=== tile_buffer ===
### Cell classes on the final placement, tile_buffer

Drawn at 3 px/um. Fill, decap, tap and diode cells in gray.
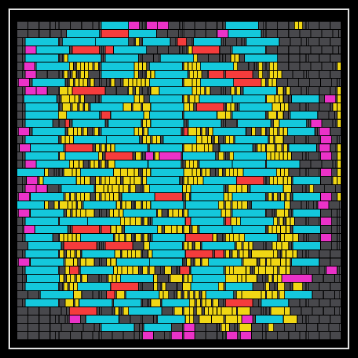

**src/rtl/tile_buffer.sv**
```systemverilog
// Double-buffered operand tile store: one bank fills while the other streams out as a skewed wavefront.
// Optional transpose read order is enabled by defining TB_TRANSPOSE_EN.
module tile_buffer #(
   parameter int DATA_WIDTH = 8,
   parameter int LINES      = 4,
   parameter int DEPTH      = 4
) (
   input  logic                        clk,
   input  logic                        rst,
   input  logic                        wr_en,
   input  logic [((LINES > 1) ? $clog2(LINES) : 1)-1:0] wr_line,
   input  logic [((DEPTH > 1) ? $clog2(DEPTH) : 1)-1:0] wr_elem,
   input  logic [DATA_WIDTH-1:0]       wr_data,
   input  logic                        commit,
   output logic                        fill_ready,
   input  logic                        start,
   output logic                        start_ready,
   output logic                        busy,
   output logic                        done,
   output logic [LINES-1:0]            out_valid,
   output logic [DATA_WIDTH*LINES-1:0] data_out
`ifdef TB_TRANSPOSE_EN
   ,
   input  logic                        transpose
`endif
);

   localparam int LW = (LINES > 1) ? $clog2(LINES) : 1;
   localparam int EW = (DEPTH > 1) ? $clog2(DEPTH) : 1;
   localparam int T  = DEPTH + LINES - 1;
   localparam int TW = (T > 1) ? $clog2(T) : 1;

   localparam logic [1:0] EMPTY  = 2'd0;
   localparam logic [1:0] FULL   = 2'd1;
   localparam logic [1:0] ACTIVE = 2'd2;

`ifdef TB_TRANSPOSE_EN
   if (LINES != DEPTH) begin : g_bad_transpose
      $error("tile_buffer: transpose requires LINES == DEPTH");
   end
`endif

   logic [DATA_WIDTH-1:0]       mem [2][LINES][DEPTH];
   logic [1:0]                  bank_st [2];
   logic                        fill_ptr, rd_ptr;
   logic                        streaming;
   logic [TW-1:0]               t;
   logic                        last, start_acc, commit_acc, wr_ok, start_bank;
   logic                        beat_en, beat_bank, beat_tr;
   logic [TW-1:0]               beat_t;
   logic [LINES-1:0]            beat_valid;
   logic [DATA_WIDTH*LINES-1:0] beat_data;

   assign fill_ready  = (bank_st[fill_ptr] == EMPTY);
   assign last        = streaming && (t == TW'(T - 1));
   assign start_ready = (!streaming && bank_st[rd_ptr] == FULL) ||
                        (last && bank_st[~rd_ptr] == FULL);
   assign start_acc   = start && start_ready;
   assign commit_acc  = commit && fill_ready;
   // Widened compares keep the range check meaningful when LINES/DEPTH are not powers of two.
   assign wr_ok       = wr_en && fill_ready &&
                        ({1'b0, wr_line} < (LW + 1)'(LINES)) &&
                        ({1'b0, wr_elem} < (EW + 1)'(DEPTH));
   assign start_bank  = streaming ? ~rd_ptr : rd_ptr;

   assign busy = streaming;
   assign done = last;

   // A start always presents beat 0 of the newly started bank; otherwise advance the current stream.
   assign beat_en   = start_acc || (streaming && !last);
   assign beat_bank = start_acc ? start_bank : rd_ptr;
   assign beat_t    = start_acc ? '0 : t + TW'(1);

`ifdef TB_TRANSPOSE_EN
   logic tr_q;
   assign beat_tr = start_acc ? transpose : tr_q;
`else
   assign beat_tr = 1'b0;
`endif

   always_comb begin
      int e;
      // NOTE: every always_comb output gets a default first so no path can infer a latch.
      e          = 0;
      beat_valid = '0;
      beat_data  = '0;
      for (int l = 0; l < LINES; l++) begin
         e = int'(beat_t) - l;
         if (beat_en && e >= 0 && e < DEPTH) begin
            beat_valid[l] = 1'b1;
            if (beat_tr)
               beat_data[DATA_WIDTH*l +: DATA_WIDTH] = mem[beat_bank][LW'(e)][EW'(l)];
            else
               beat_data[DATA_WIDTH*l +: DATA_WIDTH] = mem[beat_bank][LW'(l)][EW'(e)];
         end
      end
   end

   // NOTE: tile storage carries no reset; bank state guards every read, so stale contents never escape.
   always_ff @(posedge clk) begin
      if (wr_ok)
         mem[fill_ptr][wr_line][wr_elem] <= wr_data;
   end

   // NOTE: all sequential state uses non-blocking assignments so every register samples pre-edge values.
   always_ff @(posedge clk or posedge rst) begin
      if (rst) begin
         bank_st[0] <= EMPTY;
         bank_st[1] <= EMPTY;
         fill_ptr   <= 1'b0;
         rd_ptr     <= 1'b0;
         streaming  <= 1'b0;
         t          <= '0;
         out_valid  <= '0;
         data_out   <= '0;
      end else begin
         if (commit_acc) begin
            bank_st[fill_ptr] <= FULL;
            fill_ptr          <= ~fill_ptr;
         end
         if (last) begin
            bank_st[rd_ptr] <= EMPTY;
            rd_ptr          <= ~rd_ptr;
         end
         if (start_acc) begin
            bank_st[start_bank] <= ACTIVE;
            streaming           <= 1'b1;
            t                   <= '0;
         end else if (last) begin
            streaming <= 1'b0;
            t         <= '0;
         end else if (streaming) begin
            t <= t + TW'(1);
         end
         out_valid <= beat_valid;
         data_out  <= beat_data;
      end
   end

`ifdef TB_TRANSPOSE_EN
   always_ff @(posedge clk or posedge rst) begin
      if (rst)
         tr_q <= 1'b0;
      else if (start_acc)
         tr_q <= transpose;
   end
`endif

endmodule

```
**config.mk**
```make
export PLATFORM = sky130hd
export DESIGN_NAME = tile_buffer
export DESIGN_NICKNAME = d
export VERILOG_FILES = /design/src/rtl/tile_buffer.sv
export SDC_FILE = /design/constraint.sdc
export NUM_CORES = 1
export LEC_CHECK = 0
export ABC_AREA = 1
export ABC_CLOCK_PERIOD_IN_PS = 6100
export CAP_MARGIN = 40
export CORE_MARGIN = 2
export CORE_UTILIZATION = 60
export DETAILED_ROUTE_END_ITERATION = 16
export GPL_ROUTABILITY_DRIVEN = 0
export GPL_TIMING_DRIVEN = 0
export PLACE_DENSITY = 0.88
export REMOVE_ABC_BUFFERS = 1
export SLEW_MARGIN = 20
export SYNTH_ARGS = -nofsm -noshare
export SYNTH_HDL_FRONTEND = slang
export SYNTH_SLANG_ARGS = --single-unit
```
**constraint.sdc**
```tcl
create_clock -name clk -period 6.1 [get_ports clk]
set_clock_uncertainty 0.05 [all_clocks]
set_input_delay 1.22 -clock clk [delete_from_list [all_inputs] [get_ports clk]]
set_output_delay 1.22 -clock clk [all_outputs]
set_load 0.03 [all_outputs]
```
=== instr_encoder_flat ===
--- config.mk ---
export PLATFORM = sky130hd
export DESIGN_NAME = instr_encoder_flat
export DESIGN_NICKNAME = d
export VERILOG_FILES = /design/src/rtl/instr_encoder_if.sv /design/src/rtl/instr_encoder.sv /design/src/flat_wrapper.sv
export SDC_FILE = /design/constraint.sdc
export NUM_CORES = 1
export LEC_CHECK = 0
export CAP_MARGIN = 30
export CORE_MARGIN = 5
export CORE_UTILIZATION = 50
export CTS_CLUSTER_DIAMETER = 120
export DETAILED_ROUTE_END_ITERATION = 8
export PLACE_DENSITY = 0.77
export SETUP_SLACK_MARGIN = 0.4
export SYNTH_ARGS = -nofsm -noshare
export SYNTH_HDL_FRONTEND = slang
export SYNTH_SLANG_ARGS = --single-unit
--- constraint.sdc ---
create_clock -name i_clk -period 5.3 [get_ports i_clk]
set_input_delay 1.06 -clock i_clk [delete_from_list [all_inputs] [get_ports i_clk]]
set_output_delay 1.06 -clock i_clk [all_outputs]
set_load 0.005 [all_outputs]
--- src/rtl/instr_encoder_if.sv ---
// Request/response bundle for the RV32I instruction encoder.
// DUT side uses slave, the driver side uses master.
interface instr_encoder_if #(
  parameter int CNT_W = 16
);
  logic             i_valid;
  logic             o_ready;
  logic [2:0]       i_fmt;
  logic [6:0]       i_opcode;
  logic [2:0]       i_funct3;
  logic [6:0]       i_funct7;
  logic [4:0]       i_rd;
  logic [4:0]       i_rs1;
  logic [4:0]       i_rs2;
  logic [31:0]      i_imm;
  logic             o_valid;
  logic             i_ready;
  logic [31:0]      o_instr;
  logic             o_illegal;
  logic [CNT_W-1:0] o_count;

  modport slave (
    input  i_valid, i_fmt, i_opcode, i_funct3,
    input  i_funct7, i_rd, i_rs1, i_rs2,
    input  i_imm, i_ready,
    output o_ready, o_valid, o_instr,
    output o_illegal, o_count
  );

  modport master (
    output i_valid, i_fmt, i_opcode, i_funct3,
    output i_funct7, i_rd, i_rs1, i_rs2,
    output i_imm, i_ready,
    input  o_ready, o_valid, o_instr,
    input  o_illegal, o_count
  );
endinterface

--- src/rtl/instr_encoder.sv ---
// RV32I field-set to instruction-word encoder with
// an output FIFO, illegal pulse and delivery counter.
module instr_encoder #(
  parameter int DEPTH = 4,
  parameter int CNT_W = 16
) (
  input logic            i_clk,
  input logic            i_rst_n,
  instr_encoder_if.slave bus
);
  localparam int AW = $clog2(DEPTH);

  typedef enum logic [2:0] {
    FMT_R = 3'd0,
    FMT_I = 3'd1,
    FMT_S = 3'd2,
    FMT_B = 3'd3,
    FMT_U = 3'd4,
    FMT_J = 3'd5
  } fmt_e;

  logic [31:0]      mem_q [DEPTH];
  logic [AW:0]      wr_q, wr_d;
  logic [AW:0]      rd_q, rd_d;
  logic             up_q;
  logic             ill_q, ill_d;
  logic [CNT_W-1:0] cnt_q, cnt_d;

  logic        full, empty;
  logic        fire_in, fire_out;
  logic        illegal;
  logic        push;
  logic [31:0] word;
  logic [31:0] imm;

  assign imm = bus.i_imm;

  // Extra pointer bit separates full from empty.
  assign empty = (wr_q == rd_q);
  assign full  = (wr_q[AW] != rd_q[AW]) &&
                 (wr_q[AW-1:0] == rd_q[AW-1:0]);

  // Ready depends only on occupancy and reset release.
  assign bus.o_ready = up_q && !full;
  assign bus.o_valid = !empty;
  assign bus.o_instr = empty ? 32'h0
                             : mem_q[rd_q[AW-1:0]];
  assign bus.o_illegal = ill_q;
  assign bus.o_count   = cnt_q;

  assign fire_in  = bus.i_valid && bus.o_ready;
  assign fire_out = bus.o_valid && bus.i_ready;
  assign push     = fire_in && !illegal;

  // Format decode: pack fields and flag bad requests.
  always_comb begin
    word    = 32'h0;
    illegal = (bus.i_opcode[1:0] != 2'b11);
    unique case (bus.i_fmt)
      FMT_R: word = {bus.i_funct7, bus.i_rs2,
                     bus.i_rs1, bus.i_funct3,
                     bus.i_rd, bus.i_opcode};
      FMT_I: word = {imm[11:0], bus.i_rs1,
                     bus.i_funct3, bus.i_rd,
                     bus.i_opcode};
      FMT_S: word = {imm[11:5], bus.i_rs2,
                     bus.i_rs1, bus.i_funct3,
                     imm[4:0], bus.i_opcode};
      FMT_B: begin
        word = {imm[12], imm[10:5], bus.i_rs2,
                bus.i_rs1, bus.i_funct3,
                imm[4:1], imm[11], bus.i_opcode};
        if (imm[0]) illegal = 1'b1;
      end
      FMT_U: word = {imm[31:12], bus.i_rd,
                     bus.i_opcode};
      FMT_J: begin
        word = {imm[20], imm[10:1], imm[11],
                imm[19:12], bus.i_rd,
                bus.i_opcode};
        if (imm[0]) illegal = 1'b1;
      end
      default: illegal = 1'b1;
    endcase
  end

  // Pointer, pulse and counter next-state.
  always_comb begin
    wr_d  = wr_q;
    rd_d  = rd_q;
    cnt_d = cnt_q;
    ill_d = fire_in && illegal;
    if (push)     wr_d  = wr_q + 1'b1;
    if (fire_out) begin
      rd_d  = rd_q + 1'b1;
      cnt_d = cnt_q + 1'b1;
    end
  end

  // Control state; reset drops every queued word.
  always_ff @(posedge i_clk or negedge i_rst_n) begin
    if (!i_rst_n) begin
      wr_q  <= '0;
      rd_q  <= '0;
      up_q  <= 1'b0;
      ill_q <= 1'b0;
      cnt_q <= '0;
    end else begin
      wr_q  <= wr_d;
      rd_q  <= rd_d;
      up_q  <= 1'b1;
      ill_q <= ill_d;
      cnt_q <= cnt_d;
    end
  end

  // Storage needs no reset; reads are masked when empty.
  always_ff @(posedge i_clk) begin
    if (push) mem_q[wr_q[AW-1:0]] <= word;
  end
endmodule

--- src/flat_wrapper.sv ---
// flat-port wrapper written by rule: the top's interface ports become plain ports
module instr_encoder_flat 
#(
  parameter int DEPTH = 4,
  parameter int CNT_W = 16
)
  (i_clk, i_rst_n, bus_i_valid, bus_i_fmt, bus_i_opcode, bus_i_funct3, bus_i_funct7, bus_i_rd, bus_i_rs1, bus_i_rs2, bus_i_imm, bus_i_ready, bus_o_ready, bus_o_valid, bus_o_instr, bus_o_illegal, bus_o_count);
  instr_encoder_if #(.CNT_W(CNT_W)) bus_i ();
  input logic i_clk;
  input logic i_rst_n;
  input wire logic [$bits(bus_i.i_valid)-1:0] bus_i_valid;
  input wire logic [$bits(bus_i.i_fmt)-1:0] bus_i_fmt;
  input wire logic [$bits(bus_i.i_opcode)-1:0] bus_i_opcode;
  input wire logic [$bits(bus_i.i_funct3)-1:0] bus_i_funct3;
  input wire logic [$bits(bus_i.i_funct7)-1:0] bus_i_funct7;
  input wire logic [$bits(bus_i.i_rd)-1:0] bus_i_rd;
  input wire logic [$bits(bus_i.i_rs1)-1:0] bus_i_rs1;
  input wire logic [$bits(bus_i.i_rs2)-1:0] bus_i_rs2;
  input wire logic [$bits(bus_i.i_imm)-1:0] bus_i_imm;
  input wire logic [$bits(bus_i.i_ready)-1:0] bus_i_ready;
  output wire logic [$bits(bus_i.o_ready)-1:0] bus_o_ready;
  output wire logic [$bits(bus_i.o_valid)-1:0] bus_o_valid;
  output wire logic [$bits(bus_i.o_instr)-1:0] bus_o_instr;
  output wire logic [$bits(bus_i.o_illegal)-1:0] bus_o_illegal;
  output wire logic [$bits(bus_i.o_count)-1:0] bus_o_count;
  assign bus_i.i_valid = bus_i_valid;
  assign bus_i.i_fmt = bus_i_fmt;
  assign bus_i.i_opcode = bus_i_opcode;
  assign bus_i.i_funct3 = bus_i_funct3;
  assign bus_i.i_funct7 = bus_i_funct7;
  assign bus_i.i_rd = bus_i_rd;
  assign bus_i.i_rs1 = bus_i_rs1;
  assign bus_i.i_rs2 = bus_i_rs2;
  assign bus_i.i_imm = bus_i_imm;
  assign bus_i.i_ready = bus_i_ready;
  assign bus_o_ready = bus_i.o_ready;
  assign bus_o_valid = bus_i.o_valid;
  assign bus_o_instr = bus_i.o_instr;
  assign bus_o_illegal = bus_i.o_illegal;
  assign bus_o_count = bus_i.o_count;
  instr_encoder #(.DEPTH(DEPTH), .CNT_W(CNT_W)) u_core (.i_clk(i_clk), .i_rst_n(i_rst_n), .bus(bus_i));
endmodule
### Routed clock nets over the placement, instr_encoder_flat

Drawn at 4 px/um.
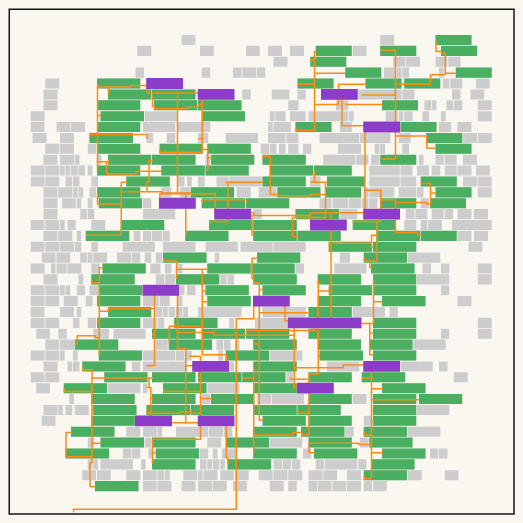
- clock wires: orange (length 1,570 um)
- flip-flops: green (count 152)
- clock-net drivers: purple (count 17)
- routed clock nets: 18
clock-net power: 1.23 mW
setup clock skew after layout: 4.64 ps
share of power burned in the clock network: 0.293
clock insertion delay at the later pin of the skew report: 410 ps

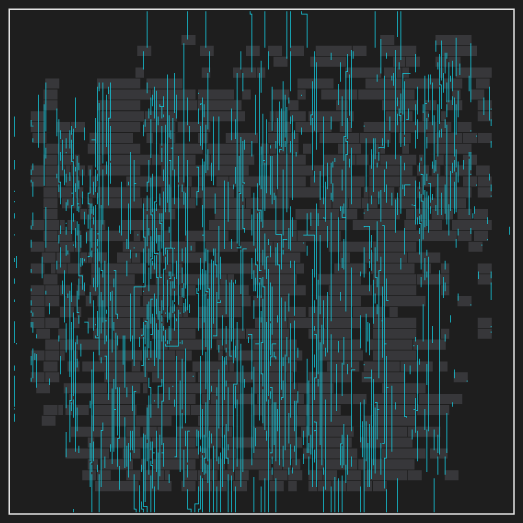
*M2 wires, instr_encoder_flat*
Drawn at 4 px/um.
- wire length on this layer: 7,070 um
- share of all routed wire: 50%
- main direction: vertical
met2 Use GR: 0.311
total wirelength of the detailed-routed design: 14,100 um
via count of the routed design: 3,965

==> results.sh, instr_encoder_flat <==
# physical design summary
export IMPL_multi_input_comb_area_um2=2100
export IMPL_mappedNetlistNets=500
export IMPL_seq_cells=152
export IMPL_worstPathCellList="buf_4, mux4_2, and2_1, clkdlybuf4s50_1"
export IMPL_fin_tns_setup_ps=0
export IMPL_seq_area_frac=0.512
export IMPL_critPathSlowestCell="dfrtp_2"
export IMPL_ys_sh_adder=0.0112
export IMPL_ys_area_um2=6710
export IMPL_final_setup_viol_count=0
export IMPL_fin_nets=622
export IMPL_top_logic_kind="multiplexers"
export IMPL_worst_endpoint_arrival_ps=2840
export IMPL_layout_cells_most_common_list="128 x edfxtp_1, 121 x clkdlybuf4s50_1, 40 x and2_1"
export IMPL_layout_worst_path_cycle_share=0.736
export IMPL_grt_most_used_layer="met2"
export IMPL_drt_met1_wl_um=5660
export IMPL_aoi_share=0.0483
export IMPL_worst_hold_path_startpoint="u_core.bus.o_count[15]"
export IMPL_status="finished, final reports clean"
export IMPL_count_of_unresolved_drc_violations_after_routing=0
export IMPL_design_core_area_um2=13200
export IMPL_via_count_of_the_first_global_routing_pass=4146
export IMPL_groute_usage_overall=0.184
export IMPL_ys_sh_mux=0.126
export IMPL_rsz0062_at_grt="no"
export IMPL_clk_pin_slew_worst_paths_ps=60
export IMPL_yosysWarningCount=0
export IMPL_chip_area_um2=15800
export IMPL_worst_endpoint_required_ps=4240
export IMPL_comb_power_share=0.339
export IMPL_portBuffers=121
export IMPL_critical_path_endpoint_type="output pin"
export IMPL_fin_area_um2=8690
instr_encoder_flat: power groups by stage:
stage | registers, mW | logic, mW | clock network (mW)
floorplan | 1.47 | 0.855 | 0
global placement | 1.56 | 1.41 | 0
detailed placement | 1.57 | 1.44 | 0
CTS | 1.55 | 1.46 | 1.25
global route | 1.56 | 1.54 | 1.30
finish | 1.54 | 1.42 | 1.23
instr_encoder_flat: critical path, delay by kind of cell (launching register included):
kind                   cells  cell delay [ps]
DFF                        1              690
and+or+nand+nor            1              190
buffers and inverters      2              950
muxes                      1              590
instr_encoder_flat: Yosys cell counts (all sizes together):
library cell	instances
dfrtp	24
nand2b	1
clkbuf	12
mux4	32
and2	40
a211o	1
xnor2	19
ha	6
xor2	4
nor3	1
a22oi	5
a21oi	12
conb	1
nand3	10
nor2b	8
nand2	28
mux2	4
mux2i	8
o22ai	1
buf	9
nor2	10
a31oi	5
inv	16
nand4	5
o211a	1
edfxtp	128
and3	6
and4	1
o21ai	25
instr_encoder_flat: flip-flops by register name, summed over array words and instances (netlist names):
signal,flops
u_core.mem_q,128
u_core.bus.o_illegal,1
u_core.wr_q,3
u_core.rd_q,3
u_core.bus.o_count,16
u_core.up_q,1
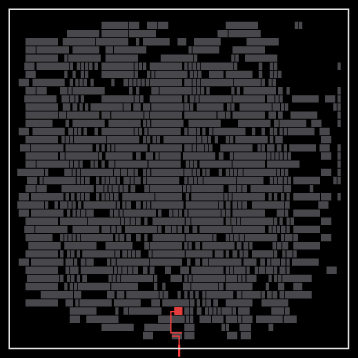
*Wires at chosen ports, followed through buffers, tile_buffer*
Drawn at 3 px/um.
- wr_en: red (direction input; edge bottom; end cells 1; wire 18.1 um)
num ports: 57
count of input and output buffers: 40

About 'Cell classes on the final placement' of tile_buffer:
- remaining logic cells: yellow (cells 483; share of their area 29%)
- registers: cyan (cells 158; share of their area 58%)
- remaining buffers and delay cells: magenta (cells 43; share of their area 5.8%)
- clock drivers and dummy loads: red (cells 32; share of their area 7.4%)
number of rows in the core area: 39
post-layout utilization of the core: 0.703

==> results.sh, tile_buffer <==
# physical design summary
export IMPL_holdBufCountCts=0
export IMPL_critical_path_endpoint_type="flop"
export IMPL_seq_cells=158
export IMPL_n_multi_input_combinational_cell=379
export IMPL_status="finished, final reports clean"
export IMPL_comb_share=0.230
export IMPL_worst_endpoint_arrival_ps=4230
export IMPL_yosys_area_top_type_share=0.543
export IMPL_globalRouteMet1Util=0.305
export IMPL_cp_max_fo=41
export IMPL_ys_flop_type="edfxtp_1"
export IMPL_place_worst_setup_slack_ps=2070
export IMPL_synthToLayoutAreaGrowth_pct=13.9
export IMPL_grt_pass1_wl_um=24000
export IMPL_comb_power_share=0.021
tile_buffer: registers in the layout (all words and copies together), names as in the netlist:
register / cells
mem: 128
data_out: 16
bank_st: 4
out_valid: 4
t: 3
busy: 1
fill_ptr: 1
rd_ptr: 1
tile_buffer: worst max-delay path by stage:
stage / end / depth (start not counted)
floorplan: data_out[11] / 13
global placement: data_out[9] / 13
detailed placement: data_out[13] / 8
CTS: start_ready / 7
global route: data_out[13] / 13
finish: data_out[13] / 13
tile_buffer: worst max-delay path, stage by stage, from the launching register on:
cell and delay (ps):
dfrtp_1 460, clkinv_1 450, ha_1 400, nand2_2 110, nor2_4 50, nand3_2 90
nand2_4 80, nand2_4 410, nand2_1 420, ha_1 660, inv_1 240, o21ai_1 150
nor2_1 70, nor2_1 180
tile_buffer: kinds of logic after synthesis:
group                    after synthesis  share of synthesized area
flip-flops                           158                      0.649
adder cells (fa/ha/maj)                3                    0.00531
buffers and inverters                148                     0.0966
other                                  1                   0.000530
XOR/XNOR                               2                    0.00248
AND-OR/OR-AND                         61                     0.0561
AND/OR/NAND/NOR                      297                      0.190

=== uart_tx ===
### Wires at chosen ports, followed through buffers, uart_tx

Drawn at 3 px/um.
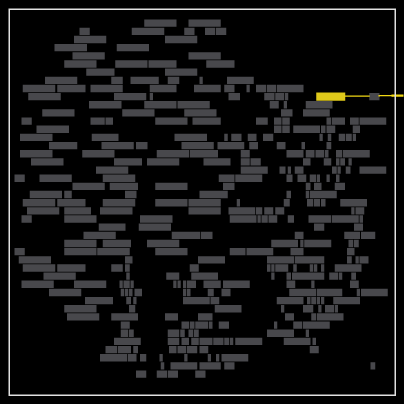

### config.mk
export PLATFORM = sky130hd
export DESIGN_NAME = uart_tx
export DESIGN_NICKNAME = d
export VERILOG_FILES = /design/src/rtl/uart_pkg.sv /design/src/rtl/uart_tx_fifo.sv /design/src/rtl/uart_tx.sv
export SDC_FILE = /design/constraint.sdc
export NUM_CORES = 1
export LEC_CHECK = 0
export CORE_UTILIZATION = 30
export DETAILED_ROUTE_END_ITERATION = 10
export PLACE_DENSITY_LB_ADDON = 0.08
export SLEW_MARGIN = 20
export SYNTH_ARGS = -nofsm -noshare
export SYNTH_HDL_FRONTEND = slang
export SYNTH_HIERARCHICAL = 1
export SYNTH_SLANG_ARGS = --single-unit
### constraint.sdc
create_clock -name clk -period 4.7 [get_ports clk]
set_clock_uncertainty 0.2 [all_clocks]
set_input_delay 0.94 -clock clk [delete_from_list [all_inputs] [get_ports clk]]
set_output_delay 0.94 -clock clk [all_outputs]
set_load 0.01 [all_outputs]
### src/rtl/uart_pkg.sv
// Shared UART definitions used by the transmit and receive paths.
package uart_pkg;

   localparam int UART_DATA_BITS = 8;

   typedef enum logic [2:0] {
      ST_IDLE   = 3'd0,
      ST_START  = 3'd1,
      ST_DATA   = 3'd2,
      ST_PARITY = 3'd3,
      ST_STOP   = 3'd4
   } uart_state_t;

   function automatic int clks_per_bit(input int freq, input int baud);
      return freq / baud;
   endfunction

endpackage

### src/rtl/uart_tx_fifo.sv
// Small synchronous FIFO for the UART transmit path; head entry is readable without a pop.
module uart_tx_fifo
   import uart_pkg::*;
#(
   parameter int DEPTH = 8,
   parameter int WIDTH = UART_DATA_BITS
) (
   input  logic                   clk,
   input  logic                   rst,
   input  logic                   push,
   input  logic [WIDTH-1:0]       push_data,
   input  logic                   pop,
   output logic [WIDTH-1:0]       pop_data,
   output logic                   full,
   output logic                   empty,
   output logic [$clog2(DEPTH):0] count
);

   localparam int PTR_W = $clog2(DEPTH);

   logic [WIDTH-1:0] mem [DEPTH];
   logic [PTR_W-1:0] wr_ptr_reg;
   logic [PTR_W-1:0] rd_ptr_reg;
   logic [PTR_W:0]   count_reg;
   logic             do_push;
   logic             do_pop;

   // A push is refused when full even if a pop happens on the same edge.
   assign full     = (count_reg == (PTR_W+1)'(DEPTH));
   assign empty    = (count_reg == '0);
   assign do_push  = push && !full;
   assign do_pop   = pop && !empty;
   assign pop_data = mem[rd_ptr_reg];
   assign count    = count_reg;

   always_ff @(posedge clk) begin
      if (do_push) begin
         mem[wr_ptr_reg] <= push_data;
      end
   end

   always_ff @(posedge clk or negedge rst) begin
      if (!rst) begin
         wr_ptr_reg <= '0;
         rd_ptr_reg <= '0;
         count_reg  <= '0;
      end else begin
         if (do_push) begin
            wr_ptr_reg <= wr_ptr_reg + 1'b1;
         end
         if (do_pop) begin
            rd_ptr_reg <= rd_ptr_reg + 1'b1;
         end
         case ({do_push, do_pop})
            2'b10:   count_reg <= count_reg + 1'b1;
            2'b01:   count_reg <= count_reg - 1'b1;
            default: count_reg <= count_reg;
         endcase
      end
   end

endmodule

### src/rtl/uart_tx.sv
// UART transmitter: byte FIFO feeding a start/data/parity/stop frame serialiser.
module uart_tx
   import uart_pkg::*;
#(
   parameter int CLK_FREQ     = 50_000_000,
   parameter int BAUD_RATE    = 9600,
   parameter int CLKS_PER_BIT = clks_per_bit(CLK_FREQ, BAUD_RATE),
   parameter int FIFO_DEPTH   = 8,
   parameter bit PARITY_EN    = 1'b0
) (
   input  logic                        clk,
   input  logic                        rst,
   input  logic [UART_DATA_BITS-1:0]   tx_data,
   input  logic                        tx_valid,
   output logic                        tx_ready,
   output logic                        tx,
   output logic                        tx_busy,
   output logic [$clog2(FIFO_DEPTH):0] fifo_count
);

   localparam int CNT_W = $clog2(CLKS_PER_BIT);
   localparam int BIT_W = $clog2(UART_DATA_BITS);
   localparam logic [CNT_W-1:0] BAUD_LAST = CNT_W'(CLKS_PER_BIT - 1);
   localparam logic [BIT_W-1:0] BIT_LAST  = BIT_W'(UART_DATA_BITS - 1);

   uart_state_t               state_reg, state_next;
   logic [CNT_W-1:0]          baud_cnt_reg, baud_cnt_next;
   logic [BIT_W-1:0]          bit_idx_reg, bit_idx_next;
   logic [UART_DATA_BITS-1:0] shreg_reg, shreg_next;
   logic                      tx_reg, tx_next;
   logic                      baud_done;
   logic                      fifo_pop;
   logic                      fifo_full;
   logic                      fifo_empty;
   logic [UART_DATA_BITS-1:0] fifo_head;

   uart_tx_fifo #(
      .DEPTH (FIFO_DEPTH),
      .WIDTH (UART_DATA_BITS)
   ) u_fifo (
      .clk       (clk),
      .rst       (rst),
      .push      (tx_valid),
      .push_data (tx_data),
      .pop       (fifo_pop),
      .pop_data  (fifo_head),
      .full      (fifo_full),
      .empty     (fifo_empty),
      .count     (fifo_count)
   );

   assign tx_ready  = !fifo_full;
   assign tx_busy   = (state_reg != ST_IDLE) || !fifo_empty;
   assign tx        = tx_reg;
   assign baud_done = (baud_cnt_reg == BAUD_LAST);

   always_comb begin
      state_next    = state_reg;
      baud_cnt_next = '0;
      bit_idx_next  = bit_idx_reg;
      shreg_next    = shreg_reg;
      fifo_pop      = 1'b0;
      tx_next       = 1'b1;

      if (state_reg != ST_IDLE && !baud_done) begin
         baud_cnt_next = baud_cnt_reg + 1'b1;
      end

      case (state_reg)
         ST_IDLE: begin
            if (!fifo_empty) begin
               fifo_pop   = 1'b1;
               shreg_next = fifo_head;
               state_next = ST_START;
            end
         end
         ST_START: begin
            if (baud_done) begin
               state_next   = ST_DATA;
               bit_idx_next = '0;
            end
         end
         ST_DATA: begin
            if (baud_done) begin
               if (bit_idx_reg == BIT_LAST) begin
                  state_next = PARITY_EN ? ST_PARITY : ST_STOP;
               end else begin
                  bit_idx_next = bit_idx_reg + 1'b1;
               end
            end
         end
         ST_PARITY: begin
            if (baud_done) begin
               state_next = ST_STOP;
            end
         end
         ST_STOP: begin
            // Chain straight into the next start bit so queued frames leave no gap.
            if (baud_done) begin
               if (!fifo_empty) begin
                  fifo_pop   = 1'b1;
                  shreg_next = fifo_head;
                  state_next = ST_START;
               end else begin
                  state_next = ST_IDLE;
               end
            end
         end
         default: state_next = ST_IDLE;
      endcase

      // Line level is computed from the next state so tx leaves a flop.
      case (state_next)
         ST_START:  tx_next = 1'b0;
         ST_DATA:   tx_next = shreg_next[bit_idx_next];
         ST_PARITY: tx_next = ^shreg_next;
         default:   tx_next = 1'b1;
      endcase
   end

   always_ff @(posedge clk or negedge rst) begin
      if (!rst) begin
         state_reg    <= ST_IDLE;
         baud_cnt_reg <= '0;
         bit_idx_reg  <= '0;
         shreg_reg    <= '0;
         tx_reg       <= 1'b1;
      end else begin
         state_reg    <= state_next;
         baud_cnt_reg <= baud_cnt_next;
         bit_idx_reg  <= bit_idx_next;
         shreg_reg    <= shreg_next;
         tx_reg       <= tx_next;
      end
   end

endmodule

=== store_buffer ===
[config.mk]
export PLATFORM = sky130hd
export DESIGN_NAME = store_buffer
export DESIGN_NICKNAME = d
export VERILOG_FILES = /design/src/rtl/config_pkg.sv /design/src/rtl/decode_pkg.sv /design/src/rtl/store_buffer_pkg.sv /design/src/rtl/sb_fwd_select.sv /design/src/rtl/store_buffer.sv
export SDC_FILE = /design/constraint.sdc
export NUM_CORES = 2
export LEC_CHECK = 0
export CORE_MARGIN = 2
export CORE_UTILIZATION = 45
export CTS_CLUSTER_DIAMETER = 120
export CTS_CLUSTER_SIZE = 40
export DETAILED_ROUTE_END_ITERATION = 8
export GPL_ROUTABILITY_DRIVEN = 1
export PLACE_DENSITY = 0.71
export SYNTH_ARGS = -nofsm -noshare
export SYNTH_HDL_FRONTEND = slang
export SYNTH_HIERARCHICAL = 1
export SYNTH_SLANG_ARGS = --single-unit
[constraint.sdc]
create_clock -name clk_i -period 27.9 [get_ports clk_i]
set_clock_uncertainty 0.15 [all_clocks]
set_input_delay 6.975 -clock clk_i [delete_from_list [all_inputs] [get_ports clk_i]]
set_output_delay 6.975 -clock clk_i [all_outputs]
set_load 0.005 [all_outputs]
[src/rtl/config_pkg.sv]
// Core configuration record shared by every unit.
// XLEN is the register width, PLEN the physical address width.
package config_pkg;

    typedef struct packed {
        int unsigned XLEN;
        int unsigned PLEN;
    } cfg_t;

    localparam cfg_t EmptyCfg = '{XLEN: 64, PLEN: 56};

endpackage

[src/rtl/decode_pkg.sv]
// Decoded op encodings shared by the decoder, LSU and store buffer.
// lsu_size_bytes gives the access width of any load/store op.
package decode_pkg;

    typedef enum logic [3:0] {
        LSU_LB,
        LSU_LH,
        LSU_LW,
        LSU_LD,
        LSU_LBU,
        LSU_LHU,
        LSU_LWU,
        LSU_SB,
        LSU_SH,
        LSU_SW,
        LSU_SD
    } lsu_op_e;

    function automatic logic [3:0] lsu_size_bytes(lsu_op_e op);
        logic [3:0] sz;
        case (op)
            LSU_LB, LSU_LBU, LSU_SB: sz = 4'd1;
            LSU_LH, LSU_LHU, LSU_SH: sz = 4'd2;
            LSU_LW, LSU_LWU, LSU_SW: sz = 4'd4;
            default:                 sz = 4'd8;
        endcase
        return sz;
    endfunction

endpackage

[src/rtl/store_buffer_pkg.sv]
// Store buffer helpers: 8-byte granule geometry and byte masks.
// Byte masks are truncated to the granule; accesses are naturally aligned.
package store_buffer_pkg;

    import decode_pkg::*;

    localparam int GranBits = 3;

    function automatic logic [7:0] byte_mask(lsu_op_e op, logic [2:0] off);
        logic [15:0] m;
        case (lsu_size_bytes(op))
            4'd1:    m = 16'h0001;
            4'd2:    m = 16'h0003;
            4'd4:    m = 16'h000F;
            default: m = 16'h00FF;
        endcase
        m = m << off;
        return m[7:0];
    endfunction

endpackage

[src/rtl/sb_fwd_select.sv]
// Picks the youngest older overlapping store, walking from head to tail.
// Also flags any older entry whose address is not yet known.
module sb_fwd_select #(
    parameter int DEPTH = 16,
    parameter int IDX_W = $clog2(DEPTH)
) (
    input  logic [DEPTH-1:0] older_i,
    input  logic [DEPTH-1:0] overlap_i,
    input  logic [DEPTH-1:0] addr_valid_i,
    input  logic [IDX_W-1:0] head_i,
    output logic [IDX_W-1:0] sel_o,
    output logic             found_o,
    output logic             unknown_o
);

    logic [IDX_W-1:0] idx;

    always_comb begin
        sel_o   = '0;
        found_o = 1'b0;
        idx     = '0;
        for (int k = 0; k < DEPTH; k++) begin
            idx = head_i + IDX_W'(k);
            if (older_i[idx] && overlap_i[idx] && addr_valid_i[idx]) begin
                sel_o   = idx;
                found_o = 1'b1;
            end
        end
    end

    assign unknown_o = |(older_i & ~addr_valid_i);

endmodule

[src/rtl/store_buffer.sv]
// In-order store buffer: allocate at dispatch, fill at execute,
// forward to loads, drain committed stores to the D-cache.
module store_buffer
    import decode_pkg::*;
    import store_buffer_pkg::*;
#(
    parameter config_pkg::cfg_t Cfg = config_pkg::EmptyCfg,
    parameter int ROB_IDX_WIDTH = 6,
    parameter int SB_DEPTH      = 16,
    parameter int SB_IDX_WIDTH  = $clog2(SB_DEPTH)
) (
    input  logic                     clk_i,
    input  logic                     rst_ni,
    input  logic                     flush_i,
    input  logic [ROB_IDX_WIDTH-1:0] rob_head_i,
    input  logic                     alloc_valid_i,
    output logic                     alloc_ready_o,
    output logic [SB_IDX_WIDTH-1:0]  alloc_sb_id_o,
    input  logic                     ex_valid_i,
    input  logic [SB_IDX_WIDTH-1:0]  ex_sb_id_i,
    input  logic [Cfg.PLEN-1:0]      ex_addr_i,
    input  logic [Cfg.XLEN-1:0]      ex_data_i,
    input  lsu_op_e                  ex_op_i,
    input  logic [ROB_IDX_WIDTH-1:0] ex_rob_idx_i,
    input  logic [Cfg.PLEN-1:0]      ld_addr_i,
    input  lsu_op_e                  ld_op_i,
    input  logic [ROB_IDX_WIDTH-1:0] ld_rob_idx_i,
    output logic                     ld_hit_o,
    output logic                     ld_block_o,
    output logic [Cfg.XLEN-1:0]      ld_data_o,
    input  logic                     commit_valid_i,
    output logic                     st_req_valid_o,
    input  logic                     st_req_ready_i,
    output logic [Cfg.PLEN-1:0]      st_req_addr_o,
    output logic [Cfg.XLEN-1:0]      st_req_data_o,
    output lsu_op_e                  st_req_op_o,
    output logic                     empty_o
);

    localparam int XLEN = int'(Cfg.XLEN);
    localparam int PLEN = int'(Cfg.PLEN);
    localparam int IDX  = SB_IDX_WIDTH;
    localparam int PTR  = SB_IDX_WIDTH + 1;

    logic [PTR-1:0] head_q, commit_q, tail_q;
    logic [PTR-1:0] commit_d, count, ccount;
    logic [IDX-1:0] head_idx, tail_idx, ex_off;

    logic [SB_DEPTH-1:0]      av_q;
    logic [PLEN-1:0]          addr_q [SB_DEPTH];
    logic [XLEN-1:0]          data_q [SB_DEPTH];
    lsu_op_e                  op_q   [SB_DEPTH];
    logic [ROB_IDX_WIDTH-1:0] rob_q  [SB_DEPTH];

    logic do_alloc, do_fill, do_drain, fill_alloc;

    assign head_idx = head_q[IDX-1:0];
    assign tail_idx = tail_q[IDX-1:0];
    assign count    = tail_q - head_q;
    assign ccount   = commit_q - head_q;
    assign commit_d = commit_q + PTR'(commit_valid_i);

    assign alloc_ready_o = (count != PTR'(SB_DEPTH)) && !flush_i;
    assign alloc_sb_id_o = tail_idx;
    assign empty_o       = (head_q == tail_q);

    assign do_alloc = alloc_valid_i && alloc_ready_o;
    assign do_fill  = ex_valid_i && !flush_i;
    assign do_drain = st_req_valid_o && st_req_ready_i;

    assign st_req_valid_o = (head_q != commit_q) && av_q[head_idx];
    assign st_req_addr_o  = addr_q[head_idx];
    assign st_req_data_o  = data_q[head_idx];
    assign st_req_op_o    = op_q[head_idx];

    always_ff @(posedge clk_i) begin
        if (!rst_ni) begin
            head_q   <= '0;
            commit_q <= '0;
            tail_q   <= '0;
            av_q     <= '0;
        end else begin
            if (do_drain) head_q <= head_q + PTR'(1);
            commit_q <= commit_d;
            if (flush_i) begin
                tail_q <= commit_d;
            end else if (do_alloc) begin
                tail_q <= tail_q + PTR'(1);
            end
            if (do_alloc) av_q[tail_idx] <= 1'b0;
            if (do_fill) av_q[ex_sb_id_i] <= 1'b1;
        end
    end

    always_ff @(posedge clk_i) begin
        if (do_fill) begin
            addr_q[ex_sb_id_i] <= ex_addr_i;
            data_q[ex_sb_id_i] <= ex_data_i;
            op_q[ex_sb_id_i]   <= ex_op_i;
            rob_q[ex_sb_id_i]  <= ex_rob_idx_i;
        end
    end

    logic [SB_DEPTH-1:0]      older, overlap;
    logic [7:0]               ld_mask;
    logic [ROB_IDX_WIDTH-1:0] ld_age;

    assign ld_mask = byte_mask(ld_op_i, ld_addr_i[GranBits-1:0]);
    assign ld_age  = ld_rob_idx_i - rob_head_i;

    for (genvar i = 0; i < SB_DEPTH; i++) begin : g_ent
        localparam logic [IDX-1:0] Idx = IDX'(i);
        logic [IDX-1:0]           off;
        logic [ROB_IDX_WIDTH-1:0] age;
        logic                     in_win, committed;
        assign off       = Idx - head_idx;
        assign in_win    = {1'b0, off} < count;
        assign committed = {1'b0, off} < ccount;
        assign age       = rob_q[i] - rob_head_i;
        // an unfilled entry has no trusted ROB tag yet, so assume it is older
        assign older[i]   = in_win && (committed || !av_q[i] || age < ld_age);
        assign overlap[i] =
            (addr_q[i][PLEN-1:GranBits] == ld_addr_i[PLEN-1:GranBits]) &&
            |(byte_mask(op_q[i], addr_q[i][GranBits-1:0]) & ld_mask);
    end

    logic [IDX-1:0] sel;
    logic           found, unknown, exact;

    sb_fwd_select #(
        .DEPTH(SB_DEPTH),
        .IDX_W(IDX)
    ) u_sel (
        .older_i     (older),
        .overlap_i   (overlap),
        .addr_valid_i(av_q),
        .head_i      (head_idx),
        .sel_o       (sel),
        .found_o     (found),
        .unknown_o   (unknown)
    );

    assign exact = (addr_q[sel] == ld_addr_i) &&
                   (lsu_size_bytes(op_q[sel]) >= lsu_size_bytes(ld_op_i));

    assign ld_hit_o   = found && !unknown && exact;
    assign ld_block_o = unknown || (found && !exact);
    assign ld_data_o  = ld_hit_o ? data_q[sel] : '0;

    assign ex_off     = ex_sb_id_i - head_idx;
    assign fill_alloc = {1'b0, ex_off} < count;

`ifndef SYNTHESIS
    always_ff @(posedge clk_i) begin
        if (rst_ni) begin
            assert (!(do_fill && !fill_alloc));
            assert (!(commit_valid_i && commit_q == tail_q));
        end
    end
`endif

endmodule

=== id_ex_stage ===
### src/rtl/risc_v_pkg.sv
// Shared ALU-control encodings for the decode/execute boundary.
// Operation is {Ainvert, Binvert, Op[1:0]} as consumed by the ripple ALU.
package risc_v_pkg;

    typedef enum logic [1:0] {
        ALUOP_LDST  = 2'b00,
        ALUOP_BR    = 2'b01,
        ALUOP_ARITH = 2'b10,
        ALUOP_RSVD  = 2'b11
    } alu_op_e;

    localparam logic [3:0] ALU_AND = 4'b0000;
    localparam logic [3:0] ALU_OR  = 4'b0001;
    localparam logic [3:0] ALU_ADD = 4'b0010;
    localparam logic [3:0] ALU_SUB = 4'b0110;
    localparam logic [3:0] ALU_SLT = 4'b0111;

    localparam logic [2:0] F3_ADD = 3'b000;
    localparam logic [2:0] F3_SLT = 3'b010;
    localparam logic [2:0] F3_OR  = 3'b110;
    localparam logic [2:0] F3_AND = 3'b111;

endpackage

### src/rtl/alu_ctrl_decode.sv
// Combinational ALU control: maps alu_op/funct3/funct7[5] to the 4-bit Operation.
// Unsupported encodings fall back to ADD and raise o_illegal.
module alu_ctrl_decode
    import risc_v_pkg::*;
(
    input  logic [1:0] i_alu_op,
    input  logic [2:0] i_funct3,
    input  logic       i_funct7_b5,
    input  logic       i_is_rtype,
    output logic [3:0] o_operation,
    output logic       o_illegal
);

    always_comb begin
        o_operation = ALU_ADD;
        o_illegal   = 1'b0;
        case (alu_op_e'(i_alu_op))
            ALUOP_LDST: o_operation = ALU_ADD;
            ALUOP_BR:   o_operation = ALU_SUB;
            ALUOP_ARITH: begin
                case (i_funct3)
                    // funct7_b5 is an immediate bit for I-type, so only R-type may select SUB
                    F3_ADD:  o_operation = (i_is_rtype && i_funct7_b5) ? ALU_SUB : ALU_ADD;
                    F3_AND:  o_operation = ALU_AND;
                    F3_OR:   o_operation = ALU_OR;
                    F3_SLT:  o_operation = ALU_SLT;
                    default: o_illegal   = 1'b1;
                endcase
            end
            ALUOP_RSVD: o_illegal = 1'b1;
            default:    o_illegal = 1'b1;
        endcase
    end

endmodule

### src/rtl/id_ex_stage.sv
// Decode-to-execute pipeline register: single-entry valid/ready buffer holding
// ALU operands and control, with flush and a saturating stall counter.
module id_ex_stage
    import risc_v_pkg::*;
#(
    parameter int N     = 32,
    parameter int CNT_W = 16
) (
    input  logic             clk,
    input  logic             rst_n,
    input  logic             in_valid,
    output logic             in_ready,
    input  logic             flush,
    input  logic [N-1:0]     rs1_data,
    input  logic [N-1:0]     rs2_data,
    input  logic [N-1:0]     imm,
    input  logic             alu_src,
    input  logic [1:0]       alu_op,
    input  logic [2:0]       funct3,
    input  logic             funct7_b5,
    input  logic             is_rtype,
    input  logic [4:0]       rd_in,
    input  logic             reg_write_in,
    output logic             out_valid,
    input  logic             out_ready,
    output logic [N-1:0]     alu_a,
    output logic [N-1:0]     alu_b,
    output logic [3:0]       alu_operation,
    output logic [4:0]       rd_out,
    output logic             reg_write_out,
    output logic             illegal_op,
    output logic [CNT_W-1:0] stall_cnt
);

    logic [3:0]       w_operation;
    logic             w_illegal;
    logic [N-1:0]     w_b;
    logic             w_in_ready;
    logic             w_load;
    logic             w_stall;

    logic             r_out_valid;
    logic [N-1:0]     r_alu_a;
    logic [N-1:0]     r_alu_b;
    logic [3:0]       r_alu_operation;
    logic [4:0]       r_rd;
    logic             r_reg_write;
    logic             r_illegal;
    logic [CNT_W-1:0] r_stall_cnt;

    alu_ctrl_decode u_decode (
        .i_alu_op    (alu_op),
        .i_funct3    (funct3),
        .i_funct7_b5 (funct7_b5),
        .i_is_rtype  (is_rtype),
        .o_operation (w_operation),
        .o_illegal   (w_illegal)
    );

    assign w_b        = alu_src ? imm : rs2_data;
    assign w_in_ready = !r_out_valid || out_ready;
    assign w_load     = in_valid && w_in_ready && !flush;
    assign w_stall    = r_out_valid && !out_ready && !flush;

    always_ff @(posedge clk or negedge rst_n) begin
        if (!rst_n) begin
            r_out_valid     <= 1'b0;
            r_alu_a         <= '0;
            r_alu_b         <= '0;
            r_alu_operation <= '0;
            r_rd            <= '0;
            r_reg_write     <= 1'b0;
            r_illegal       <= 1'b0;
            r_stall_cnt     <= '0;
        end else begin
            if (flush) begin
                r_out_valid <= 1'b0;
            end else if (w_load) begin
                r_out_valid <= 1'b1;
            end else if (out_ready) begin
                r_out_valid <= 1'b0;
            end

            // Payload only moves on an accepted load, so it is naturally held under backpressure
            if (w_load) begin
                r_alu_a         <= rs1_data;
                r_alu_b         <= w_b;
                r_alu_operation <= w_operation;
                r_rd            <= rd_in;
                r_reg_write     <= reg_write_in && !w_illegal;
                r_illegal       <= w_illegal;
            end

            if (w_stall && (r_stall_cnt != {CNT_W{1'b1}})) begin
                r_stall_cnt <= r_stall_cnt + 1'b1;
            end
        end
    end

    assign in_ready      = w_in_ready;
    assign out_valid     = r_out_valid;
    assign alu_a         = r_alu_a;
    assign alu_b         = r_alu_b;
    assign alu_operation = r_alu_operation;
    assign rd_out        = r_rd;
    assign reg_write_out = r_reg_write;
    assign illegal_op    = r_illegal;
    assign stall_cnt     = r_stall_cnt;

endmodule
### config.mk
export PLATFORM = sky130hd
export DESIGN_NAME = id_ex_stage
export DESIGN_NICKNAME = d
export VERILOG_FILES = /design/src/rtl/risc_v_pkg.sv /design/src/rtl/alu_ctrl_decode.sv /design/src/rtl/id_ex_stage.sv
export SDC_FILE = /design/constraint.sdc
export NUM_CORES = 1
export LEC_CHECK = 0
export ABC_AREA = 1
export CAP_MARGIN = 40
export CORE_UTILIZATION = 41
export CTS_CLUSTER_SIZE = 10
export DETAILED_ROUTE_END_ITERATION = 10
export PLACE_DENSITY = 0.81
export SETUP_SLACK_MARGIN = 0.5
export SLEW_MARGIN = 20
export SYNTH_ARGS = -nofsm -noshare
export SYNTH_HDL_FRONTEND = slang
export SYNTH_SLANG_ARGS = --single-unit
### constraint.sdc
create_clock -name clk -period 1.84 [get_ports clk]
set_input_delay 0.184 -clock clk [delete_from_list [all_inputs] [get_ports clk]]
set_output_delay 0.184 -clock clk [all_outputs]
set_load 0.005 [all_outputs]
### M2 wires, store_buffer

Drawn at 1 px/um.
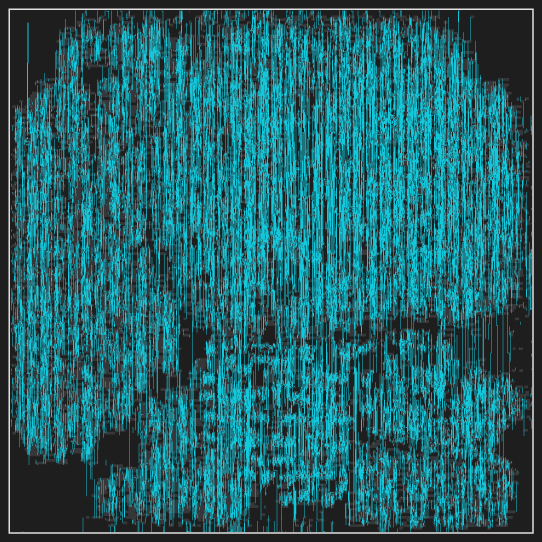
- main direction: vertical
- wire length on this layer: 215 mm
- longest straight run: 177 um
via count of the routed design: 80.6k
total wirelength of the detailed-routed design: 503,000 um
met2 Use GR: 0.526

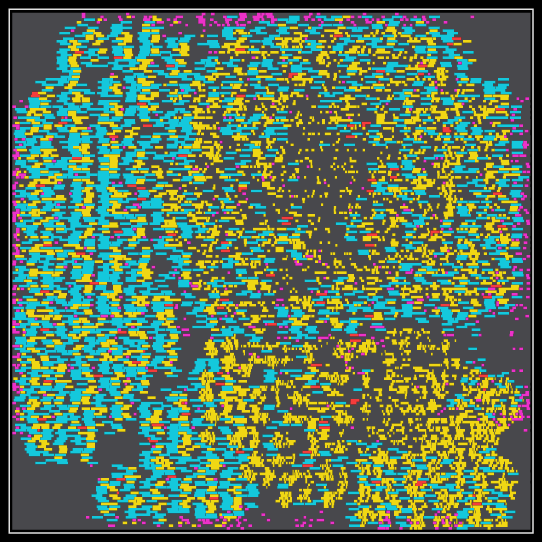
*Cell classes on the final placement, store_buffer*
Drawn at 1 px/um. Fill, decap, tap and diode cells in gray.
- clock drivers and dummy loads: red (cells 109; share of their area 1.9%)
- remaining buffers and delay cells: magenta (cells 662; share of their area 4.9%)
- registers: cyan (cells 2,115; share of their area 49%)
- remaining logic cells: yellow (cells 5,022; share of their area 44%)
fin area: 132,000 um2
fraction of area in registers: 0.478
core box area: 268,000 um2
post-layout utilization of the core: 0.494
number of rows in the core area: 190

==> results.sh, store_buffer <==
# physical design summary
export IMPL_grt_pass1_wl_um=676000
export IMPL_num_nonclk_inverters=223
export IMPL_chipHeight_um=522
export IMPL_vdd_ir_drop_worst_mv=0.0475
export IMPL_clock_tree_htree_level_count=3
export IMPL_switching_share=0.265
export IMPL_place_worst_setup_slack_ps=1400
export IMPL_drt_met1_wl_um=191000
export IMPL_count_of_unresolved_drc_violations_after_routing=0
export IMPL_max_freq_mhz=37.1
export IMPL_final_setup_viol_count=0
export IMPL_yosys_area_top_type_share=0.517
export IMPL_die_width_um=522
export IMPL_synth_ff_latch_count=2115
export IMPL_failed_checks="capacitance limit"
export IMPL_layout_drive_gt1_share=0.207
export IMPL_synthToLayoutAreaGrowth_pct=9.30
export IMPL_tritoncts_clock_tree="yes"
export IMPL_top_logic_kind="multiplexers"
export IMPL_gp_routability_congestion=1.15
export IMPL_final_critical_path_setup_slack_ps=968
export IMPL_seq_cells=2115
export IMPL_portBuffers=409
export IMPL_maxCapViolations=2
export IMPL_top_register="data_q"
export IMPL_grt_antenna_before_repair=84
export IMPL_crit_start_category="primary input"
export IMPL_fin_nets=8433
export IMPL_rsz0062_at_grt="no"
export IMPL_met2_wirelength_from_detailed_routing_um=215000
export IMPL_detail_route_first_pass_iterations=6
export IMPL_critical_path_endpoint_type="output pin"
export IMPL_layout_cells_most_common_list="2,080 x edfxtp_1, 1,159 x mux4_2, 627 x xnor2_1"
export IMPL_status="finished, violations left"
export IMPL_r2r_start="head_q[2]"
export IMPL_fin_tns_setup_ps=0
-- store_buffer: path summary, 6_finish.rpt --
kind / to / slack [ps]
worst max-delay path: ld_data_o[23] / 970
worst min register to register: commit_q[4] / 460
worst max register to register: av_q[0] / 23310
worst min-delay path: commit_q[4] / 460
-- store_buffer: power groups by stage --
stage / clock [mW] / combinational (mW) / sequential [mW]
final: 1.59 / 0.635 / 3.56
after floorplan: 0 / 0.287 / 3.62
after CTS: 1.60 / 0.609 / 3.56
after detailed placement: 0 / 0.606 / 3.63
after global routing: 1.69 / 0.651 / 3.56
after global placement: 0 / 0.599 / 3.63
-- store_buffer: synth_stat cells, drive strengths merged (13+ instances only) --
cell,number
a2bb2oi,15
a21boi,13
a22o,15
o22ai,38
nor4,120
clkbuf,283
o21bai,30
a211o,13
a31oi,50
xnor2,630
mux4,1159
nand2,142
a32oi,23
a22oi,42
and3b,18
a221oi,22
dfxtp,35
mux2,17
fa,19
mux2i,191
a211oi,15
buf,221
o32a,14
nand4,167
nor2,170
o311a,13
o22a,19
o21a,20
o21ai,116
nor2b,73
nand2b,60
o211ai,29
xor2,448
ha,328
inv,218
and3,24
a21oi,216
nor3b,87
a21o,112
nor3,123
edfxtp,2080
nand3,62
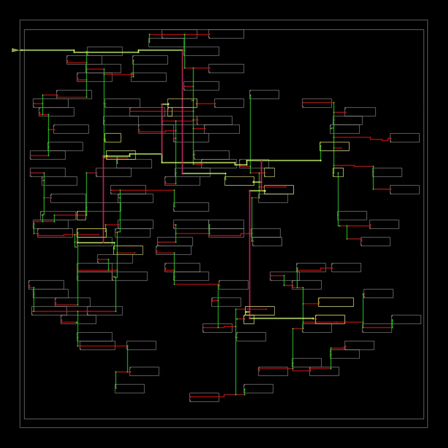
*The clock network, uart_tx*
number of buffers created by CTS: 9
sequential cell count of the final layout: 102
# clock sinks: 102
clock insertion delay at the later pin of the skew report: 350 ps

About 'Wires at chosen ports, followed through buffers' of uart_tx:
- tx: yellow (direction output; edge right; end cells 1; wire 12.8 um)
count of input and output buffers: 17
num ports: 18

==> results.sh, uart_tx <==
# physical design summary
export IMPL_ys_area_um2=4770
export IMPL_diodes=0
export IMPL_post_synth_cell_area_avg_um2=14.9
export IMPL_synth_async_reset_ratio=0.373
export IMPL_netlist_instances=321
export IMPL_floorplan_initialDensity=0.311
export IMPL_p_per_area_nw_per_um2=407
export IMPL_status="finished, final reports clean"
export IMPL_yosysWarningCount=6
export IMPL_filler_cell_count_in_the_final_layout=1478
export IMPL_most_common_cell="edfxtp_1"
export IMPL_largest_register_ff_count=64
export IMPL_p_sw_uw=576
export IMPL_place_area_um2=5140
export IMPL_timing_critical_path_max_delay_family="simple AND/OR/NAND/NOR gates"
export IMPL_groute_usage_overall=0.126
export IMPL_min_to="baud_cnt_reg[0]"
export IMPL_layout_core_utilization=0.354
export IMPL_slew_hr=0.314
export IMPL_post_synth_instance_area_um2=4770
export IMPL_fin_area_um2=5450
export IMPL_netlist_cell_type_count=59
export IMPL_viasPerCell=4.71
export IMPL_gp_routability_congestion=0.752
export IMPL_maxCapViolations=0
export IMPL_reg2reg_setup_slack_ps=880
export IMPL_drt_wl_total_um=9400
==> uart_tx: routing by layer <==
layer / up-vias / wire, um / global-route usage
li1: 1257 / - / -
met1: 1329 / 4550 / 0.167
met2: 26 / 4490 / 0.203
met3: 12 / 230 / 0.0317
met4: 0 / 131 / 0.0415
met5: - / 0 / 0
==> uart_tx: cell type report <==
type                    count  area, um2  share of cell area
flip-flops and latches    102       2870               0.527
multi-input cells         192       1760               0.322
well taps                 211        264              0.0484
clock buffers              11        243              0.0445
repair buffers             20        188              0.0344
clock inverters             5       63.8              0.0117
inverters                  16       60.1              0.0110
==> uart_tx: power groups by stage <==
stage | logic (mW) | clock network (mW) | registers (mW)
2_1_floorplan | 0.176 | 0 | 1.15
3_3_place_gp | 0.315 | 0 | 1.16
3_5_place_dp | 0.313 | 0 | 1.16
4_1_cts | 0.313 | 0.800 | 1.14
5_1_grt | 0.339 | 0.844 | 1.15
6_report | 0.304 | 0.777 | 1.14
==> uart_tx: cells by family after synthesis <==
logic type / count (synthesis) / share of synthesized area
compound gates: 28 / 0.0493
xor+xnor: 24 / 0.0440
fa+ha+maj: 8 / 0.0225
buf+inv: 27 / 0.0301
flops: 102 / 0.602
mux: 36 / 0.135
simple gates: 96 / 0.117
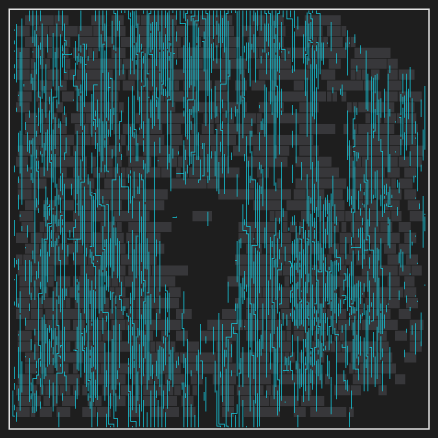
*M2 wires, id_ex_stage*
Drawn at 4 px/um.
- share of all routed wire: 53%
- main direction: vertical
- wire length on this layer: 7,850 um
met2 Use GR: 0.439
via count of the routed design: 4,562
total wirelength of the detailed-routed design: 14,700 um

==> results.sh, id_ex_stage <==
# physical design summary
export IMPL_longest_clk_path_bufs=2
export IMPL_yosys_area_top_type_share=0.528
export IMPL_routed_wl_met3_um=1050
export IMPL_rr_endpoint="stall_cnt[14]"
export IMPL_mappedNetlistNets=665
export IMPL_detail_routed_net_length_per_standard_cell_um=15.4
export IMPL_detail_route_first_pass_iterations=5
export IMPL_final_setup_viol_count=0
export IMPL_ys_area_um2=4310
export IMPL_top_signal_layer_used="met4"
export IMPL_yosys_cells=546
export IMPL_status="finished, final reports clean"
export IMPL_top_area_cell="dfrtp_1"
export IMPL_gr_usage_met3=0.0674
export IMPL_synth_sequential_area_ratio=0.528
export IMPL_ff2ff_path_depth=9
export IMPL_topCellsByArea="dfrtp_1 53%, nand2_1 20%, o21ai_0 7.8%, inv_1 4.3%, nor2_1 1.9%"
export IMPL_num_nonclk_inverters=51
export IMPL_ioPinCount=208
export IMPL_finalClockSkew_ps=11.5
export IMPL_finalPower_mw=5.95
id_ex_stage: layout by cell type, fill, tap and decap left out, drive strengths merged, types with 2 or more instances in the layout:
master         count
nand4              3
dlygate4sd2       91
bufinv             2
o21ai             76
dfrtp             91
buf               66
nand2            240
nand3             16
inv               51
clkbuf            18
clkinvlp           2
nand3b             3
clkdlybuf4s50    112
xor2               8
ha                 4
nor2              24
id_ex_stage: report_power, final:
part	internal [mW]	leakage, nW	total [mW]	switching, mW
registers	2.32	1.13	2.52	0.194
logic	1.07	2.66	1.90	0.828
clock network	0.808	0.106	1.54	0.727
id_ex_stage: state kept, by name (all words and copies together), names as in the netlist:
register	flops
alu_a	32
alu_b	32
stall_cnt	16
rd_out	5
alu_operation	3
illegal_op	1
out_valid	1
reg_write_out	1
id_ex_stage: repair_timing:
action / in CTS / in global routing
pin swaps: 10 / 17
buffers inserted: 40 / 9
resized: 115 / 76
cloned: 4 / 10
hold buffers: 1 / 0
setup endpoints to repair: 141 / 45
hold endpoints to repair: 21 / 0
id_ex_stage: critical path: stages (launching register included):
cell	delay [ps]
dfrtp_2	400
buf_6	110
ha_4	160
inv_4	40
nor2_4	130
nand3_4	120
nand2_8	140
buf_6	140
nand3_1	80
nand2_1	80

=== rtl_uart_phy ===
### M2 wires, rtl_uart_phy

Drawn at 4 px/um.
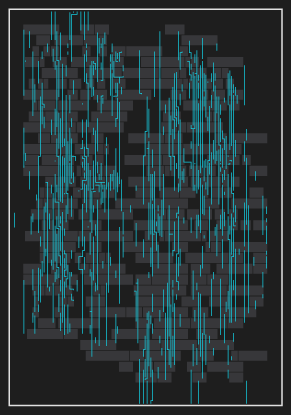

`src/rtl/rtl_uart_phy.sv`:
```
// 8N1 asynchronous serial engine below the ACIA register block: one TX serialiser and one RX
// deserialiser sharing a single elaboration-time baud divisor, fully independent of each other.
module rtl_uart_phy #(
  parameter int SYSCLK_MHZ = 27,
  parameter int BAUD_RATE  = 115200
) (
  input  logic       CLK,
  input  logic       RST_N,
  input  logic       rxd,
  output logic       rx_rdy,
  output logic [7:0] rx_data,
  output logic       rx_frame_err,
  output logic       rx_sample_pulse,
  input  logic       ena_tx,
  input  logic [7:0] tx_data,
  output logic       txd,
  output logic       tx_busy
);

  localparam int DIV  = (SYSCLK_MHZ * 1000000 + BAUD_RATE / 2) / BAUD_RATE;
  localparam int HALF = DIV / 2;
  localparam int CW   = $clog2(DIV + 1);

  generate
    if (DIV < 4) begin : g_div_too_small
      $error("rtl_uart_phy: baud divisor below 4");
    end
  endgenerate

  typedef enum logic [1:0] {
    ST_IDLE  = 2'd0,
    ST_START = 2'd1,
    ST_DATA  = 2'd2,
    ST_STOP  = 2'd3
  } ph_state_t;

  ph_state_t         tx_state_r, tx_state_s;
  logic [CW-1:0]     tx_cnt_r, tx_cnt_s;
  logic [2:0]        tx_bit_r, tx_bit_s;
  logic [7:0]        tx_shift_r, tx_shift_s;
  logic              txd_r, txd_s;
  logic              tx_busy_r, tx_busy_s;
  logic              tx_end_s;

  // TX next-state: each phase lasts DIV cycles; txd/tx_busy are decoded from the next state
  always_comb begin
    tx_state_s = tx_state_r;
    tx_cnt_s   = tx_cnt_r;
    tx_bit_s   = tx_bit_r;
    tx_shift_s = tx_shift_r;
    tx_end_s   = (tx_cnt_r == CW'(DIV - 1));
    case (tx_state_r)
      ST_IDLE: begin
        if (ena_tx) begin
          tx_shift_s = tx_data;
          tx_cnt_s   = '0;
          tx_bit_s   = 3'd0;
          tx_state_s = ST_START;
        end else begin
          tx_state_s = ST_IDLE;
        end
      end
      ST_START: begin
        if (tx_end_s) begin
          tx_cnt_s   = '0;
          tx_state_s = ST_DATA;
        end else begin
          tx_cnt_s = tx_cnt_r + CW'(1);
        end
      end
      ST_DATA: begin
        if (tx_end_s) begin
          tx_cnt_s   = '0;
          tx_shift_s = {1'b0, tx_shift_r[7:1]};
          tx_bit_s   = tx_bit_r + 3'd1;
          if (tx_bit_r == 3'd7) begin
            tx_state_s = ST_STOP;
          end else begin
            tx_state_s = ST_DATA;
          end
        end else begin
          tx_cnt_s = tx_cnt_r + CW'(1);
        end
      end
      ST_STOP: begin
        if (tx_end_s) begin
          tx_cnt_s   = '0;
          tx_state_s = ST_IDLE;
        end else begin
          tx_cnt_s = tx_cnt_r + CW'(1);
        end
      end
      default: begin
        tx_state_s = ST_IDLE;
      end
    endcase
    case (tx_state_s)
      ST_START: txd_s = 1'b0;
      ST_DATA:  txd_s = tx_shift_s[0];
      default:  txd_s = 1'b1;
    endcase
    tx_busy_s = (tx_state_s != ST_IDLE);
  end

  // TX state and registered line outputs
  always_ff @(posedge CLK or negedge RST_N) begin
    if (!RST_N) begin
      tx_state_r <= ST_IDLE;
      tx_cnt_r   <= '0;
      tx_bit_r   <= 3'd0;
      tx_shift_r <= 8'h00;
      txd_r      <= 1'b1;
      tx_busy_r  <= 1'b0;
    end else begin
      tx_state_r <= tx_state_s;
      tx_cnt_r   <= tx_cnt_s;
      tx_bit_r   <= tx_bit_s;
      tx_shift_r <= tx_shift_s;
      txd_r      <= txd_s;
      tx_busy_r  <= tx_busy_s;
    end
  end

  logic              rx_meta_r, rx_sync_r, rx_prev_r;
  ph_state_t         rx_state_r, rx_state_s;
  logic [CW-1:0]     rx_cnt_r, rx_cnt_s;
  logic [2:0]        rx_bit_r, rx_bit_s;
  logic [7:0]        rx_shift_r, rx_shift_s;
  logic [7:0]        rx_data_r, rx_data_s;
  logic              rx_rdy_r, rx_rdy_s;
  logic              rx_ferr_r, rx_ferr_s;
  logic              rx_pulse_r, rx_pulse_s;

  // Two-flop synchroniser plus one delayed copy for falling-edge detection
  always_ff @(posedge CLK or negedge RST_N) begin
    if (!RST_N) begin
      rx_meta_r <= 1'b1;
      rx_sync_r <= 1'b1;
      rx_prev_r <= 1'b1;
    end else begin
      rx_meta_r <= rxd;
      rx_sync_r <= rx_meta_r;
      rx_prev_r <= rx_sync_r;
    end
  end

  // RX next-state: start checked at half a bit, then every DIV cycles lands on a bit centre
  always_comb begin
    rx_state_s = rx_state_r;
    rx_cnt_s   = rx_cnt_r;
    rx_bit_s   = rx_bit_r;
    rx_shift_s = rx_shift_r;
    rx_data_s  = rx_data_r;
    rx_rdy_s   = 1'b0;
    rx_ferr_s  = 1'b0;
    rx_pulse_s = 1'b0;
    case (rx_state_r)
      ST_IDLE: begin
        if (rx_prev_r && !rx_sync_r) begin
          rx_cnt_s   = '0;
          rx_state_s = ST_START;
        end else begin
          rx_state_s = ST_IDLE;
        end
      end
      ST_START: begin
        if (rx_cnt_r == CW'(HALF - 1)) begin
          rx_pulse_s = 1'b1;
          rx_cnt_s   = '0;
          rx_bit_s   = 3'd0;
          if (!rx_sync_r) begin
            rx_state_s = ST_DATA;
          end else begin
            rx_state_s = ST_IDLE;
          end
        end else begin
          rx_cnt_s = rx_cnt_r + CW'(1);
        end
      end
      ST_DATA: begin
        if (rx_cnt_r == CW'(DIV - 1)) begin
          rx_pulse_s = 1'b1;
          rx_cnt_s   = '0;
          rx_shift_s = {rx_sync_r, rx_shift_r[7:1]};
          rx_bit_s   = rx_bit_r + 3'd1;
          if (rx_bit_r == 3'd7) begin
            rx_state_s = ST_STOP;
          end else begin
            rx_state_s = ST_DATA;
          end
        end else begin
          rx_cnt_s = rx_cnt_r + CW'(1);
        end
      end
      ST_STOP: begin
        if (rx_cnt_r == CW'(DIV - 1)) begin
          rx_pulse_s = 1'b1;
          rx_cnt_s   = '0;
          rx_state_s = ST_IDLE;
          if (rx_sync_r) begin
            rx_data_s = rx_shift_r;
            rx_rdy_s  = 1'b1;
          end else begin
            rx_ferr_s = 1'b1;
          end
        end else begin
          rx_cnt_s = rx_cnt_r + CW'(1);
        end
      end
      default: begin
        rx_state_s = ST_IDLE;
      end
    endcase
  end

  // RX state and registered strobes/data
  always_ff @(posedge CLK or negedge RST_N) begin
    if (!RST_N) begin
      rx_state_r <= ST_IDLE;
      rx_cnt_r   <= '0;
      rx_bit_r   <= 3'd0;
      rx_shift_r <= 8'h00;
      rx_data_r  <= 8'h00;
      rx_rdy_r   <= 1'b0;
      rx_ferr_r  <= 1'b0;
      rx_pulse_r <= 1'b0;
    end else begin
      rx_state_r <= rx_state_s;
      rx_cnt_r   <= rx_cnt_s;
      rx_bit_r   <= rx_bit_s;
      rx_shift_r <= rx_shift_s;
      rx_data_r  <= rx_data_s;
      rx_rdy_r   <= rx_rdy_s;
      rx_ferr_r  <= rx_ferr_s;
      rx_pulse_r <= rx_pulse_s;
    end
  end

  assign txd             = txd_r;
  assign tx_busy         = tx_busy_r;
  assign rx_rdy          = rx_rdy_r;
  assign rx_data         = rx_data_r;
  assign rx_frame_err    = rx_ferr_r;
  assign rx_sample_pulse = rx_pulse_r;

endmodule
```
`config.mk`:
```
export PLATFORM = sky130hd
export DESIGN_NAME = rtl_uart_phy
export DESIGN_NICKNAME = d
export VERILOG_FILES = /design/src/rtl/rtl_uart_phy.sv
export SDC_FILE = /design/constraint.sdc
export NUM_CORES = 1
export LEC_CHECK = 0
export CORE_ASPECT_RATIO = 1.5
export CORE_MARGIN = 3
export CORE_UTILIZATION = 50
export CTS_BUF_LIST = sky130_fd_sc_hd__clkbuf_4 sky130_fd_sc_hd__clkbuf_8
export DETAILED_ROUTE_END_ITERATION = 8
export GPL_ROUTABILITY_DRIVEN = 0
export PLACE_DENSITY = 0.71
export REMOVE_ABC_BUFFERS = 1
export SYNTH_ARGS = -nofsm -noshare
export SYNTH_HDL_FRONTEND = slang
export SYNTH_SLANG_ARGS = --single-unit
```
`constraint.sdc`:
```
create_clock -name CLK -period 1.9 [get_ports CLK]
set_input_delay 0.475 -clock CLK [delete_from_list [all_inputs] [get_ports CLK]]
set_output_delay 0.475 -clock CLK [all_outputs]
set_load 0.01 [all_outputs]
```
=== state_dump ===
File: src/rtl/state_dump.sv
// Debug dump engine. It halts the cpu, then streams every register and every
// data-memory word out over a valid/ready port through a one-entry output buffer.
module state_dump #(
   parameter int XLEN       = 32,
   parameter int NREGS      = 32,
   parameter int DMEM_WORDS = 64
) (
   input  logic                          clock,
   input  logic                          reset,
   input  logic                          start,
   output logic                          cpu_halt,
   output logic [$clog2(NREGS)-1:0]      reg_addr,
   input  logic [XLEN-1:0]               reg_rdata,
   output logic [$clog2(DMEM_WORDS)-1:0] mem_addr,
   input  logic [XLEN-1:0]               mem_rdata,
   output logic                          out_valid,
   input  logic                          out_ready,
   output logic [XLEN-1:0]               out_data,
   output logic [15:0]                   out_addr,
   output logic                          out_is_mem,
   output logic                          out_last,
   output logic                          busy,
   output logic                          done
);

   localparam int RAW = $clog2(NREGS);
   localparam int MAW = $clog2(DMEM_WORDS);
   localparam int IW  = (RAW > MAW) ? RAW : MAW;

   localparam logic [IW-1:0] LAST_REG = IW'(NREGS - 1);
   localparam logic [IW-1:0] LAST_MEM = IW'(DMEM_WORDS - 1);

   typedef enum logic [2:0] {
      S_IDLE,
      S_HALT,
      S_REGS,
      S_MEM,
      S_DONE
   } state_t;

   state_t          state, state_d;
   logic [IW-1:0]   index, index_d;

   logic            valid_d;
   logic [XLEN-1:0] data_d;
   logic [15:0]     addr_d;
   logic            is_mem_d;
   logic            last_d;

   logic            accept;
   logic            can_load;

   // The buffer may refill in the same cycle its current word is taken,
   // which is what sustains one word per cycle under continuous ready.
   assign accept   = out_valid && out_ready;
   assign can_load = !out_valid || out_ready;

   assign cpu_halt = (state != S_IDLE);
   assign busy     = (state != S_IDLE);
   assign done     = (state == S_DONE);
   assign reg_addr = (state == S_REGS) ? index[RAW-1:0] : '0;
   assign mem_addr = (state == S_MEM)  ? index[MAW-1:0] : '0;

   // NOTE: every signal written here gets a default first, so no path
   // through the case statement can leave one unassigned and infer a latch.
   always_comb begin
      state_d  = state;
      index_d  = index;
      valid_d  = out_valid;
      data_d   = out_data;
      addr_d   = out_addr;
      is_mem_d = out_is_mem;
      last_d   = out_last;

      if (accept) begin
         valid_d = 1'b0;
         last_d  = 1'b0;
      end

      case (state)
         S_IDLE: begin
            if (start) begin
               state_d = S_HALT;
            end
         end

         S_HALT: begin
            index_d = '0;
            state_d = S_REGS;
         end

         S_REGS: begin
            if (can_load) begin
               valid_d  = 1'b1;
               data_d   = reg_rdata;
               addr_d   = 16'(index);
               is_mem_d = 1'b0;
               last_d   = 1'b0;
               if (index == LAST_REG) begin
                  index_d = '0;
                  state_d = S_MEM;
               end else begin
                  index_d = index + IW'(1);
               end
            end
         end

         S_MEM: begin
            // Once the final word sits in the buffer, only its handshake remains.
            if (out_last) begin
               if (accept) begin
                  state_d = S_DONE;
               end
            end else if (can_load) begin
               valid_d  = 1'b1;
               data_d   = mem_rdata;
               addr_d   = 16'(index);
               is_mem_d = 1'b1;
               last_d   = (index == LAST_MEM);
               if (index != LAST_MEM) begin
                  index_d = index + IW'(1);
               end
            end
         end

         S_DONE: begin
            state_d = S_IDLE;
         end

         default: begin
            state_d = S_IDLE;
         end
      endcase
   end

   // NOTE: state registers use non-blocking assignments so every flop samples
   // the pre-edge values, independent of the order these statements run in.
   always_ff @(posedge clock or posedge reset) begin
      if (reset) begin
         state      <= S_IDLE;
         index      <= '0;
         out_valid  <= 1'b0;
         out_data   <= '0;
         out_addr   <= '0;
         out_is_mem <= 1'b0;
         out_last   <= 1'b0;
      end else begin
         state      <= state_d;
         index      <= index_d;
         out_valid  <= valid_d;
         out_data   <= data_d;
         out_addr   <= addr_d;
         out_is_mem <= is_mem_d;
         out_last   <= last_d;
      end
   end

endmodule
File: config.mk
export PLATFORM = sky130hd
export DESIGN_NAME = state_dump
export DESIGN_NICKNAME = d
export VERILOG_FILES = /design/src/rtl/state_dump.sv
export SDC_FILE = /design/constraint.sdc
export NUM_CORES = 1
export LEC_CHECK = 0
export CAP_MARGIN = 20
export CORE_ASPECT_RATIO = 0.7
export CORE_MARGIN = 4
export CORE_UTILIZATION = 43
export CTS_CLUSTER_SIZE = 24
export DETAILED_ROUTE_END_ITERATION = 10
export PLACE_DENSITY = 0.87
export SYNTH_ARGS = -nofsm -noshare
export SYNTH_HDL_FRONTEND = slang
export SYNTH_SLANG_ARGS = --single-unit
File: constraint.sdc
create_clock -name clock -period 2.7 [get_ports clock]
set_clock_uncertainty 0.2 [all_clocks]
set_input_delay 0.54 -clock clock [delete_from_list [all_inputs] [get_ports clock]]
set_output_delay 0.54 -clock clock [all_outputs]
set_load 0.05 [all_outputs]
=== kp_adapt ===
`src/rtl/kp_adapt.sv`:
```
// Loop-gain integrator: accumulates +1/-1 step decisions into kp once per
// prescaler tick, with saturation, lock detection on dithering, and freeze.
module kp_adapt #(
  parameter int          UPD_DIV    = 16,
  parameter logic [7:0]  KP_INIT    = 8'd64,
  parameter logic [7:0]  KP_MIN     = 8'd1,
  parameter logic [7:0]  KP_MAX     = 8'd254,
  parameter int          LOCK_CNT   = 8,
  parameter int          UNLOCK_CNT = 4
) (
  input  logic       clk,
  input  logic       rst_n,
  input  logic       en,
  input  logic       freeze,
  input  logic [7:0] inc,
  output logic [7:0] kp,
  output logic       kp_valid,
  output logic       locked,
  output logic       sat_hi,
  output logic       sat_lo,
  output logic       err
);
  typedef enum logic [1:0] {IDLE, TRACK, LOCKED} state_t;

  localparam int PW = $clog2(UPD_DIV);
  localparam int AW = $clog2(LOCK_CNT + 1);
  localparam int SW = $clog2(UNLOCK_CNT + 1);
  localparam logic [PW-1:0] PRE_LAST = PW'(UPD_DIV - 1);
  localparam logic [AW-1:0] LOCK_C   = AW'(LOCK_CNT);
  localparam logic [SW-1:0] UNLOCK_C = SW'(UNLOCK_CNT);

  state_t        state;
  logic [PW-1:0] pre;
  logic [AW-1:0] alt_cnt;
  logic [SW-1:0] same_cnt;
  logic          prev_vld, prev_up;

  logic          tick, up, dn, legal, rev, changed;
  logic [8:0]    kp_up9;
  logic [7:0]    kp_step;
  logic [AW-1:0] alt_inc;
  logic [SW-1:0] same_inc;

  assign tick     = (pre == PRE_LAST);
  assign up       = (inc == 8'h01);
  assign dn       = (inc == 8'hFF);
  assign legal    = up | dn;
  assign kp_up9   = {1'b0, kp} + 9'd1;
  // Up-step is widened to 9 bits so the clamp test cannot be fooled by wrap.
  assign kp_step  = up ? ((kp_up9 > {1'b0, KP_MAX}) ? KP_MAX : kp_up9[7:0])
                       : ((kp <= KP_MIN) ? KP_MIN : kp - 8'd1);
  assign changed  = (kp_step != kp);
  assign rev      = prev_vld && (prev_up != up);
  assign alt_inc  = alt_cnt + 1'b1;
  assign same_inc = same_cnt + 1'b1;
  assign sat_hi   = (kp == KP_MAX);
  assign sat_lo   = (kp == KP_MIN);

  always_ff @(posedge clk) begin
    if (!rst_n) begin
      state    <= IDLE;
      kp       <= KP_INIT;
      kp_valid <= 1'b0;
      locked   <= 1'b0;
      err      <= 1'b0;
      pre      <= '0;
      alt_cnt  <= '0;
      same_cnt <= '0;
      prev_vld <= 1'b0;
      prev_up  <= 1'b0;
    end else if (!en) begin
      state    <= IDLE;
      kp_valid <= 1'b0;
      locked   <= 1'b0;
      pre      <= '0;
      alt_cnt  <= '0;
      same_cnt <= '0;
      prev_vld <= 1'b0;
      prev_up  <= 1'b0;
    end else if (freeze) begin
      kp_valid <= 1'b0;
    end else if (state == IDLE) begin
      state    <= TRACK;
      kp_valid <= 1'b0;
    end else begin
      kp_valid <= tick;
      pre      <= tick ? '0 : pre + 1'b1;
      if (tick) begin
        // Illegal decisions only flag err; all tracking state is left alone.
        if (!legal) begin
          err <= 1'b1;
        end else if (state == TRACK) begin
          kp       <= kp_step;
          prev_vld <= 1'b1;
          prev_up  <= up;
          if (rev && changed) begin
            if (alt_inc == LOCK_C) begin
              state    <= LOCKED;
              locked   <= 1'b1;
              alt_cnt  <= '0;
              same_cnt <= '0;
            end else begin
              alt_cnt <= alt_inc;
            end
          end else begin
            alt_cnt <= '0;
          end
        end else begin
          prev_vld <= 1'b1;
          prev_up  <= up;
          if (prev_vld && (prev_up == up)) begin
            if (same_inc == UNLOCK_C) begin
              state    <= TRACK;
              locked   <= 1'b0;
              same_cnt <= '0;
            end else begin
              same_cnt <= same_inc;
            end
          end else begin
            same_cnt <= '0;
          end
        end
      end
    end
  end
endmodule

```
`config.mk`:
```
export PLATFORM = sky130hd
export DESIGN_NAME = kp_adapt
export DESIGN_NICKNAME = d
export VERILOG_FILES = /design/src/rtl/kp_adapt.sv
export SDC_FILE = /design/constraint.sdc
export NUM_CORES = 1
export LEC_CHECK = 0
export ABC_AREA = 1
export CAP_MARGIN = 25
export CORE_ASPECT_RATIO = 2
export CORE_MARGIN = 2
export CORE_UTILIZATION = 43
export DETAILED_ROUTE_END_ITERATION = 10
export PLACE_DENSITY = 0.64
export SKIP_CTS_REPAIR_TIMING = 1
export SYNTH_ARGS = -nofsm -noshare
export SYNTH_HDL_FRONTEND = slang
export SYNTH_SLANG_ARGS = --single-unit
```
`constraint.sdc`:
```
create_clock -name clk -period 2.2 [get_ports clk]
set_input_delay 0.66 -clock clk [delete_from_list [all_inputs] [get_ports clk]]
set_output_delay 0.66 -clock clk [all_outputs]
set_load 0.01 [all_outputs]
```
=== lsu_mem_responder ===
### src/rtl/lsu_pkg.sv
// lsu_pkg: shared funct3 codes, FSM encoding and size helpers for the load/store unit.
package lsu_pkg;

    localparam logic [2:0] F3_B  = 3'b000;
    localparam logic [2:0] F3_H  = 3'b001;
    localparam logic [2:0] F3_W  = 3'b010;
    localparam logic [2:0] F3_D  = 3'b011;
    localparam logic [2:0] F3_BU = 3'b100;
    localparam logic [2:0] F3_HU = 3'b101;
    localparam logic [2:0] F3_WU = 3'b110;

    localparam logic [7:0] MASK_B = 8'h01;
    localparam logic [7:0] MASK_H = 8'h03;
    localparam logic [7:0] MASK_W = 8'h0F;
    localparam logic [7:0] MASK_D = 8'hFF;

    typedef enum logic [1:0] {
        IDLE = 2'd0,
        REQ  = 2'd1,
        WAIT = 2'd2,
        DONE = 2'd3
    } state_t;

    // Only funct3[1:0] carries the size; the unsigned bit and the 111 code fall out as D.
    function automatic logic [7:0] size_mask(input logic [2:0] f3);
        return f3[1:0] == 2'd0 ? MASK_B : f3[1:0] == 2'd1 ? MASK_H : f3[1:0] == 2'd2 ? MASK_W : MASK_D;
    endfunction

    function automatic logic is_aligned(input logic [2:0] f3, input logic [2:0] off);
        return (off & {f3[1] & f3[0], f3[1], f3[1] | f3[0]}) == 3'b000;
    endfunction

endpackage

### src/rtl/lsu_load_align.sv
// lsu_load_align: shifts a read doubleword down to the accessed lane and sign/zero-extends it.
module lsu_load_align
    import lsu_pkg::*;
(
    input  logic [63:0] rdata,
    input  logic [2:0]  off,
    input  logic [2:0]  funct3,
    output logic [63:0] data
);

    logic [63:0] sh;
    logic        sgn;

    always_comb begin
        sh   = rdata >> {off, 3'b000};
        sgn  = funct3 inside {F3_B, F3_H, F3_W};
        data = funct3[1:0] == 2'd0 ? {{56{sgn & sh[7]}}, sh[7:0]} :
               funct3[1:0] == 2'd1 ? {{48{sgn & sh[15]}}, sh[15:0]} :
               funct3[1:0] == 2'd2 ? {{32{sgn & sh[31]}}, sh[31:0]} : sh;
    end

endmodule

### src/rtl/lsu_mem_responder.sv
// lsu_mem_responder: MEM-stage load/store responder driving a ready/valid data-memory port.
// Define LSU_PERF_CNT_EN to add the LoadCnt/StoreCnt/StallCnt performance counters.
module lsu_mem_responder
    import lsu_pkg::*;
#(
    parameter int MAX_WAIT = 255,
    parameter int WAIT_W   = 8
) (
    input  logic        clk,
    input  logic        rst,
`ifdef LSU_PERF_CNT_EN
    output logic [63:0] LoadCnt,
    output logic [63:0] StoreCnt,
    output logic [63:0] StallCnt,
`endif
    input  logic [63:0] ALUResultM,
    input  logic [63:0] WriteDataM,
    input  logic        MemReadM,
    input  logic        MemWriteM,
    input  logic [2:0]  Funct3M,
    output logic [63:0] ReadData,
    output logic        StallM,
    output logic        MisalignedM,
    output logic        BusErrM,
    output logic        mem_req_valid,
    input  logic        mem_req_ready,
    output logic [63:0] mem_addr,
    output logic        mem_we,
    output logic [63:0] mem_wdata,
    output logic [7:0]  mem_wstrb,
    input  logic        mem_rsp_valid,
    input  logic [63:0] mem_rdata
);

    localparam logic [WAIT_W-1:0] TMO = WAIT_W'(MAX_WAIT - 1);

    state_t            state, state_n;
    logic [WAIT_W-1:0] cnt;
    logic [2:0]        off, f3;
    logic              access, aligned, start, busy, hs, rsp, tmo;
    logic [63:0]       load_data;

    assign access  = MemReadM | MemWriteM;
    assign aligned = is_aligned(Funct3M, ALUResultM[2:0]);
    assign start   = state == IDLE && access && aligned;
    assign busy    = state == REQ || state == WAIT;
    assign hs      = state == REQ && mem_req_ready;
    assign rsp     = state == WAIT && mem_rsp_valid;
    // A handshake or response landing on the last allowed cycle still completes.
    assign tmo     = busy && cnt >= TMO && !hs && !rsp;

    lsu_load_align u_align (
        .rdata  (mem_rdata),
        .off    (off),
        .funct3 (f3),
        .data   (load_data)
    );

    always_ff @(posedge clk) begin
        if (rst) state <= IDLE;
        else     state <= state_n;
    end

    always_comb begin
        state_n = state;
        case (state)
            IDLE:    state_n = start ? REQ : IDLE;
            REQ:     state_n = hs ? (mem_we ? DONE : WAIT) : tmo ? DONE : REQ;
            WAIT:    state_n = rsp || tmo ? DONE : WAIT;
            default: state_n = IDLE;
        endcase
    end

    always_comb begin
        StallM        = start || busy;
        mem_req_valid = state == REQ;
        MisalignedM   = state == IDLE && access && !aligned;
    end

    always_ff @(posedge clk) begin
        if (rst) begin
            cnt       <= '0;
            off       <= '0;
            f3        <= '0;
            mem_addr  <= '0;
            mem_we    <= 1'b0;
            mem_wdata <= '0;
            mem_wstrb <= '0;
            ReadData  <= '0;
            BusErrM   <= 1'b0;
        end else begin
            BusErrM <= tmo;
            cnt     <= start ? '0 : busy ? cnt + 1'b1 : cnt;
            if (start) begin
                off       <= ALUResultM[2:0];
                f3        <= Funct3M;
                mem_addr  <= {ALUResultM[63:3], 3'b000};
                mem_we    <= MemWriteM;
                mem_wdata <= MemWriteM ? WriteDataM << {ALUResultM[2:0], 3'b000} : '0;
                mem_wstrb <= MemWriteM ? size_mask(Funct3M) << ALUResultM[2:0] : '0;
            end
            if (rsp)
                ReadData <= load_data;
            else if (tmo || MisalignedM)
                ReadData <= '0;
        end
    end

`ifdef LSU_PERF_CNT_EN
    always_ff @(posedge clk) begin
        if (rst) begin
            LoadCnt  <= '0;
            StoreCnt <= '0;
            StallCnt <= '0;
        end else begin
            LoadCnt  <= LoadCnt + 64'(rsp);
            StoreCnt <= StoreCnt + 64'(hs && mem_we);
            StallCnt <= StallCnt + 64'(StallM);
        end
    end
`endif

endmodule

### config.mk
export PLATFORM = sky130hd
export DESIGN_NAME = lsu_mem_responder
export DESIGN_NICKNAME = d
export VERILOG_FILES = /design/src/rtl/lsu_pkg.sv /design/src/rtl/lsu_load_align.sv /design/src/rtl/lsu_mem_responder.sv
export SDC_FILE = /design/constraint.sdc
export NUM_CORES = 1
export LEC_CHECK = 0
export CORE_UTILIZATION = 40
export DETAILED_ROUTE_END_ITERATION = 10
export PLACE_DENSITY = 0.74
export SETUP_SLACK_MARGIN = 0.02
export SLEW_MARGIN = 20
export SYNTH_ARGS = -nofsm -noshare
export SYNTH_HDL_FRONTEND = slang
export SYNTH_SLANG_ARGS = --single-unit
### constraint.sdc
create_clock -name clk -period 3.13 [get_ports clk]
set_input_delay 0.4695 -clock clk [delete_from_list [all_inputs] [get_ports clk]]
set_output_delay 0.4695 -clock clk [all_outputs]
set_load 0.02 [all_outputs]
### Wires at chosen ports, followed through buffers, state_dump

Drawn at 4 px/um.
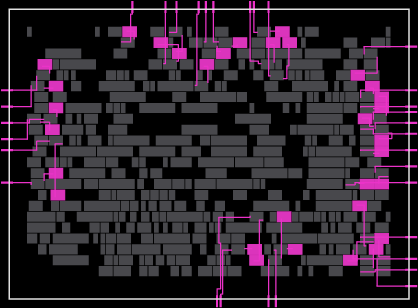
- mem_rdata: magenta (direction input; edge 13 right, 9 top, 6 left, 4 bottom; end cells 32; wire 559 um)
num ports: 133
count of input and output buffers: 122

==> results.sh, state_dump <==
# physical design summary
export IMPL_layout_core_utilization=0.692
export IMPL_timing_hold_worst_class="flop to flop"
export IMPL_cts_made_buffers=5
export IMPL_largest_register_ff_count=32
export IMPL_grt_antenna_before_repair=0
export IMPL_ys_area_um2=2520
export IMPL_yosys_area_top_type_share=0.496
export IMPL_chipHeight_um=72.1
export IMPL_die_width_um=99.5
export IMPL_worst_endpoint_required_ps=1960
export IMPL_viasPerCell=4.92
export IMPL_crit_start_category="flop"
export IMPL_layout_top_registers="out_data: 32 flops, index: 6 flops, out_addr: 6 flops"
export IMPL_top_register="out_data"
export IMPL_clock_sinks=50
export IMPL_layout_cells_most_common_list="110 x clkdlybuf4s50_1, 50 x dfrtp_1, 38 x nand2_1"
export IMPL_max_freq_mhz=382
export IMPL_chip_area_um2=7180
export IMPL_groute_usage_overall=0.188
export IMPL_clockRootBuffer="clkbuf_8"
export IMPL_comb_cell_power_mw=1.96
export IMPL_vdd_ir_drop_worst_mv=0.711
export IMPL_num_nonclk_inverters=1
export IMPL_final_cell_count_no_fill=445
export IMPL_status="finished, final reports clean"
export IMPL_critical_path_endpoint_type="output pin"
export IMPL_fin_area_um2=3950
export IMPL_ys_flop_type="dfrtp_1"
export IMPL_rsz0062_at_grt="no"
export IMPL_seq_power_share=0.314
export IMPL_tool_warnings=26
export IMPL_top_area_cell="dfrtp_1"
export IMPL_comb_power_share=0.567
export IMPL_slew_viol_final=0
export IMPL_tapcell_inserted=75
export IMPL_synthToLayoutAreaGrowth_pct=56.4
export IMPL_worst_path_largest_cell_delay_ps=720
export IMPL_drt_iter0_drc=80
==> state_dump: per-layer routing <==
layer	vias up	wire length, um	share of wire	global-route usage
met5	-	0	0	0
met4	0	65	0.0098	0.0439
met3	6	696	0.10	0.0740
met2	93	3150	0.48	0.321
met1	1020	2720	0.41	0.227
li1	1070	-	-	-
==> state_dump: timing repair <==
action                                  4_1_cts  5_1_grt
endpoints found under the setup margin        0        1
gates resized                                 0        1
hold buffers                                  0        0
setup buffers                                 0        0
==> state_dump: worst paths after layout <==
kind                         startpoint      endpoint  slack [ps]  cells after the start
setup / recovery               state[1]      cpu_halt          80                      2
hold / removal             out_data[13]  out_data[13]         290                      2
setup reg to reg               state[0]      index[5]         450                      7
hold reg to reg            out_data[13]  out_data[13]         290                      2
max in group asynchronous         reset   out_addr[0]        1420                      3
min in group asynchronous         reset     out_valid         380                      2
==> state_dump: cells by family (layout without fill, tap and decap cells) <==
group	after synthesis	count (layout)	synth area share
buffers and inverters	26	140	0.0640
AND-OR/OR-AND	46	46	0.0982
XOR/XNOR	2	2	0.00695
flip-flops	50	50	0.496
adder cells (fa/ha/maj)	1	1	0.00496
other	1	10	0.00149
multiplexers	39	39	0.167
AND/OR/NAND/NOR	82	82	0.162
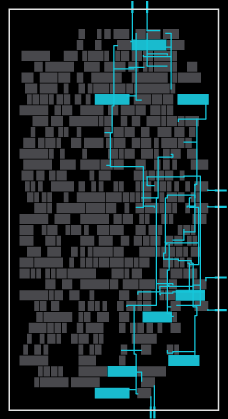
*Wires at chosen ports, followed through buffers, kp_adapt*
Drawn at 4 px/um.
- kp: cyan (direction output; edge 4 right, 2 top, 2 bottom; end cells 8; wire 526 um)
count of input and output buffers: 24
num ports: 25

==> results.sh, kp_adapt <==
# physical design summary
export IMPL_synthToLayoutAreaGrowth_pct=43.1
export IMPL_layout_worst_path_cycle_share=0.953
export IMPL_slew_hr=0.800
export IMPL_ys_flop_type="dfxtp_1"
export IMPL_netlist_instances=281
export IMPL_dp_final_hpwl_um=4460
export IMPL_grt_start_max_net_pins=15
export IMPL_yosysWarningCount=0
export IMPL_drt_antenna_violating_nets=0
export IMPL_synth_sequential_area_ratio=0.263
export IMPL_flop_area_um2=534
export IMPL_rsz0062_at_grt="yes"
export IMPL_gp_routability_congestion=0.966
export IMPL_cts_made_buffers=3
export IMPL_max_freq_mhz=477
export IMPL_worst_endpoint_required_ps=2420
export IMPL_detail_routed_net_length_per_standard_cell_um=13.7
export IMPL_post_synth_instance_area_um2=1980
export IMPL_diodes=0
export IMPL_critical_path_start_end_classification="primary input to flop"
export IMPL_final_critical_path_setup_slack_ps=104
export IMPL_status="finished, final reports clean"
export IMPL_groute_usage_overall=0.229
export IMPL_slew_viol_final=0
export IMPL_synth_edff_count=0
export IMPL_finalPower_uw=872
export IMPL_filler_cell_count_in_the_final_layout=406
export IMPL_via_count_of_the_first_global_routing_pass=2094
export IMPL_num_nonclk_inverters=41
export IMPL_layout_drive_gt1_share=0.393
export IMPL_vias=2146
export IMPL_setup_worst_path_end="locked"
export IMPL_cp_max_fo=8
export IMPL_yosys_area_top_type_share=0.263
export IMPL_synth_ff_latch_count=26
export IMPL_vdd_ir_drop_worst_mv=0.337
export IMPL_worst_path_largest_cell_delay_ps=220
export IMPL_relative_area_of_non_clock_buffer_cells_in_the_final_design=0.230
export IMPL_clk_pin_slew_worst_paths_ps=100
## kp_adapt: registers in the layout, summed over array words and instances, names as in the netlist
name      flops
same_cnt      3
locked        1
prev_vld      1
kp            8
err           1
alt_cnt       4
kp_valid      1
prev_up       1
state         2
pre           4
## kp_adapt: power by group
part	switching, mW	total (mW)	internal, mW
clock	0.162	0.323	0.160
sequential	0.00186	0.471	0.469
combinational	0.0445	0.0780	0.0335
total	0.209	0.872	0.663
## kp_adapt: logic make-up (layout without fill, tap and decap cells)
logic type,count (synthesis),after routing,synth area share
AND/OR/NAND/NOR,143,143,0.390
AND-OR/OR-AND,50,50,0.157
buffers and inverters,46,124,0.101
flip-flops,26,26,0.263
adder cells (fa/ha/maj),9,9,0.0570
XOR/XNOR,7,7,0.0310
## kp_adapt: layer usage
layer / vias to the layer above / GRT usage / wire [um]
li1: 1076 / - / -
met1: 1005 / 0.218 / 1890
met2: 49 / 0.453 / 3390
met3: 16 / 0.0193 / 156
met4: 0 / 0.117 / 213
met5: - / 0 / 0
## kp_adapt: critical path, delay by kind of cell
family	cells	cell delay (ps)
compound gates	2	280
buf+inv	3	170
simple gates	8	990
xor+xnor	1	220
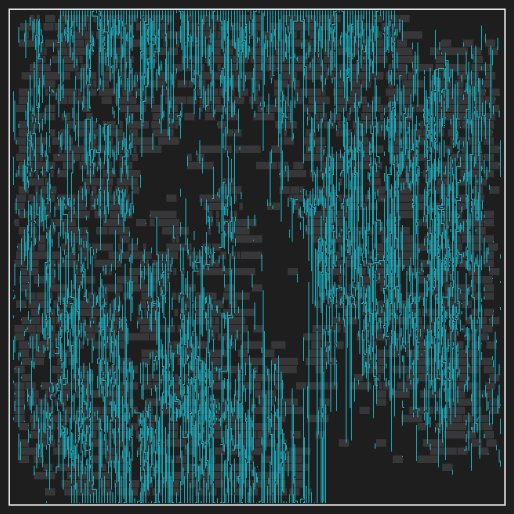
*M2 wires, lsu_mem_responder*
Drawn at 3 px/um.
- wire length on this layer: 18,700 um
- nets with wire on the layer: 1,501
- longest straight run: 73.6 um
- main direction: vertical
- share of all routed wire: 48%
via count of the routed design: 10.7k
met2 Use GR: 0.467

==> results.sh, lsu_mem_responder <==
# physical design summary
export IMPL_status="finished, final reports clean"
export IMPL_total_leakage_power_nw=5.67
export IMPL_detail_routed_net_length_per_standard_cell_um=20.5
export IMPL_filler_cell_count_in_the_final_layout=2270
export IMPL_grt_pass1_wl_um=57700
export IMPL_post_synth_xor_area_fraction=0.00662
export IMPL_chipHeight_um=165
export IMPL_cp_max_fo=8
export IMPL_tritoncts_clock_tree="yes"
export IMPL_comb_cell_power_mw=1.65
export IMPL_fin_crit_ps=2660
export IMPL_post_synth_cell_area_avg_um2=8.77
export IMPL_top_area_cell_class="combinational gates"
export IMPL_min_to="off[0]"
export IMPL_clock_tree_htree_level_count=1
export IMPL_slew_hr=0.412
export IMPL_groute_usage_overall=0.276
export IMPL_diodes=1
export IMPL_rr_endpoint="ReadData[63]"
export IMPL_grt_most_used_layer="met2"
export IMPL_yosysWarningCount=0
export IMPL_gr_usage_met3=0.0527
export IMPL_holdPathStages=3
export IMPL_dp_final_hpwl_um=28800
export IMPL_pwr_share_clk=0.376
export IMPL_viasPerCell=5.60
export IMPL_synth_sequential_area_ratio=0.406
export IMPL_ys_sh_adder=0.00709
export IMPL_maxCapViolations=0
export IMPL_relative_area_of_non_clock_buffer_cells_in_the_final_design=0.277
export IMPL_chip_area_um2=27100
export IMPL_synthToLayoutAreaGrowth_pct=47.6
export IMPL_yosys_cells=1207
export IMPL_switching_share=0.289
export IMPL_num_nonclk_inverters=8
## lsu_mem_responder: Yosys cell counts, types with 6 or more instances
| master | instances | area, um2 |
|---|---|---|
| o21ai_1 | 30 | 150 |
| a211oi_1 | 40 | 300 |
| o41ai_1 | 8 | 70.1 |
| dfxtp_1 | 215 | 4300 |
| nand2b_1 | 6 | 37.5 |
| mux2i_1 | 96 | 961 |
| nor2_1 | 62 | 233 |
| clkbuf_1 | 73 | 274 |
| a22oi_1 | 7 | 52.6 |
| mux2_2 | 9 | 101 |
| o211ai_1 | 16 | 120 |
| nand2_1 | 233 | 875 |
| buf_1 | 14 | 52.6 |
| ha_1 | 6 | 75.1 |
| mux2_1 | 23 | 259 |
| o2bb2ai_1 | 16 | 140 |
| buf_2 | 20 | 100 |
| mux4_2 | 16 | 360 |
| a21oi_1 | 114 | 571 |
| o21ai_0 | 36 | 180 |
| o22ai_1 | 9 | 56.3 |
| inv_1 | 6 | 22.5 |
| nor2b_1 | 11 | 68.8 |
| a22o_1 | 73 | 639 |
| o221a_2 | 7 | 78.8 |
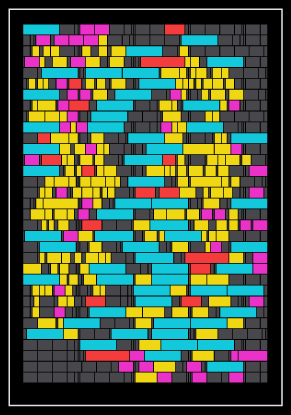
*Cell classes on the final placement, rtl_uart_phy*
Drawn at 4 px/um. Fill, decap, tap and diode cells in gray.
- registers: cyan (cells 58; share of their area 42%)
- remaining buffers and delay cells: magenta (cells 46; share of their area 12%)
- remaining logic cells: yellow (cells 178; share of their area 39%)
- clock drivers and dummy loads: red (cells 16; share of their area 7.2%)
fraction of area in registers: 0.410
post-layout utilization of the core: 0.647
number of rows in the core area: 33

Notes on 'M2 wires' of rtl_uart_phy above:
- nets with wire on the layer: 267
- main direction: vertical
- wire length on this layer: 2,840 um
- longest straight run: 39.8 um
total wirelength of the detailed-routed design: 5410 um
met2 Use GR: 0.291
via count of the routed design: 2,035

==> results.sh, rtl_uart_phy <==
# physical design summary
export IMPL_max_slew_worst_pin_slew_ps=461
export IMPL_drt_iter0_drc=117
export IMPL_holdBufCountCts=0
export IMPL_status="finished, final reports clean"
export IMPL_synth_async_reset_ratio=1.00
export IMPL_topCellsByArea="dfrtp_1 47%, mux2_4 4.2%, ha_1 3.9%, mux2_2 3.9%, dfstp_2 3.7%"
export IMPL_layout_worst_path_cycle_share=0.929
export IMPL_critical_path_start_end_classification="flop to flop"
export IMPL_p_sw_mw=1.13
export IMPL_setup_worst_path_end="rx_data[3]"
export IMPL_top_area_cell="dfrtp_1"
export IMPL_hold_violations=0
export IMPL_drt_antenna_violating_nets=0
export IMPL_maxCapViolations=0
export IMPL_final_critical_path_setup_slack_ps=135
## rtl_uart_phy: area by class of cell
class	count	area, um2
Clock inverter	7	125
Fill cell	428	1940
Multi-Input combinational cell	168	1310
Inverter	10	37.5
Timing Repair Buffer	46	415
Tap cell	70	87.6
Clock buffer	9	124
Sequential cell	58	1460
## rtl_uart_phy: per-layer routing
| layer | GRT usage | share of wire | wire length [um] | vias up |
|---|---|---|---|---|
| li1 | - | - | - | 1000 |
| met1 | 0.233 | 0.44 | 2360 | 1000 |
| met2 | 0.291 | 0.53 | 2840 | 30 |
| met3 | 0.0513 | 0.027 | 148 | 5 |
| met4 | 0.0735 | 0.012 | 64 | 0 |
| met5 | 0 | 0 | 0 | - |
## rtl_uart_phy: logic make-up (layout without fill, tap and decap cells)
group	after synthesis	count (layout)	share of synthesized area
DFF	58	58	0.509
AOI/OAI and AO/OA	60	60	0.146
muxes	22	22	0.0952
adders and majority gates	9	9	0.0393
and+or+nand+nor	74	74	0.164
buffers and inverters	19	72	0.0376
xor gates and xnor gates	3	3	0.00918
## rtl_uart_phy: worst reg2reg max path, stage by stage, from the launching register on
cell and delay (ps):
dfrtp_1 410, or3b_4 450, nor2_4 120, and4_4 350
mux2_4 320

==> screenshots <==
Routed clock nets over the placement.
panel A
Drawn at 4 px/um.
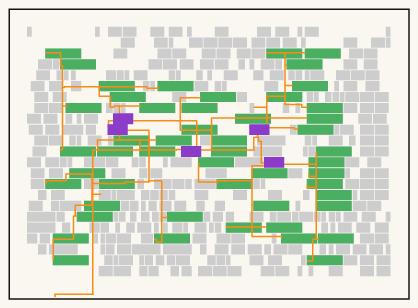
panel B
Drawn at 4 px/um.
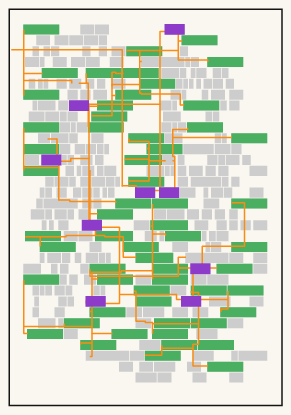
panel C
Drawn at 3 px/um.
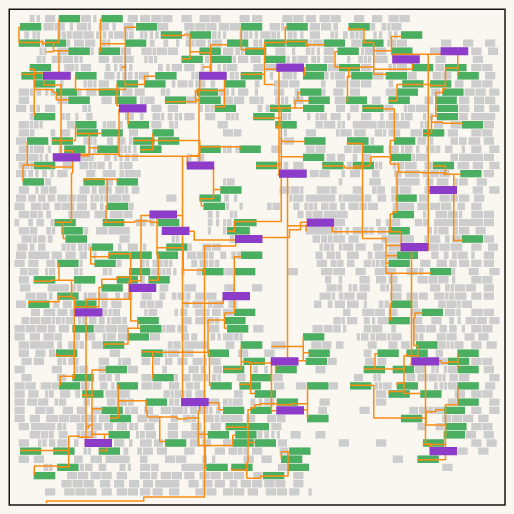
panel D
Drawn at 6 px/um.
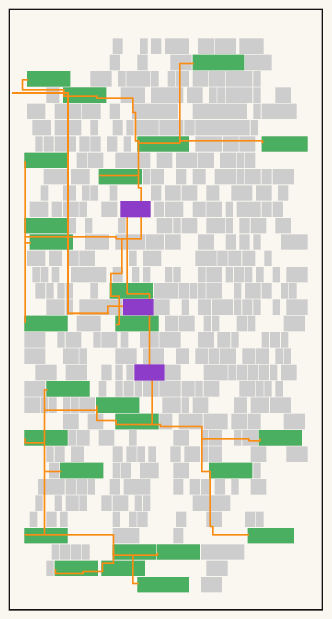
Of these, smallest die: panel D
panel D: kp_adapt
panel C: lsu_mem_responder
panel B: rtl_uart_phy
panel A: state_dump


=== alu_exec ===
### M2 wires, alu_exec

Drawn at 3 px/um.
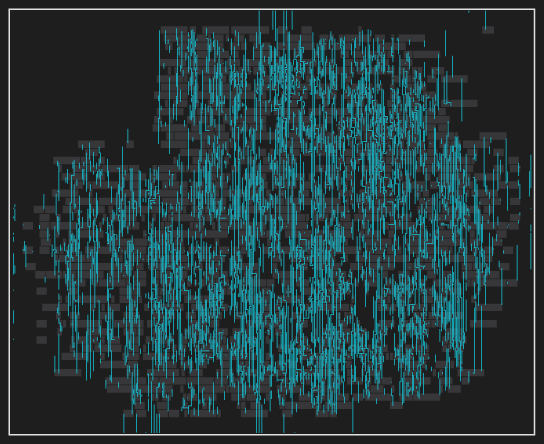

<file path="src/rtl/alu_pkg.sv">
// Shared types for the alu_exec execute stage: datapath width, op codes, FSM states.
package alu_pkg;

  localparam int unsigned WIDTH = 16;

  typedef enum logic [2:0] {
    OP_ADD = 3'b000,
    OP_SUB = 3'b001,
    OP_AND = 3'b010,
    OP_OR  = 3'b011,
    OP_XOR = 3'b100,
    OP_SHL = 3'b101,
    OP_SHR = 3'b110,
    OP_MUL = 3'b111
  } op_e;

  typedef enum logic [1:0] {
    S_IDLE = 2'b00,
    S_EXEC = 2'b01,
    S_MUL  = 2'b10,
    S_DONE = 2'b11
  } state_e;

endpackage

</file>
<file path="src/rtl/alu_mul_iter.sv">
// Iterative shift-add multiplier datapath; one partial-product step per enabled cycle.
module alu_mul_iter
  import alu_pkg::*;
#(
  parameter int unsigned WIDTH = alu_pkg::WIDTH
) (
  input  logic               clk,
  input  logic               rst_n,
  input  logic               load,
  input  logic               step,
  input  logic [WIDTH-1:0]   a,
  input  logic [WIDTH-1:0]   b,
  output logic [2*WIDTH-1:0] product_next,
  output logic               last
);

  localparam int unsigned CW = $clog2(WIDTH);

  logic [2*WIDTH-1:0] mcand;
  logic [WIDTH-1:0]   mplier;
  logic [2*WIDTH-1:0] product;
  logic [CW-1:0]      count;

  // Multiplicand shifts left while the multiplier shifts right, so bit 0 always selects.
  always_comb begin
    product_next = product + (mplier[0] ? mcand : '0);
    last         = (count == CW'(WIDTH - 1));
  end

  always_ff @(posedge clk or negedge rst_n) begin
    if (!rst_n) begin
      mcand   <= '0;
      mplier  <= '0;
      product <= '0;
      count   <= '0;
    end else if (load) begin
      mcand   <= {{WIDTH{1'b0}}, a};
      mplier  <= b;
      product <= '0;
      count   <= '0;
    end else if (step) begin
      mcand   <= mcand << 1;
      mplier  <= mplier >> 1;
      product <= product_next;
      count   <= count + 1'b1;
    end
  end

endmodule

</file>
<file path="src/rtl/alu_exec.sv">
// Multi-cycle execute stage feeding the accumulator: 2-cycle logic/arith ops, 17-cycle MUL.
module alu_exec
  import alu_pkg::*;
#(
  parameter int unsigned WIDTH = alu_pkg::WIDTH
) (
  input  logic             clk,
  input  logic             rst_n,
  input  logic             start,
  input  logic [2:0]       op,
  input  logic [WIDTH-1:0] a,
  input  logic [WIDTH-1:0] b,
  output logic [WIDTH-1:0] result,
  output logic             load_acc,
  output logic             busy,
  output logic             zero,
  output logic             carry
);

  state_e             state, next_state;
  op_e                op_q;
  logic [WIDTH-1:0]   a_q, b_q;
  logic               accept;
  logic [WIDTH-1:0]   alu_res;
  logic               alu_c;
  logic [WIDTH:0]     sum;
  logic [2*WIDTH-1:0] mul_next;
  logic               mul_last;

  assign accept   = (state == S_IDLE) && start;
  assign busy     = (state != S_IDLE);
  assign load_acc = (state == S_DONE);

  alu_mul_iter #(.WIDTH(WIDTH)) u_mul (
    .clk          (clk),
    .rst_n        (rst_n),
    .load         (accept),
    .step         (state == S_MUL),
    .a            (a),
    .b            (b),
    .product_next (mul_next),
    .last         (mul_last)
  );

  always_comb begin
    next_state = state;
    case (state)
      S_IDLE: if (start) next_state = (op_e'(op) == OP_MUL) ? S_MUL : S_EXEC;
      S_EXEC: next_state = S_DONE;
      S_MUL:  if (mul_last) next_state = S_DONE;
      S_DONE: next_state = S_IDLE;
      default: next_state = S_IDLE;
    endcase
  end

  always_comb begin
    alu_res = '0;
    alu_c   = 1'b0;
    sum     = '0;
    case (op_q)
      OP_ADD: begin
        sum     = {1'b0, a_q} + {1'b0, b_q};
        alu_res = sum[WIDTH-1:0];
        alu_c   = sum[WIDTH];
      end
      OP_SUB: begin
        // The extra top bit of the widened difference is the unsigned borrow.
        sum     = {1'b0, a_q} - {1'b0, b_q};
        alu_res = sum[WIDTH-1:0];
        alu_c   = sum[WIDTH];
      end
      OP_AND: alu_res = a_q & b_q;
      OP_OR:  alu_res = a_q | b_q;
      OP_XOR: alu_res = a_q ^ b_q;
      OP_SHL: begin
        alu_res = a_q << 1;
        alu_c   = a_q[WIDTH-1];
      end
      OP_SHR: begin
        alu_res = a_q >> 1;
        alu_c   = a_q[0];
      end
      default: ;
    endcase
  end

  always_ff @(posedge clk or negedge rst_n) begin
    if (!rst_n) begin
      state  <= S_IDLE;
      op_q   <= OP_ADD;
      a_q    <= '0;
      b_q    <= '0;
      result <= '0;
      zero   <= 1'b0;
      carry  <= 1'b0;
    end else begin
      state <= next_state;
      if (accept) begin
        op_q <= op_e'(op);
        a_q  <= a;
        b_q  <= b;
      end
      if (state == S_EXEC) begin
        result <= alu_res;
        zero   <= (alu_res == '0);
        carry  <= alu_c;
      end else if (state == S_MUL && mul_last) begin
        result <= mul_next[WIDTH-1:0];
        zero   <= (mul_next[WIDTH-1:0] == '0);
        carry  <= |mul_next[2*WIDTH-1:WIDTH];
      end
    end
  end

endmodule

</file>
<file path="config.mk">
export PLATFORM = sky130hd
export DESIGN_NAME = alu_exec
export DESIGN_NICKNAME = d
export VERILOG_FILES = /design/src/rtl/alu_pkg.sv /design/src/rtl/alu_mul_iter.sv /design/src/rtl/alu_exec.sv
export SDC_FILE = /design/constraint.sdc
export NUM_CORES = 1
export LEC_CHECK = 0
export CAP_MARGIN = 15
export CORE_ASPECT_RATIO = 0.8
export CORE_MARGIN = 4
export CORE_UTILIZATION = 50
export CTS_BUF_LIST = sky130_fd_sc_hd__clkbuf_4
export CTS_CLUSTER_DIAMETER = 30
export CTS_CLUSTER_SIZE = 14
export DETAILED_ROUTE_END_ITERATION = 7
export PLACE_DENSITY = 0.8
export SLEW_MARGIN = 10
export SYNTH_ARGS = -nofsm -noshare
export SYNTH_HDL_FRONTEND = slang
export SYNTH_HIERARCHICAL = 1
export SYNTH_SLANG_ARGS = --single-unit
</file>
<file path="constraint.sdc">
create_clock -name clk -period 4.5 [get_ports clk]
set_input_delay 0.9 -clock clk [delete_from_list [all_inputs] [get_ports clk]]
set_output_delay 0.9 -clock clk [all_outputs]
set_load 0.01 [all_outputs]
</file>
=== if_stage ===
`src/rtl/cpu_pkg.sv`:
```
// cpu_pkg
// Shared definitions for the CPU pipeline stages.
//   PC_W, INSTR_W    default program-counter and instruction widths
//   IMEM_FILL_BASE   word i of the built-in instruction image holds i + this value
//   if_state_t       fetch-stage sequencing states (BOOT / RUN / REDIRECT)
//   jump_type_t      redirect kinds reported by the memory/writeback stage
package cpu_pkg;

   localparam int PC_W           = 5;
   localparam int INSTR_W        = 32;
   localparam int IMEM_FILL_BASE = 100;

   typedef enum logic [1:0] {
      BOOT     = 2'd0,
      RUN      = 2'd1,
      REDIRECT = 2'd2
   } if_state_t;

   typedef enum logic [1:0] {
      JT_NONE   = 2'd0,
      JT_JAL    = 2'd1,
      JT_JALR   = 2'd2,
      JT_BRANCH = 2'd3
   } jump_type_t;

endpackage

```
`src/rtl/imem.sv`:
```
// imem
// Synchronous-read instruction ROM with one cycle of read latency.
// The contents are a built-in image in which word i holds
// i + IMEM_FILL_BASE; INIT_FILE is accepted for interface compatibility.
// Ports:
//   clk    rising-edge clock
//   rst    synchronous active-high reset, clears the read register
//   en     read enable; when low the read register holds its value
//   addr   word address (depth 2**PC_W)
//   rdata  registered read data, valid the cycle after addr is presented
module imem #(
   parameter int PC_W      = cpu_pkg::PC_W,
   parameter int INSTR_W   = cpu_pkg::INSTR_W,
   parameter     INIT_FILE = ""
) (
   input  logic               clk,
   input  logic               rst,
   input  logic               en,
   input  logic [PC_W-1:0]    addr,
   output logic [INSTR_W-1:0] rdata
);

   import cpu_pkg::*;

   // Registered read of the built-in image, which is a pure function of
   // the address, so no storage array is needed. The read register holds
   // while en is low so a stalled fetch keeps presenting the same word.
   always_ff @(posedge clk) begin
      if (rst) begin
         rdata <= '0;
      end else if (en) begin
         rdata <= INSTR_W'(addr) + INSTR_W'(IMEM_FILL_BASE);
      end
   end

endmodule

```
`src/rtl/if_stage.sv`:
```
// if_stage
// Instruction fetch stage: keeps the PC, issues one ROM read per cycle
// and presents the fetched word with its address one cycle later.
// Redirects from the memory/writeback stage squash the in-flight fetch
// and cost one bubble; stall freezes the whole stage.
// Optional feature: define IF_PERF_CNT_EN to add the fetch_cnt and
// squash_cnt performance counters and their ports.
// Ports:
//   clk          rising-edge clock
//   rst          synchronous active-high reset
//   should_jump  redirect request
//   jump_target  redirect PC, used when should_jump=1
//   stall        decode not ready, hold fetch
//   instr        fetched instruction word
//   pc_out       address of instr
//   pc_plus1     pc_out + 1 (link value)
//   instr_valid  instr / pc_out are meaningful this cycle
//   fetch_cnt    (IF_PERF_CNT_EN) cycles with instr_valid=1 and stall=0
//   squash_cnt   (IF_PERF_CNT_EN) squashed in-flight fetches
module if_stage #(
   parameter int              PC_W      = cpu_pkg::PC_W,
   parameter int              INSTR_W   = cpu_pkg::INSTR_W,
   parameter logic [PC_W-1:0] BOOT_PC   = '0,
   parameter                  IMEM_FILE = ""
) (
   input  logic               clk,
   input  logic               rst,
   input  logic               should_jump,
   input  logic [PC_W-1:0]    jump_target,
   input  logic               stall,
   output logic [INSTR_W-1:0] instr,
   output logic [PC_W-1:0]    pc_out,
   output logic [PC_W-1:0]    pc_plus1,
   output logic               instr_valid
`ifdef IF_PERF_CNT_EN
   ,
   output logic [15:0]        fetch_cnt,
   output logic [15:0]        squash_cnt
`endif
);

   import cpu_pkg::*;

   if_state_t       state;
   if_state_t       state_next;
   logic [PC_W-1:0] pc;
   logic [PC_W-1:0] pc_next;
   logic            advance;
   logic            valid_next;

   // Next-state logic. A redirect wins over stall: it loads the target and
   // marks the word being fetched now as invalid. Without a redirect, stall
   // freezes everything (advance=0). BOOT issues a throwaway fetch at the
   // boot PC and does not move the PC, so the first valid word appears two
   // cycles after reset release. RUN and REDIRECT both fetch at pc, step
   // the PC and mark the resulting word valid; the REDIRECT bubble comes
   // from the invalid word captured on the redirect cycle itself.
   always_comb begin
      state_next = state;
      pc_next    = pc;
      advance    = 1'b0;
      valid_next = instr_valid;
      if (should_jump) begin
         state_next = REDIRECT;
         pc_next    = jump_target;
         advance    = 1'b1;
         valid_next = 1'b0;
      end else if (!stall) begin
         advance = 1'b1;
         unique case (state)
            BOOT: begin
               state_next = RUN;
               valid_next = 1'b0;
            end
            RUN, REDIRECT: begin
               state_next = RUN;
               pc_next    = pc + PC_W'(1);
               valid_next = 1'b1;
            end
            default: begin
               state_next = BOOT;
               valid_next = 1'b0;
            end
         endcase
      end
   end

   // State, PC and output registers. The address/link registers capture
   // the fetch address alongside the ROM read so they line up with instr.
   always_ff @(posedge clk) begin
      if (rst) begin
         state       <= BOOT;
         pc          <= BOOT_PC;
         pc_out      <= '0;
         pc_plus1    <= '0;
         instr_valid <= 1'b0;
      end else begin
         state       <= state_next;
         pc          <= pc_next;
         instr_valid <= valid_next;
         if (advance) begin
            pc_out   <= pc;
            pc_plus1 <= pc + PC_W'(1);
         end
      end
   end

   imem #(
      .PC_W      (PC_W),
      .INSTR_W   (INSTR_W),
      .INIT_FILE (IMEM_FILE)
   ) u_imem (
      .clk   (clk),
      .rst   (rst),
      .en    (advance),
      .addr  (pc),
      .rdata (instr)
   );

`ifdef IF_PERF_CNT_EN
   // Saturating performance counters. A word is consumed when it is valid
   // and decode is not stalling; every redirect cycle throws away the
   // fetch issued in that cycle.
   always_ff @(posedge clk) begin
      if (rst) begin
         fetch_cnt  <= '0;
         squash_cnt <= '0;
      end else begin
         if (instr_valid && !stall && fetch_cnt != 16'hFFFF) begin
            fetch_cnt <= fetch_cnt + 16'd1;
         end
         if (should_jump && squash_cnt != 16'hFFFF) begin
            squash_cnt <= squash_cnt + 16'd1;
         end
      end
   end
`endif

endmodule

```
`config.mk`:
```
export PLATFORM = sky130hd
export DESIGN_NAME = if_stage
export DESIGN_NICKNAME = d
export VERILOG_FILES = /design/src/rtl/cpu_pkg.sv /design/src/rtl/imem.sv /design/src/rtl/if_stage.sv
export SDC_FILE = /design/constraint.sdc
export NUM_CORES = 1
export LEC_CHECK = 0
export CORE_ASPECT_RATIO = 0.6
export CORE_MARGIN = 5
export CORE_UTILIZATION = 41
export CTS_CLUSTER_DIAMETER = 50
export DETAILED_ROUTE_END_ITERATION = 8
export GPL_TIMING_DRIVEN = 0
export PLACE_DENSITY = 0.8
export SYNTH_ARGS = -nofsm -noshare
export SYNTH_HDL_FRONTEND = slang
export SYNTH_SLANG_ARGS = --single-unit
```
`constraint.sdc`:
```
create_clock -name clk -period 1.6 [get_ports clk]
set_clock_uncertainty 0.1 [all_clocks]
set_input_delay 0.32 -clock clk [delete_from_list [all_inputs] [get_ports clk]]
set_output_delay 0.32 -clock clk [all_outputs]
set_load 0.05 [all_outputs]
```
### Wires at chosen ports, followed through buffers, alu_exec

Drawn at 2 px/um.
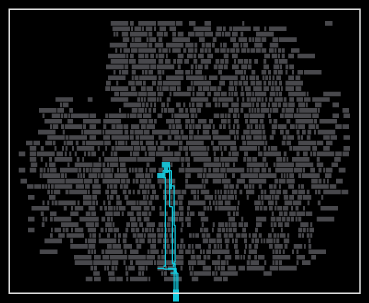
- op: cyan (direction input; edge bottom; end cells 4; wire 214 um)
num ports: 58
count of input and output buffers: 57

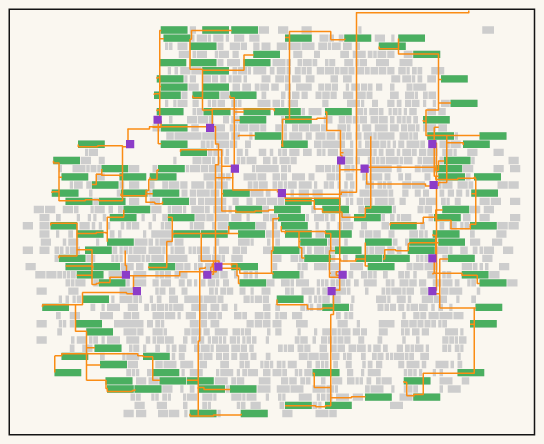
*Routed clock nets over the placement, alu_exec*
Drawn at 3 px/um.
- clock wires: orange (length 2,010 um)
- flip-flops: green (count 139)
- clock-net drivers: purple (count 17)
- routed clock nets: 18
clock insertion delay at the later pin of the skew report: 570 ps
share of power burned in the clock network: 0.082
setup clock skew after layout: 35.4 ps
clock-net power: 771 uW

About 'M2 wires' of alu_exec:
- share of all routed wire: 40%
- nets with wire on the layer: 1,173
- main direction: vertical
- wire length on this layer: 13,000 um
met2 Use GR: 0.370
total wirelength of the detailed-routed design: 32,700 um
via count of the routed design: 10.2k

==> results.sh, alu_exec <==
# physical design summary
export IMPL_worst_path_stages=14
export IMPL_gr_usage_met3=0.0810
export IMPL_timing_critical_path_max_delay_family="simple AND/OR/NAND/NOR gates"
export IMPL_grt_antenna_before_repair=1
export IMPL_core_rowCount=48
export IMPL_worst_endpoint_arrival_ps=4190
export IMPL_detail_route_first_pass_iterations=6
export IMPL_fin_area_um2=12100
export IMPL_holdBufCountCts=0
export IMPL_status="finished, final reports clean"
export IMPL_top_signal_layer_used="met5"
export IMPL_synth_async_reset_ratio=1.00
export IMPL_longest_clk_path_bufs=2
export IMPL_post_synth_instance_area_um2=11100
export IMPL_synth_sequential_area_ratio=0.313
export IMPL_ys_sh_adder=0.105
export IMPL_post_cts_gate_resize_count=0
export IMPL_place_area_um2=11800
export IMPL_netlist_instances=1311
export IMPL_max_slew_worst_pin_slew_ps=1040
export IMPL_routed_wl_met3_um=3980
export IMPL_maxCapViolations=0
[alu_exec: state kept, by name (all words and copies together), names as in the netlist]
signal / flops
carry: 1
op_q: 3
a_q: 16
u_mul/product: 32
b_q: 16
u_mul/mplier: 16
result: 16
state: 2
u_mul/mcand: 32
zero: 1
u_mul/count: 4
[alu_exec: cell type report]
type | instances | share of cell area
well taps | 300 | 0.0311
multi-input cells | 1024 | 0.582
inverters | 68 | 0.0214
clock buffers | 17 | 0.0106
flip-flops and latches | 139 | 0.288
repair buffers | 73 | 0.0574
clock inverters | 14 | 0.00934
diodes | 1 | 0.000207
[alu_exec: Yosys cell counts, types with 19 or more instances]
cell / instances / area [um2]
inv_1: 68 / 255
clkbuf_1: 45 / 169
o21ai_0: 117 / 586
dfrtp_1: 139 / 3480
a211oi_1: 21 / 158
nand2_1: 146 / 548
and2_1: 36 / 225
nor2_1: 106 / 398
mux2i_1: 80 / 801
a21oi_1: 72 / 360
and3_1: 19 / 119
xnor2_1: 25 / 219
ha_1: 88 / 1100
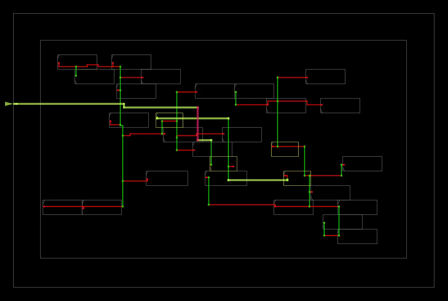
*The clock network, if_stage*
# clock sinks: 24
number of buffers created by CTS: 3

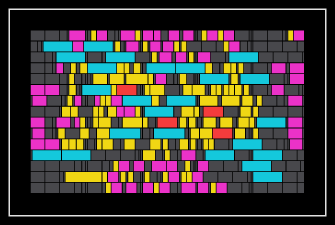
*Cell classes on the final placement, if_stage*
Drawn at 4 px/um. Fill, decap, tap and diode cells in gray.
- clock drivers and dummy loads: red (cells 4; share of their area 3.5%)
- registers: cyan (cells 24; share of their area 31%)
- remaining buffers and delay cells: magenta (cells 58; share of their area 30%)
- remaining logic cells: yellow (cells 103; share of their area 36%)
number of rows in the core area: 15
post-layout utilization of the core: 0.579
core box area: 2800 um2

==> results.sh, if_stage <==
# physical design summary
export IMPL_setup_worst_path_end="instr[5]"
export IMPL_crit_start_category="flop"
export IMPL_longest_clk_path_bufs=2
export IMPL_vdd_ir_drop_worst_mv=0.464
export IMPL_detail_route_first_pass_iterations=4
export IMPL_yosys_cells=135
export IMPL_netlist_cell_type_count=25
export IMPL_fin_crit_ps=1560
export IMPL_netlist_instances=135
export IMPL_worst_hold_path_startpoint="pc_out[4]"
export IMPL_global_route_overflow_total=0
export IMPL_chip_area_um2=4040
export IMPL_gr_usage_met3=0.0528
export IMPL_via_count_of_the_first_global_routing_pass=895
export IMPL_final_critical_path_setup_slack_ps=44.0
export IMPL_layout_worst_path_cycle_share=0.973
export IMPL_routed_wl_met3_um=185
export IMPL_slew_viol_final=0
export IMPL_critical_path_buf_inv_count=1
export IMPL_drt_antenna_violating_nets=0
export IMPL_final_cell_count_no_fill=223
export IMPL_tritoncts_clock_tree="yes"
export IMPL_worst_hold_slack_ps=353
export IMPL_timing_hold_worst_class="flop to flop"
export IMPL_clock_tree_htree_level_count=1
export IMPL_chipHeight_um=51.3
export IMPL_layout_drive_gt1_share=0.222
export IMPL_fin_area_um2=1620
export IMPL_ys_area_um2=1160
export IMPL_dp_final_hpwl_um=2110
export IMPL_grt_pass1_wl_um=4130
export IMPL_drt_iter0_drc=71
export IMPL_ys_sh_adder=0.0430
export IMPL_synth_ff_latch_count=24
export IMPL_layout_cells_most_common_list="27 x buf_4, 24 x conb_1, 22 x dfxtp_1"
export IMPL_status="finished, final reports clean"
export IMPL_count_of_unresolved_drc_violations_after_routing=0
export IMPL_ys_flop_type="dfxtp_1"
export IMPL_p_per_area_nw_per_um2=953
export IMPL_ff2ff_path_depth=4
## if_stage: layout make-up
class                   count  area (um2)  share of cell area
multi-input cells         101         561               0.346
clock buffers               4        55.1              0.0340
flip-flops and latches     24         483               0.298
inverters                   2        7.51             0.00463
plain buffers              31         220               0.136
well taps                  34        42.5              0.0263
repair buffers             27         251               0.155
## if_stage: power by group
group / switching [mW] / internal (mW) / leakage, nW
Combinational: 0.319 / 0.142 / 0.542
Sequential: 0.0336 / 0.638 / 0.199
Clock: 0.191 / 0.220 / 0.0288
## if_stage: cells in the mapped netlist, drive strengths merged, types with 2 or more instances
| cell type | n |
|---|---|
| buf | 28 |
| dfxtp | 24 |
| nand2 | 20 |
| a21oi | 12 |
| nor2 | 11 |
| a211oi | 6 |
| ha | 4 |
| a311oi | 3 |
| clkbuf | 3 |
| o211a | 3 |
| xor2 | 3 |
| nand2b | 2 |
| nor2b | 2 |
| nor3 | 2 |
| o21ai | 2 |
| or3 | 2 |
| xnor2 | 2 |
## if_stage: state kept, by name (all words and copies together) (netlist names)
name	cells
u_imem.rdata	6
pc_out	5
instr_valid	1
state	2
pc	5
pc_plus1	5


==> layout pictures side by side <==
The clock network.
Plate I
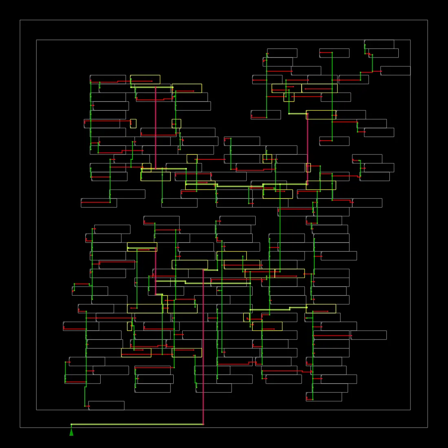
Plate II
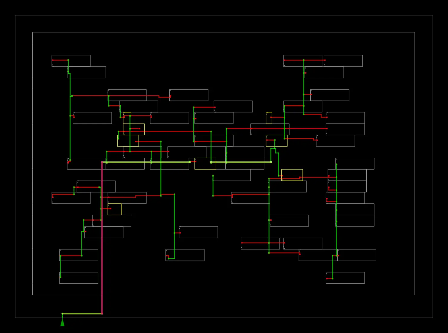
Plate III
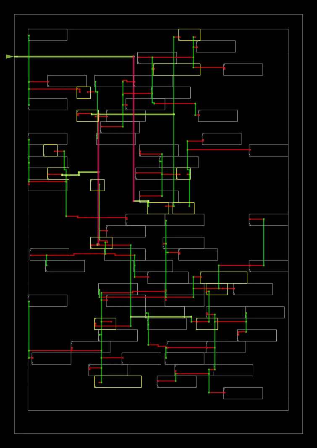
Plate IV
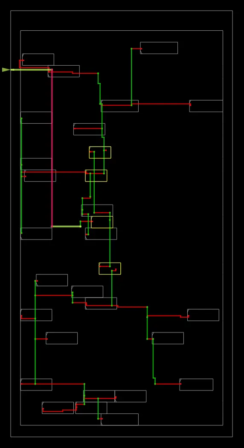
Plate V
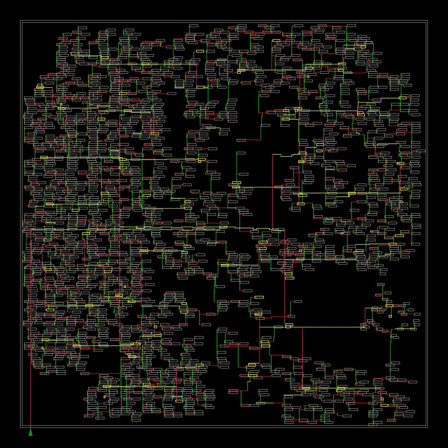
Plate VI
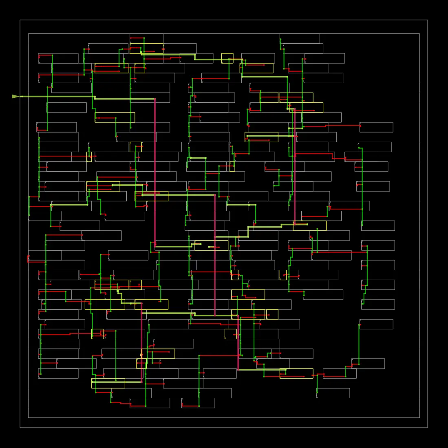
Of these, fewest sequential cells: Plate IV
Of these, most sequential cells: Plate V
- Plate I = instr_encoder_flat
- Plate V = store_buffer
- Plate VI = tile_buffer
- Plate IV = kp_adapt
- Plate II = state_dump
- Plate III = rtl_uart_phy


==> notes/layouts.md <==
Pictures saved along the way, in no particular order.

Routed clock nets over the placement.
picture 1
Drawn at 4 px/um.
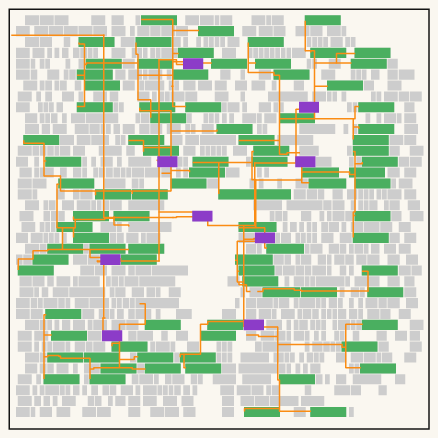
picture 2
Drawn at 6 px/um.
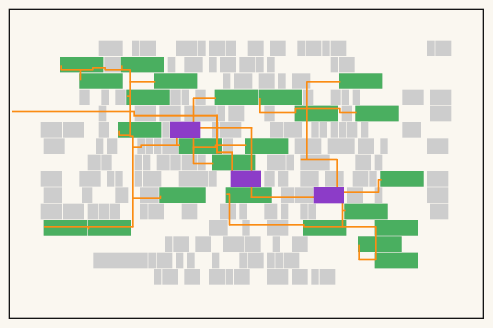
picture 3
Drawn at 1 px/um.
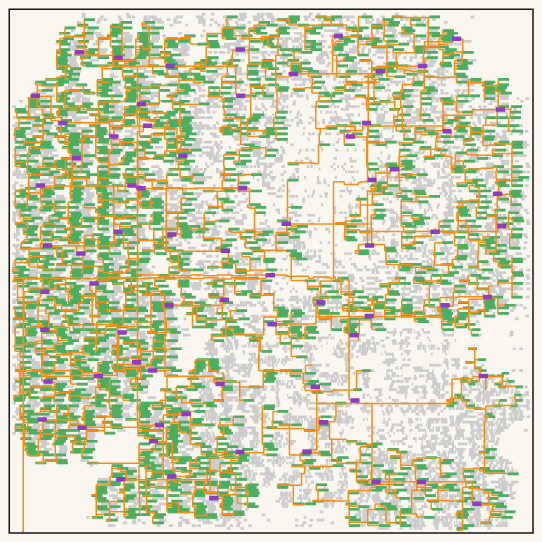
picture 4
Drawn at 4 px/um.
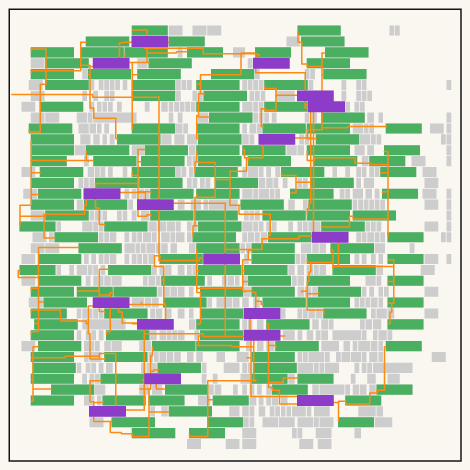
picture 5
Drawn at 4 px/um.
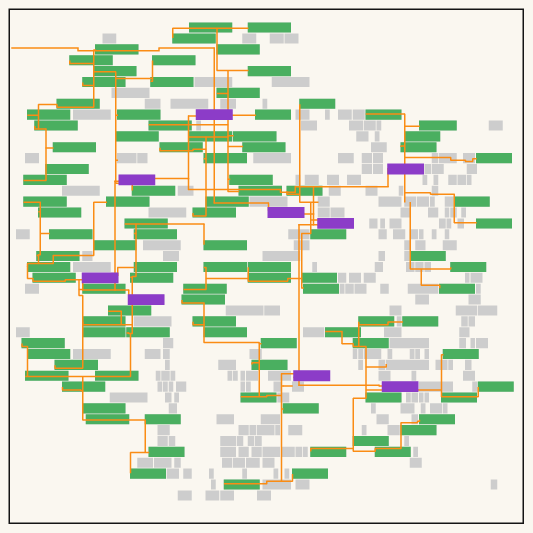
The one with the fewest sequential cells is picture 2.
if_stage is picture 2.
uart_tx is picture 5.
tile_buffer is picture 4.
id_ex_stage is picture 1.
store_buffer is picture 3.

No activity file was given, so power comes from the tool's default toggle rates.
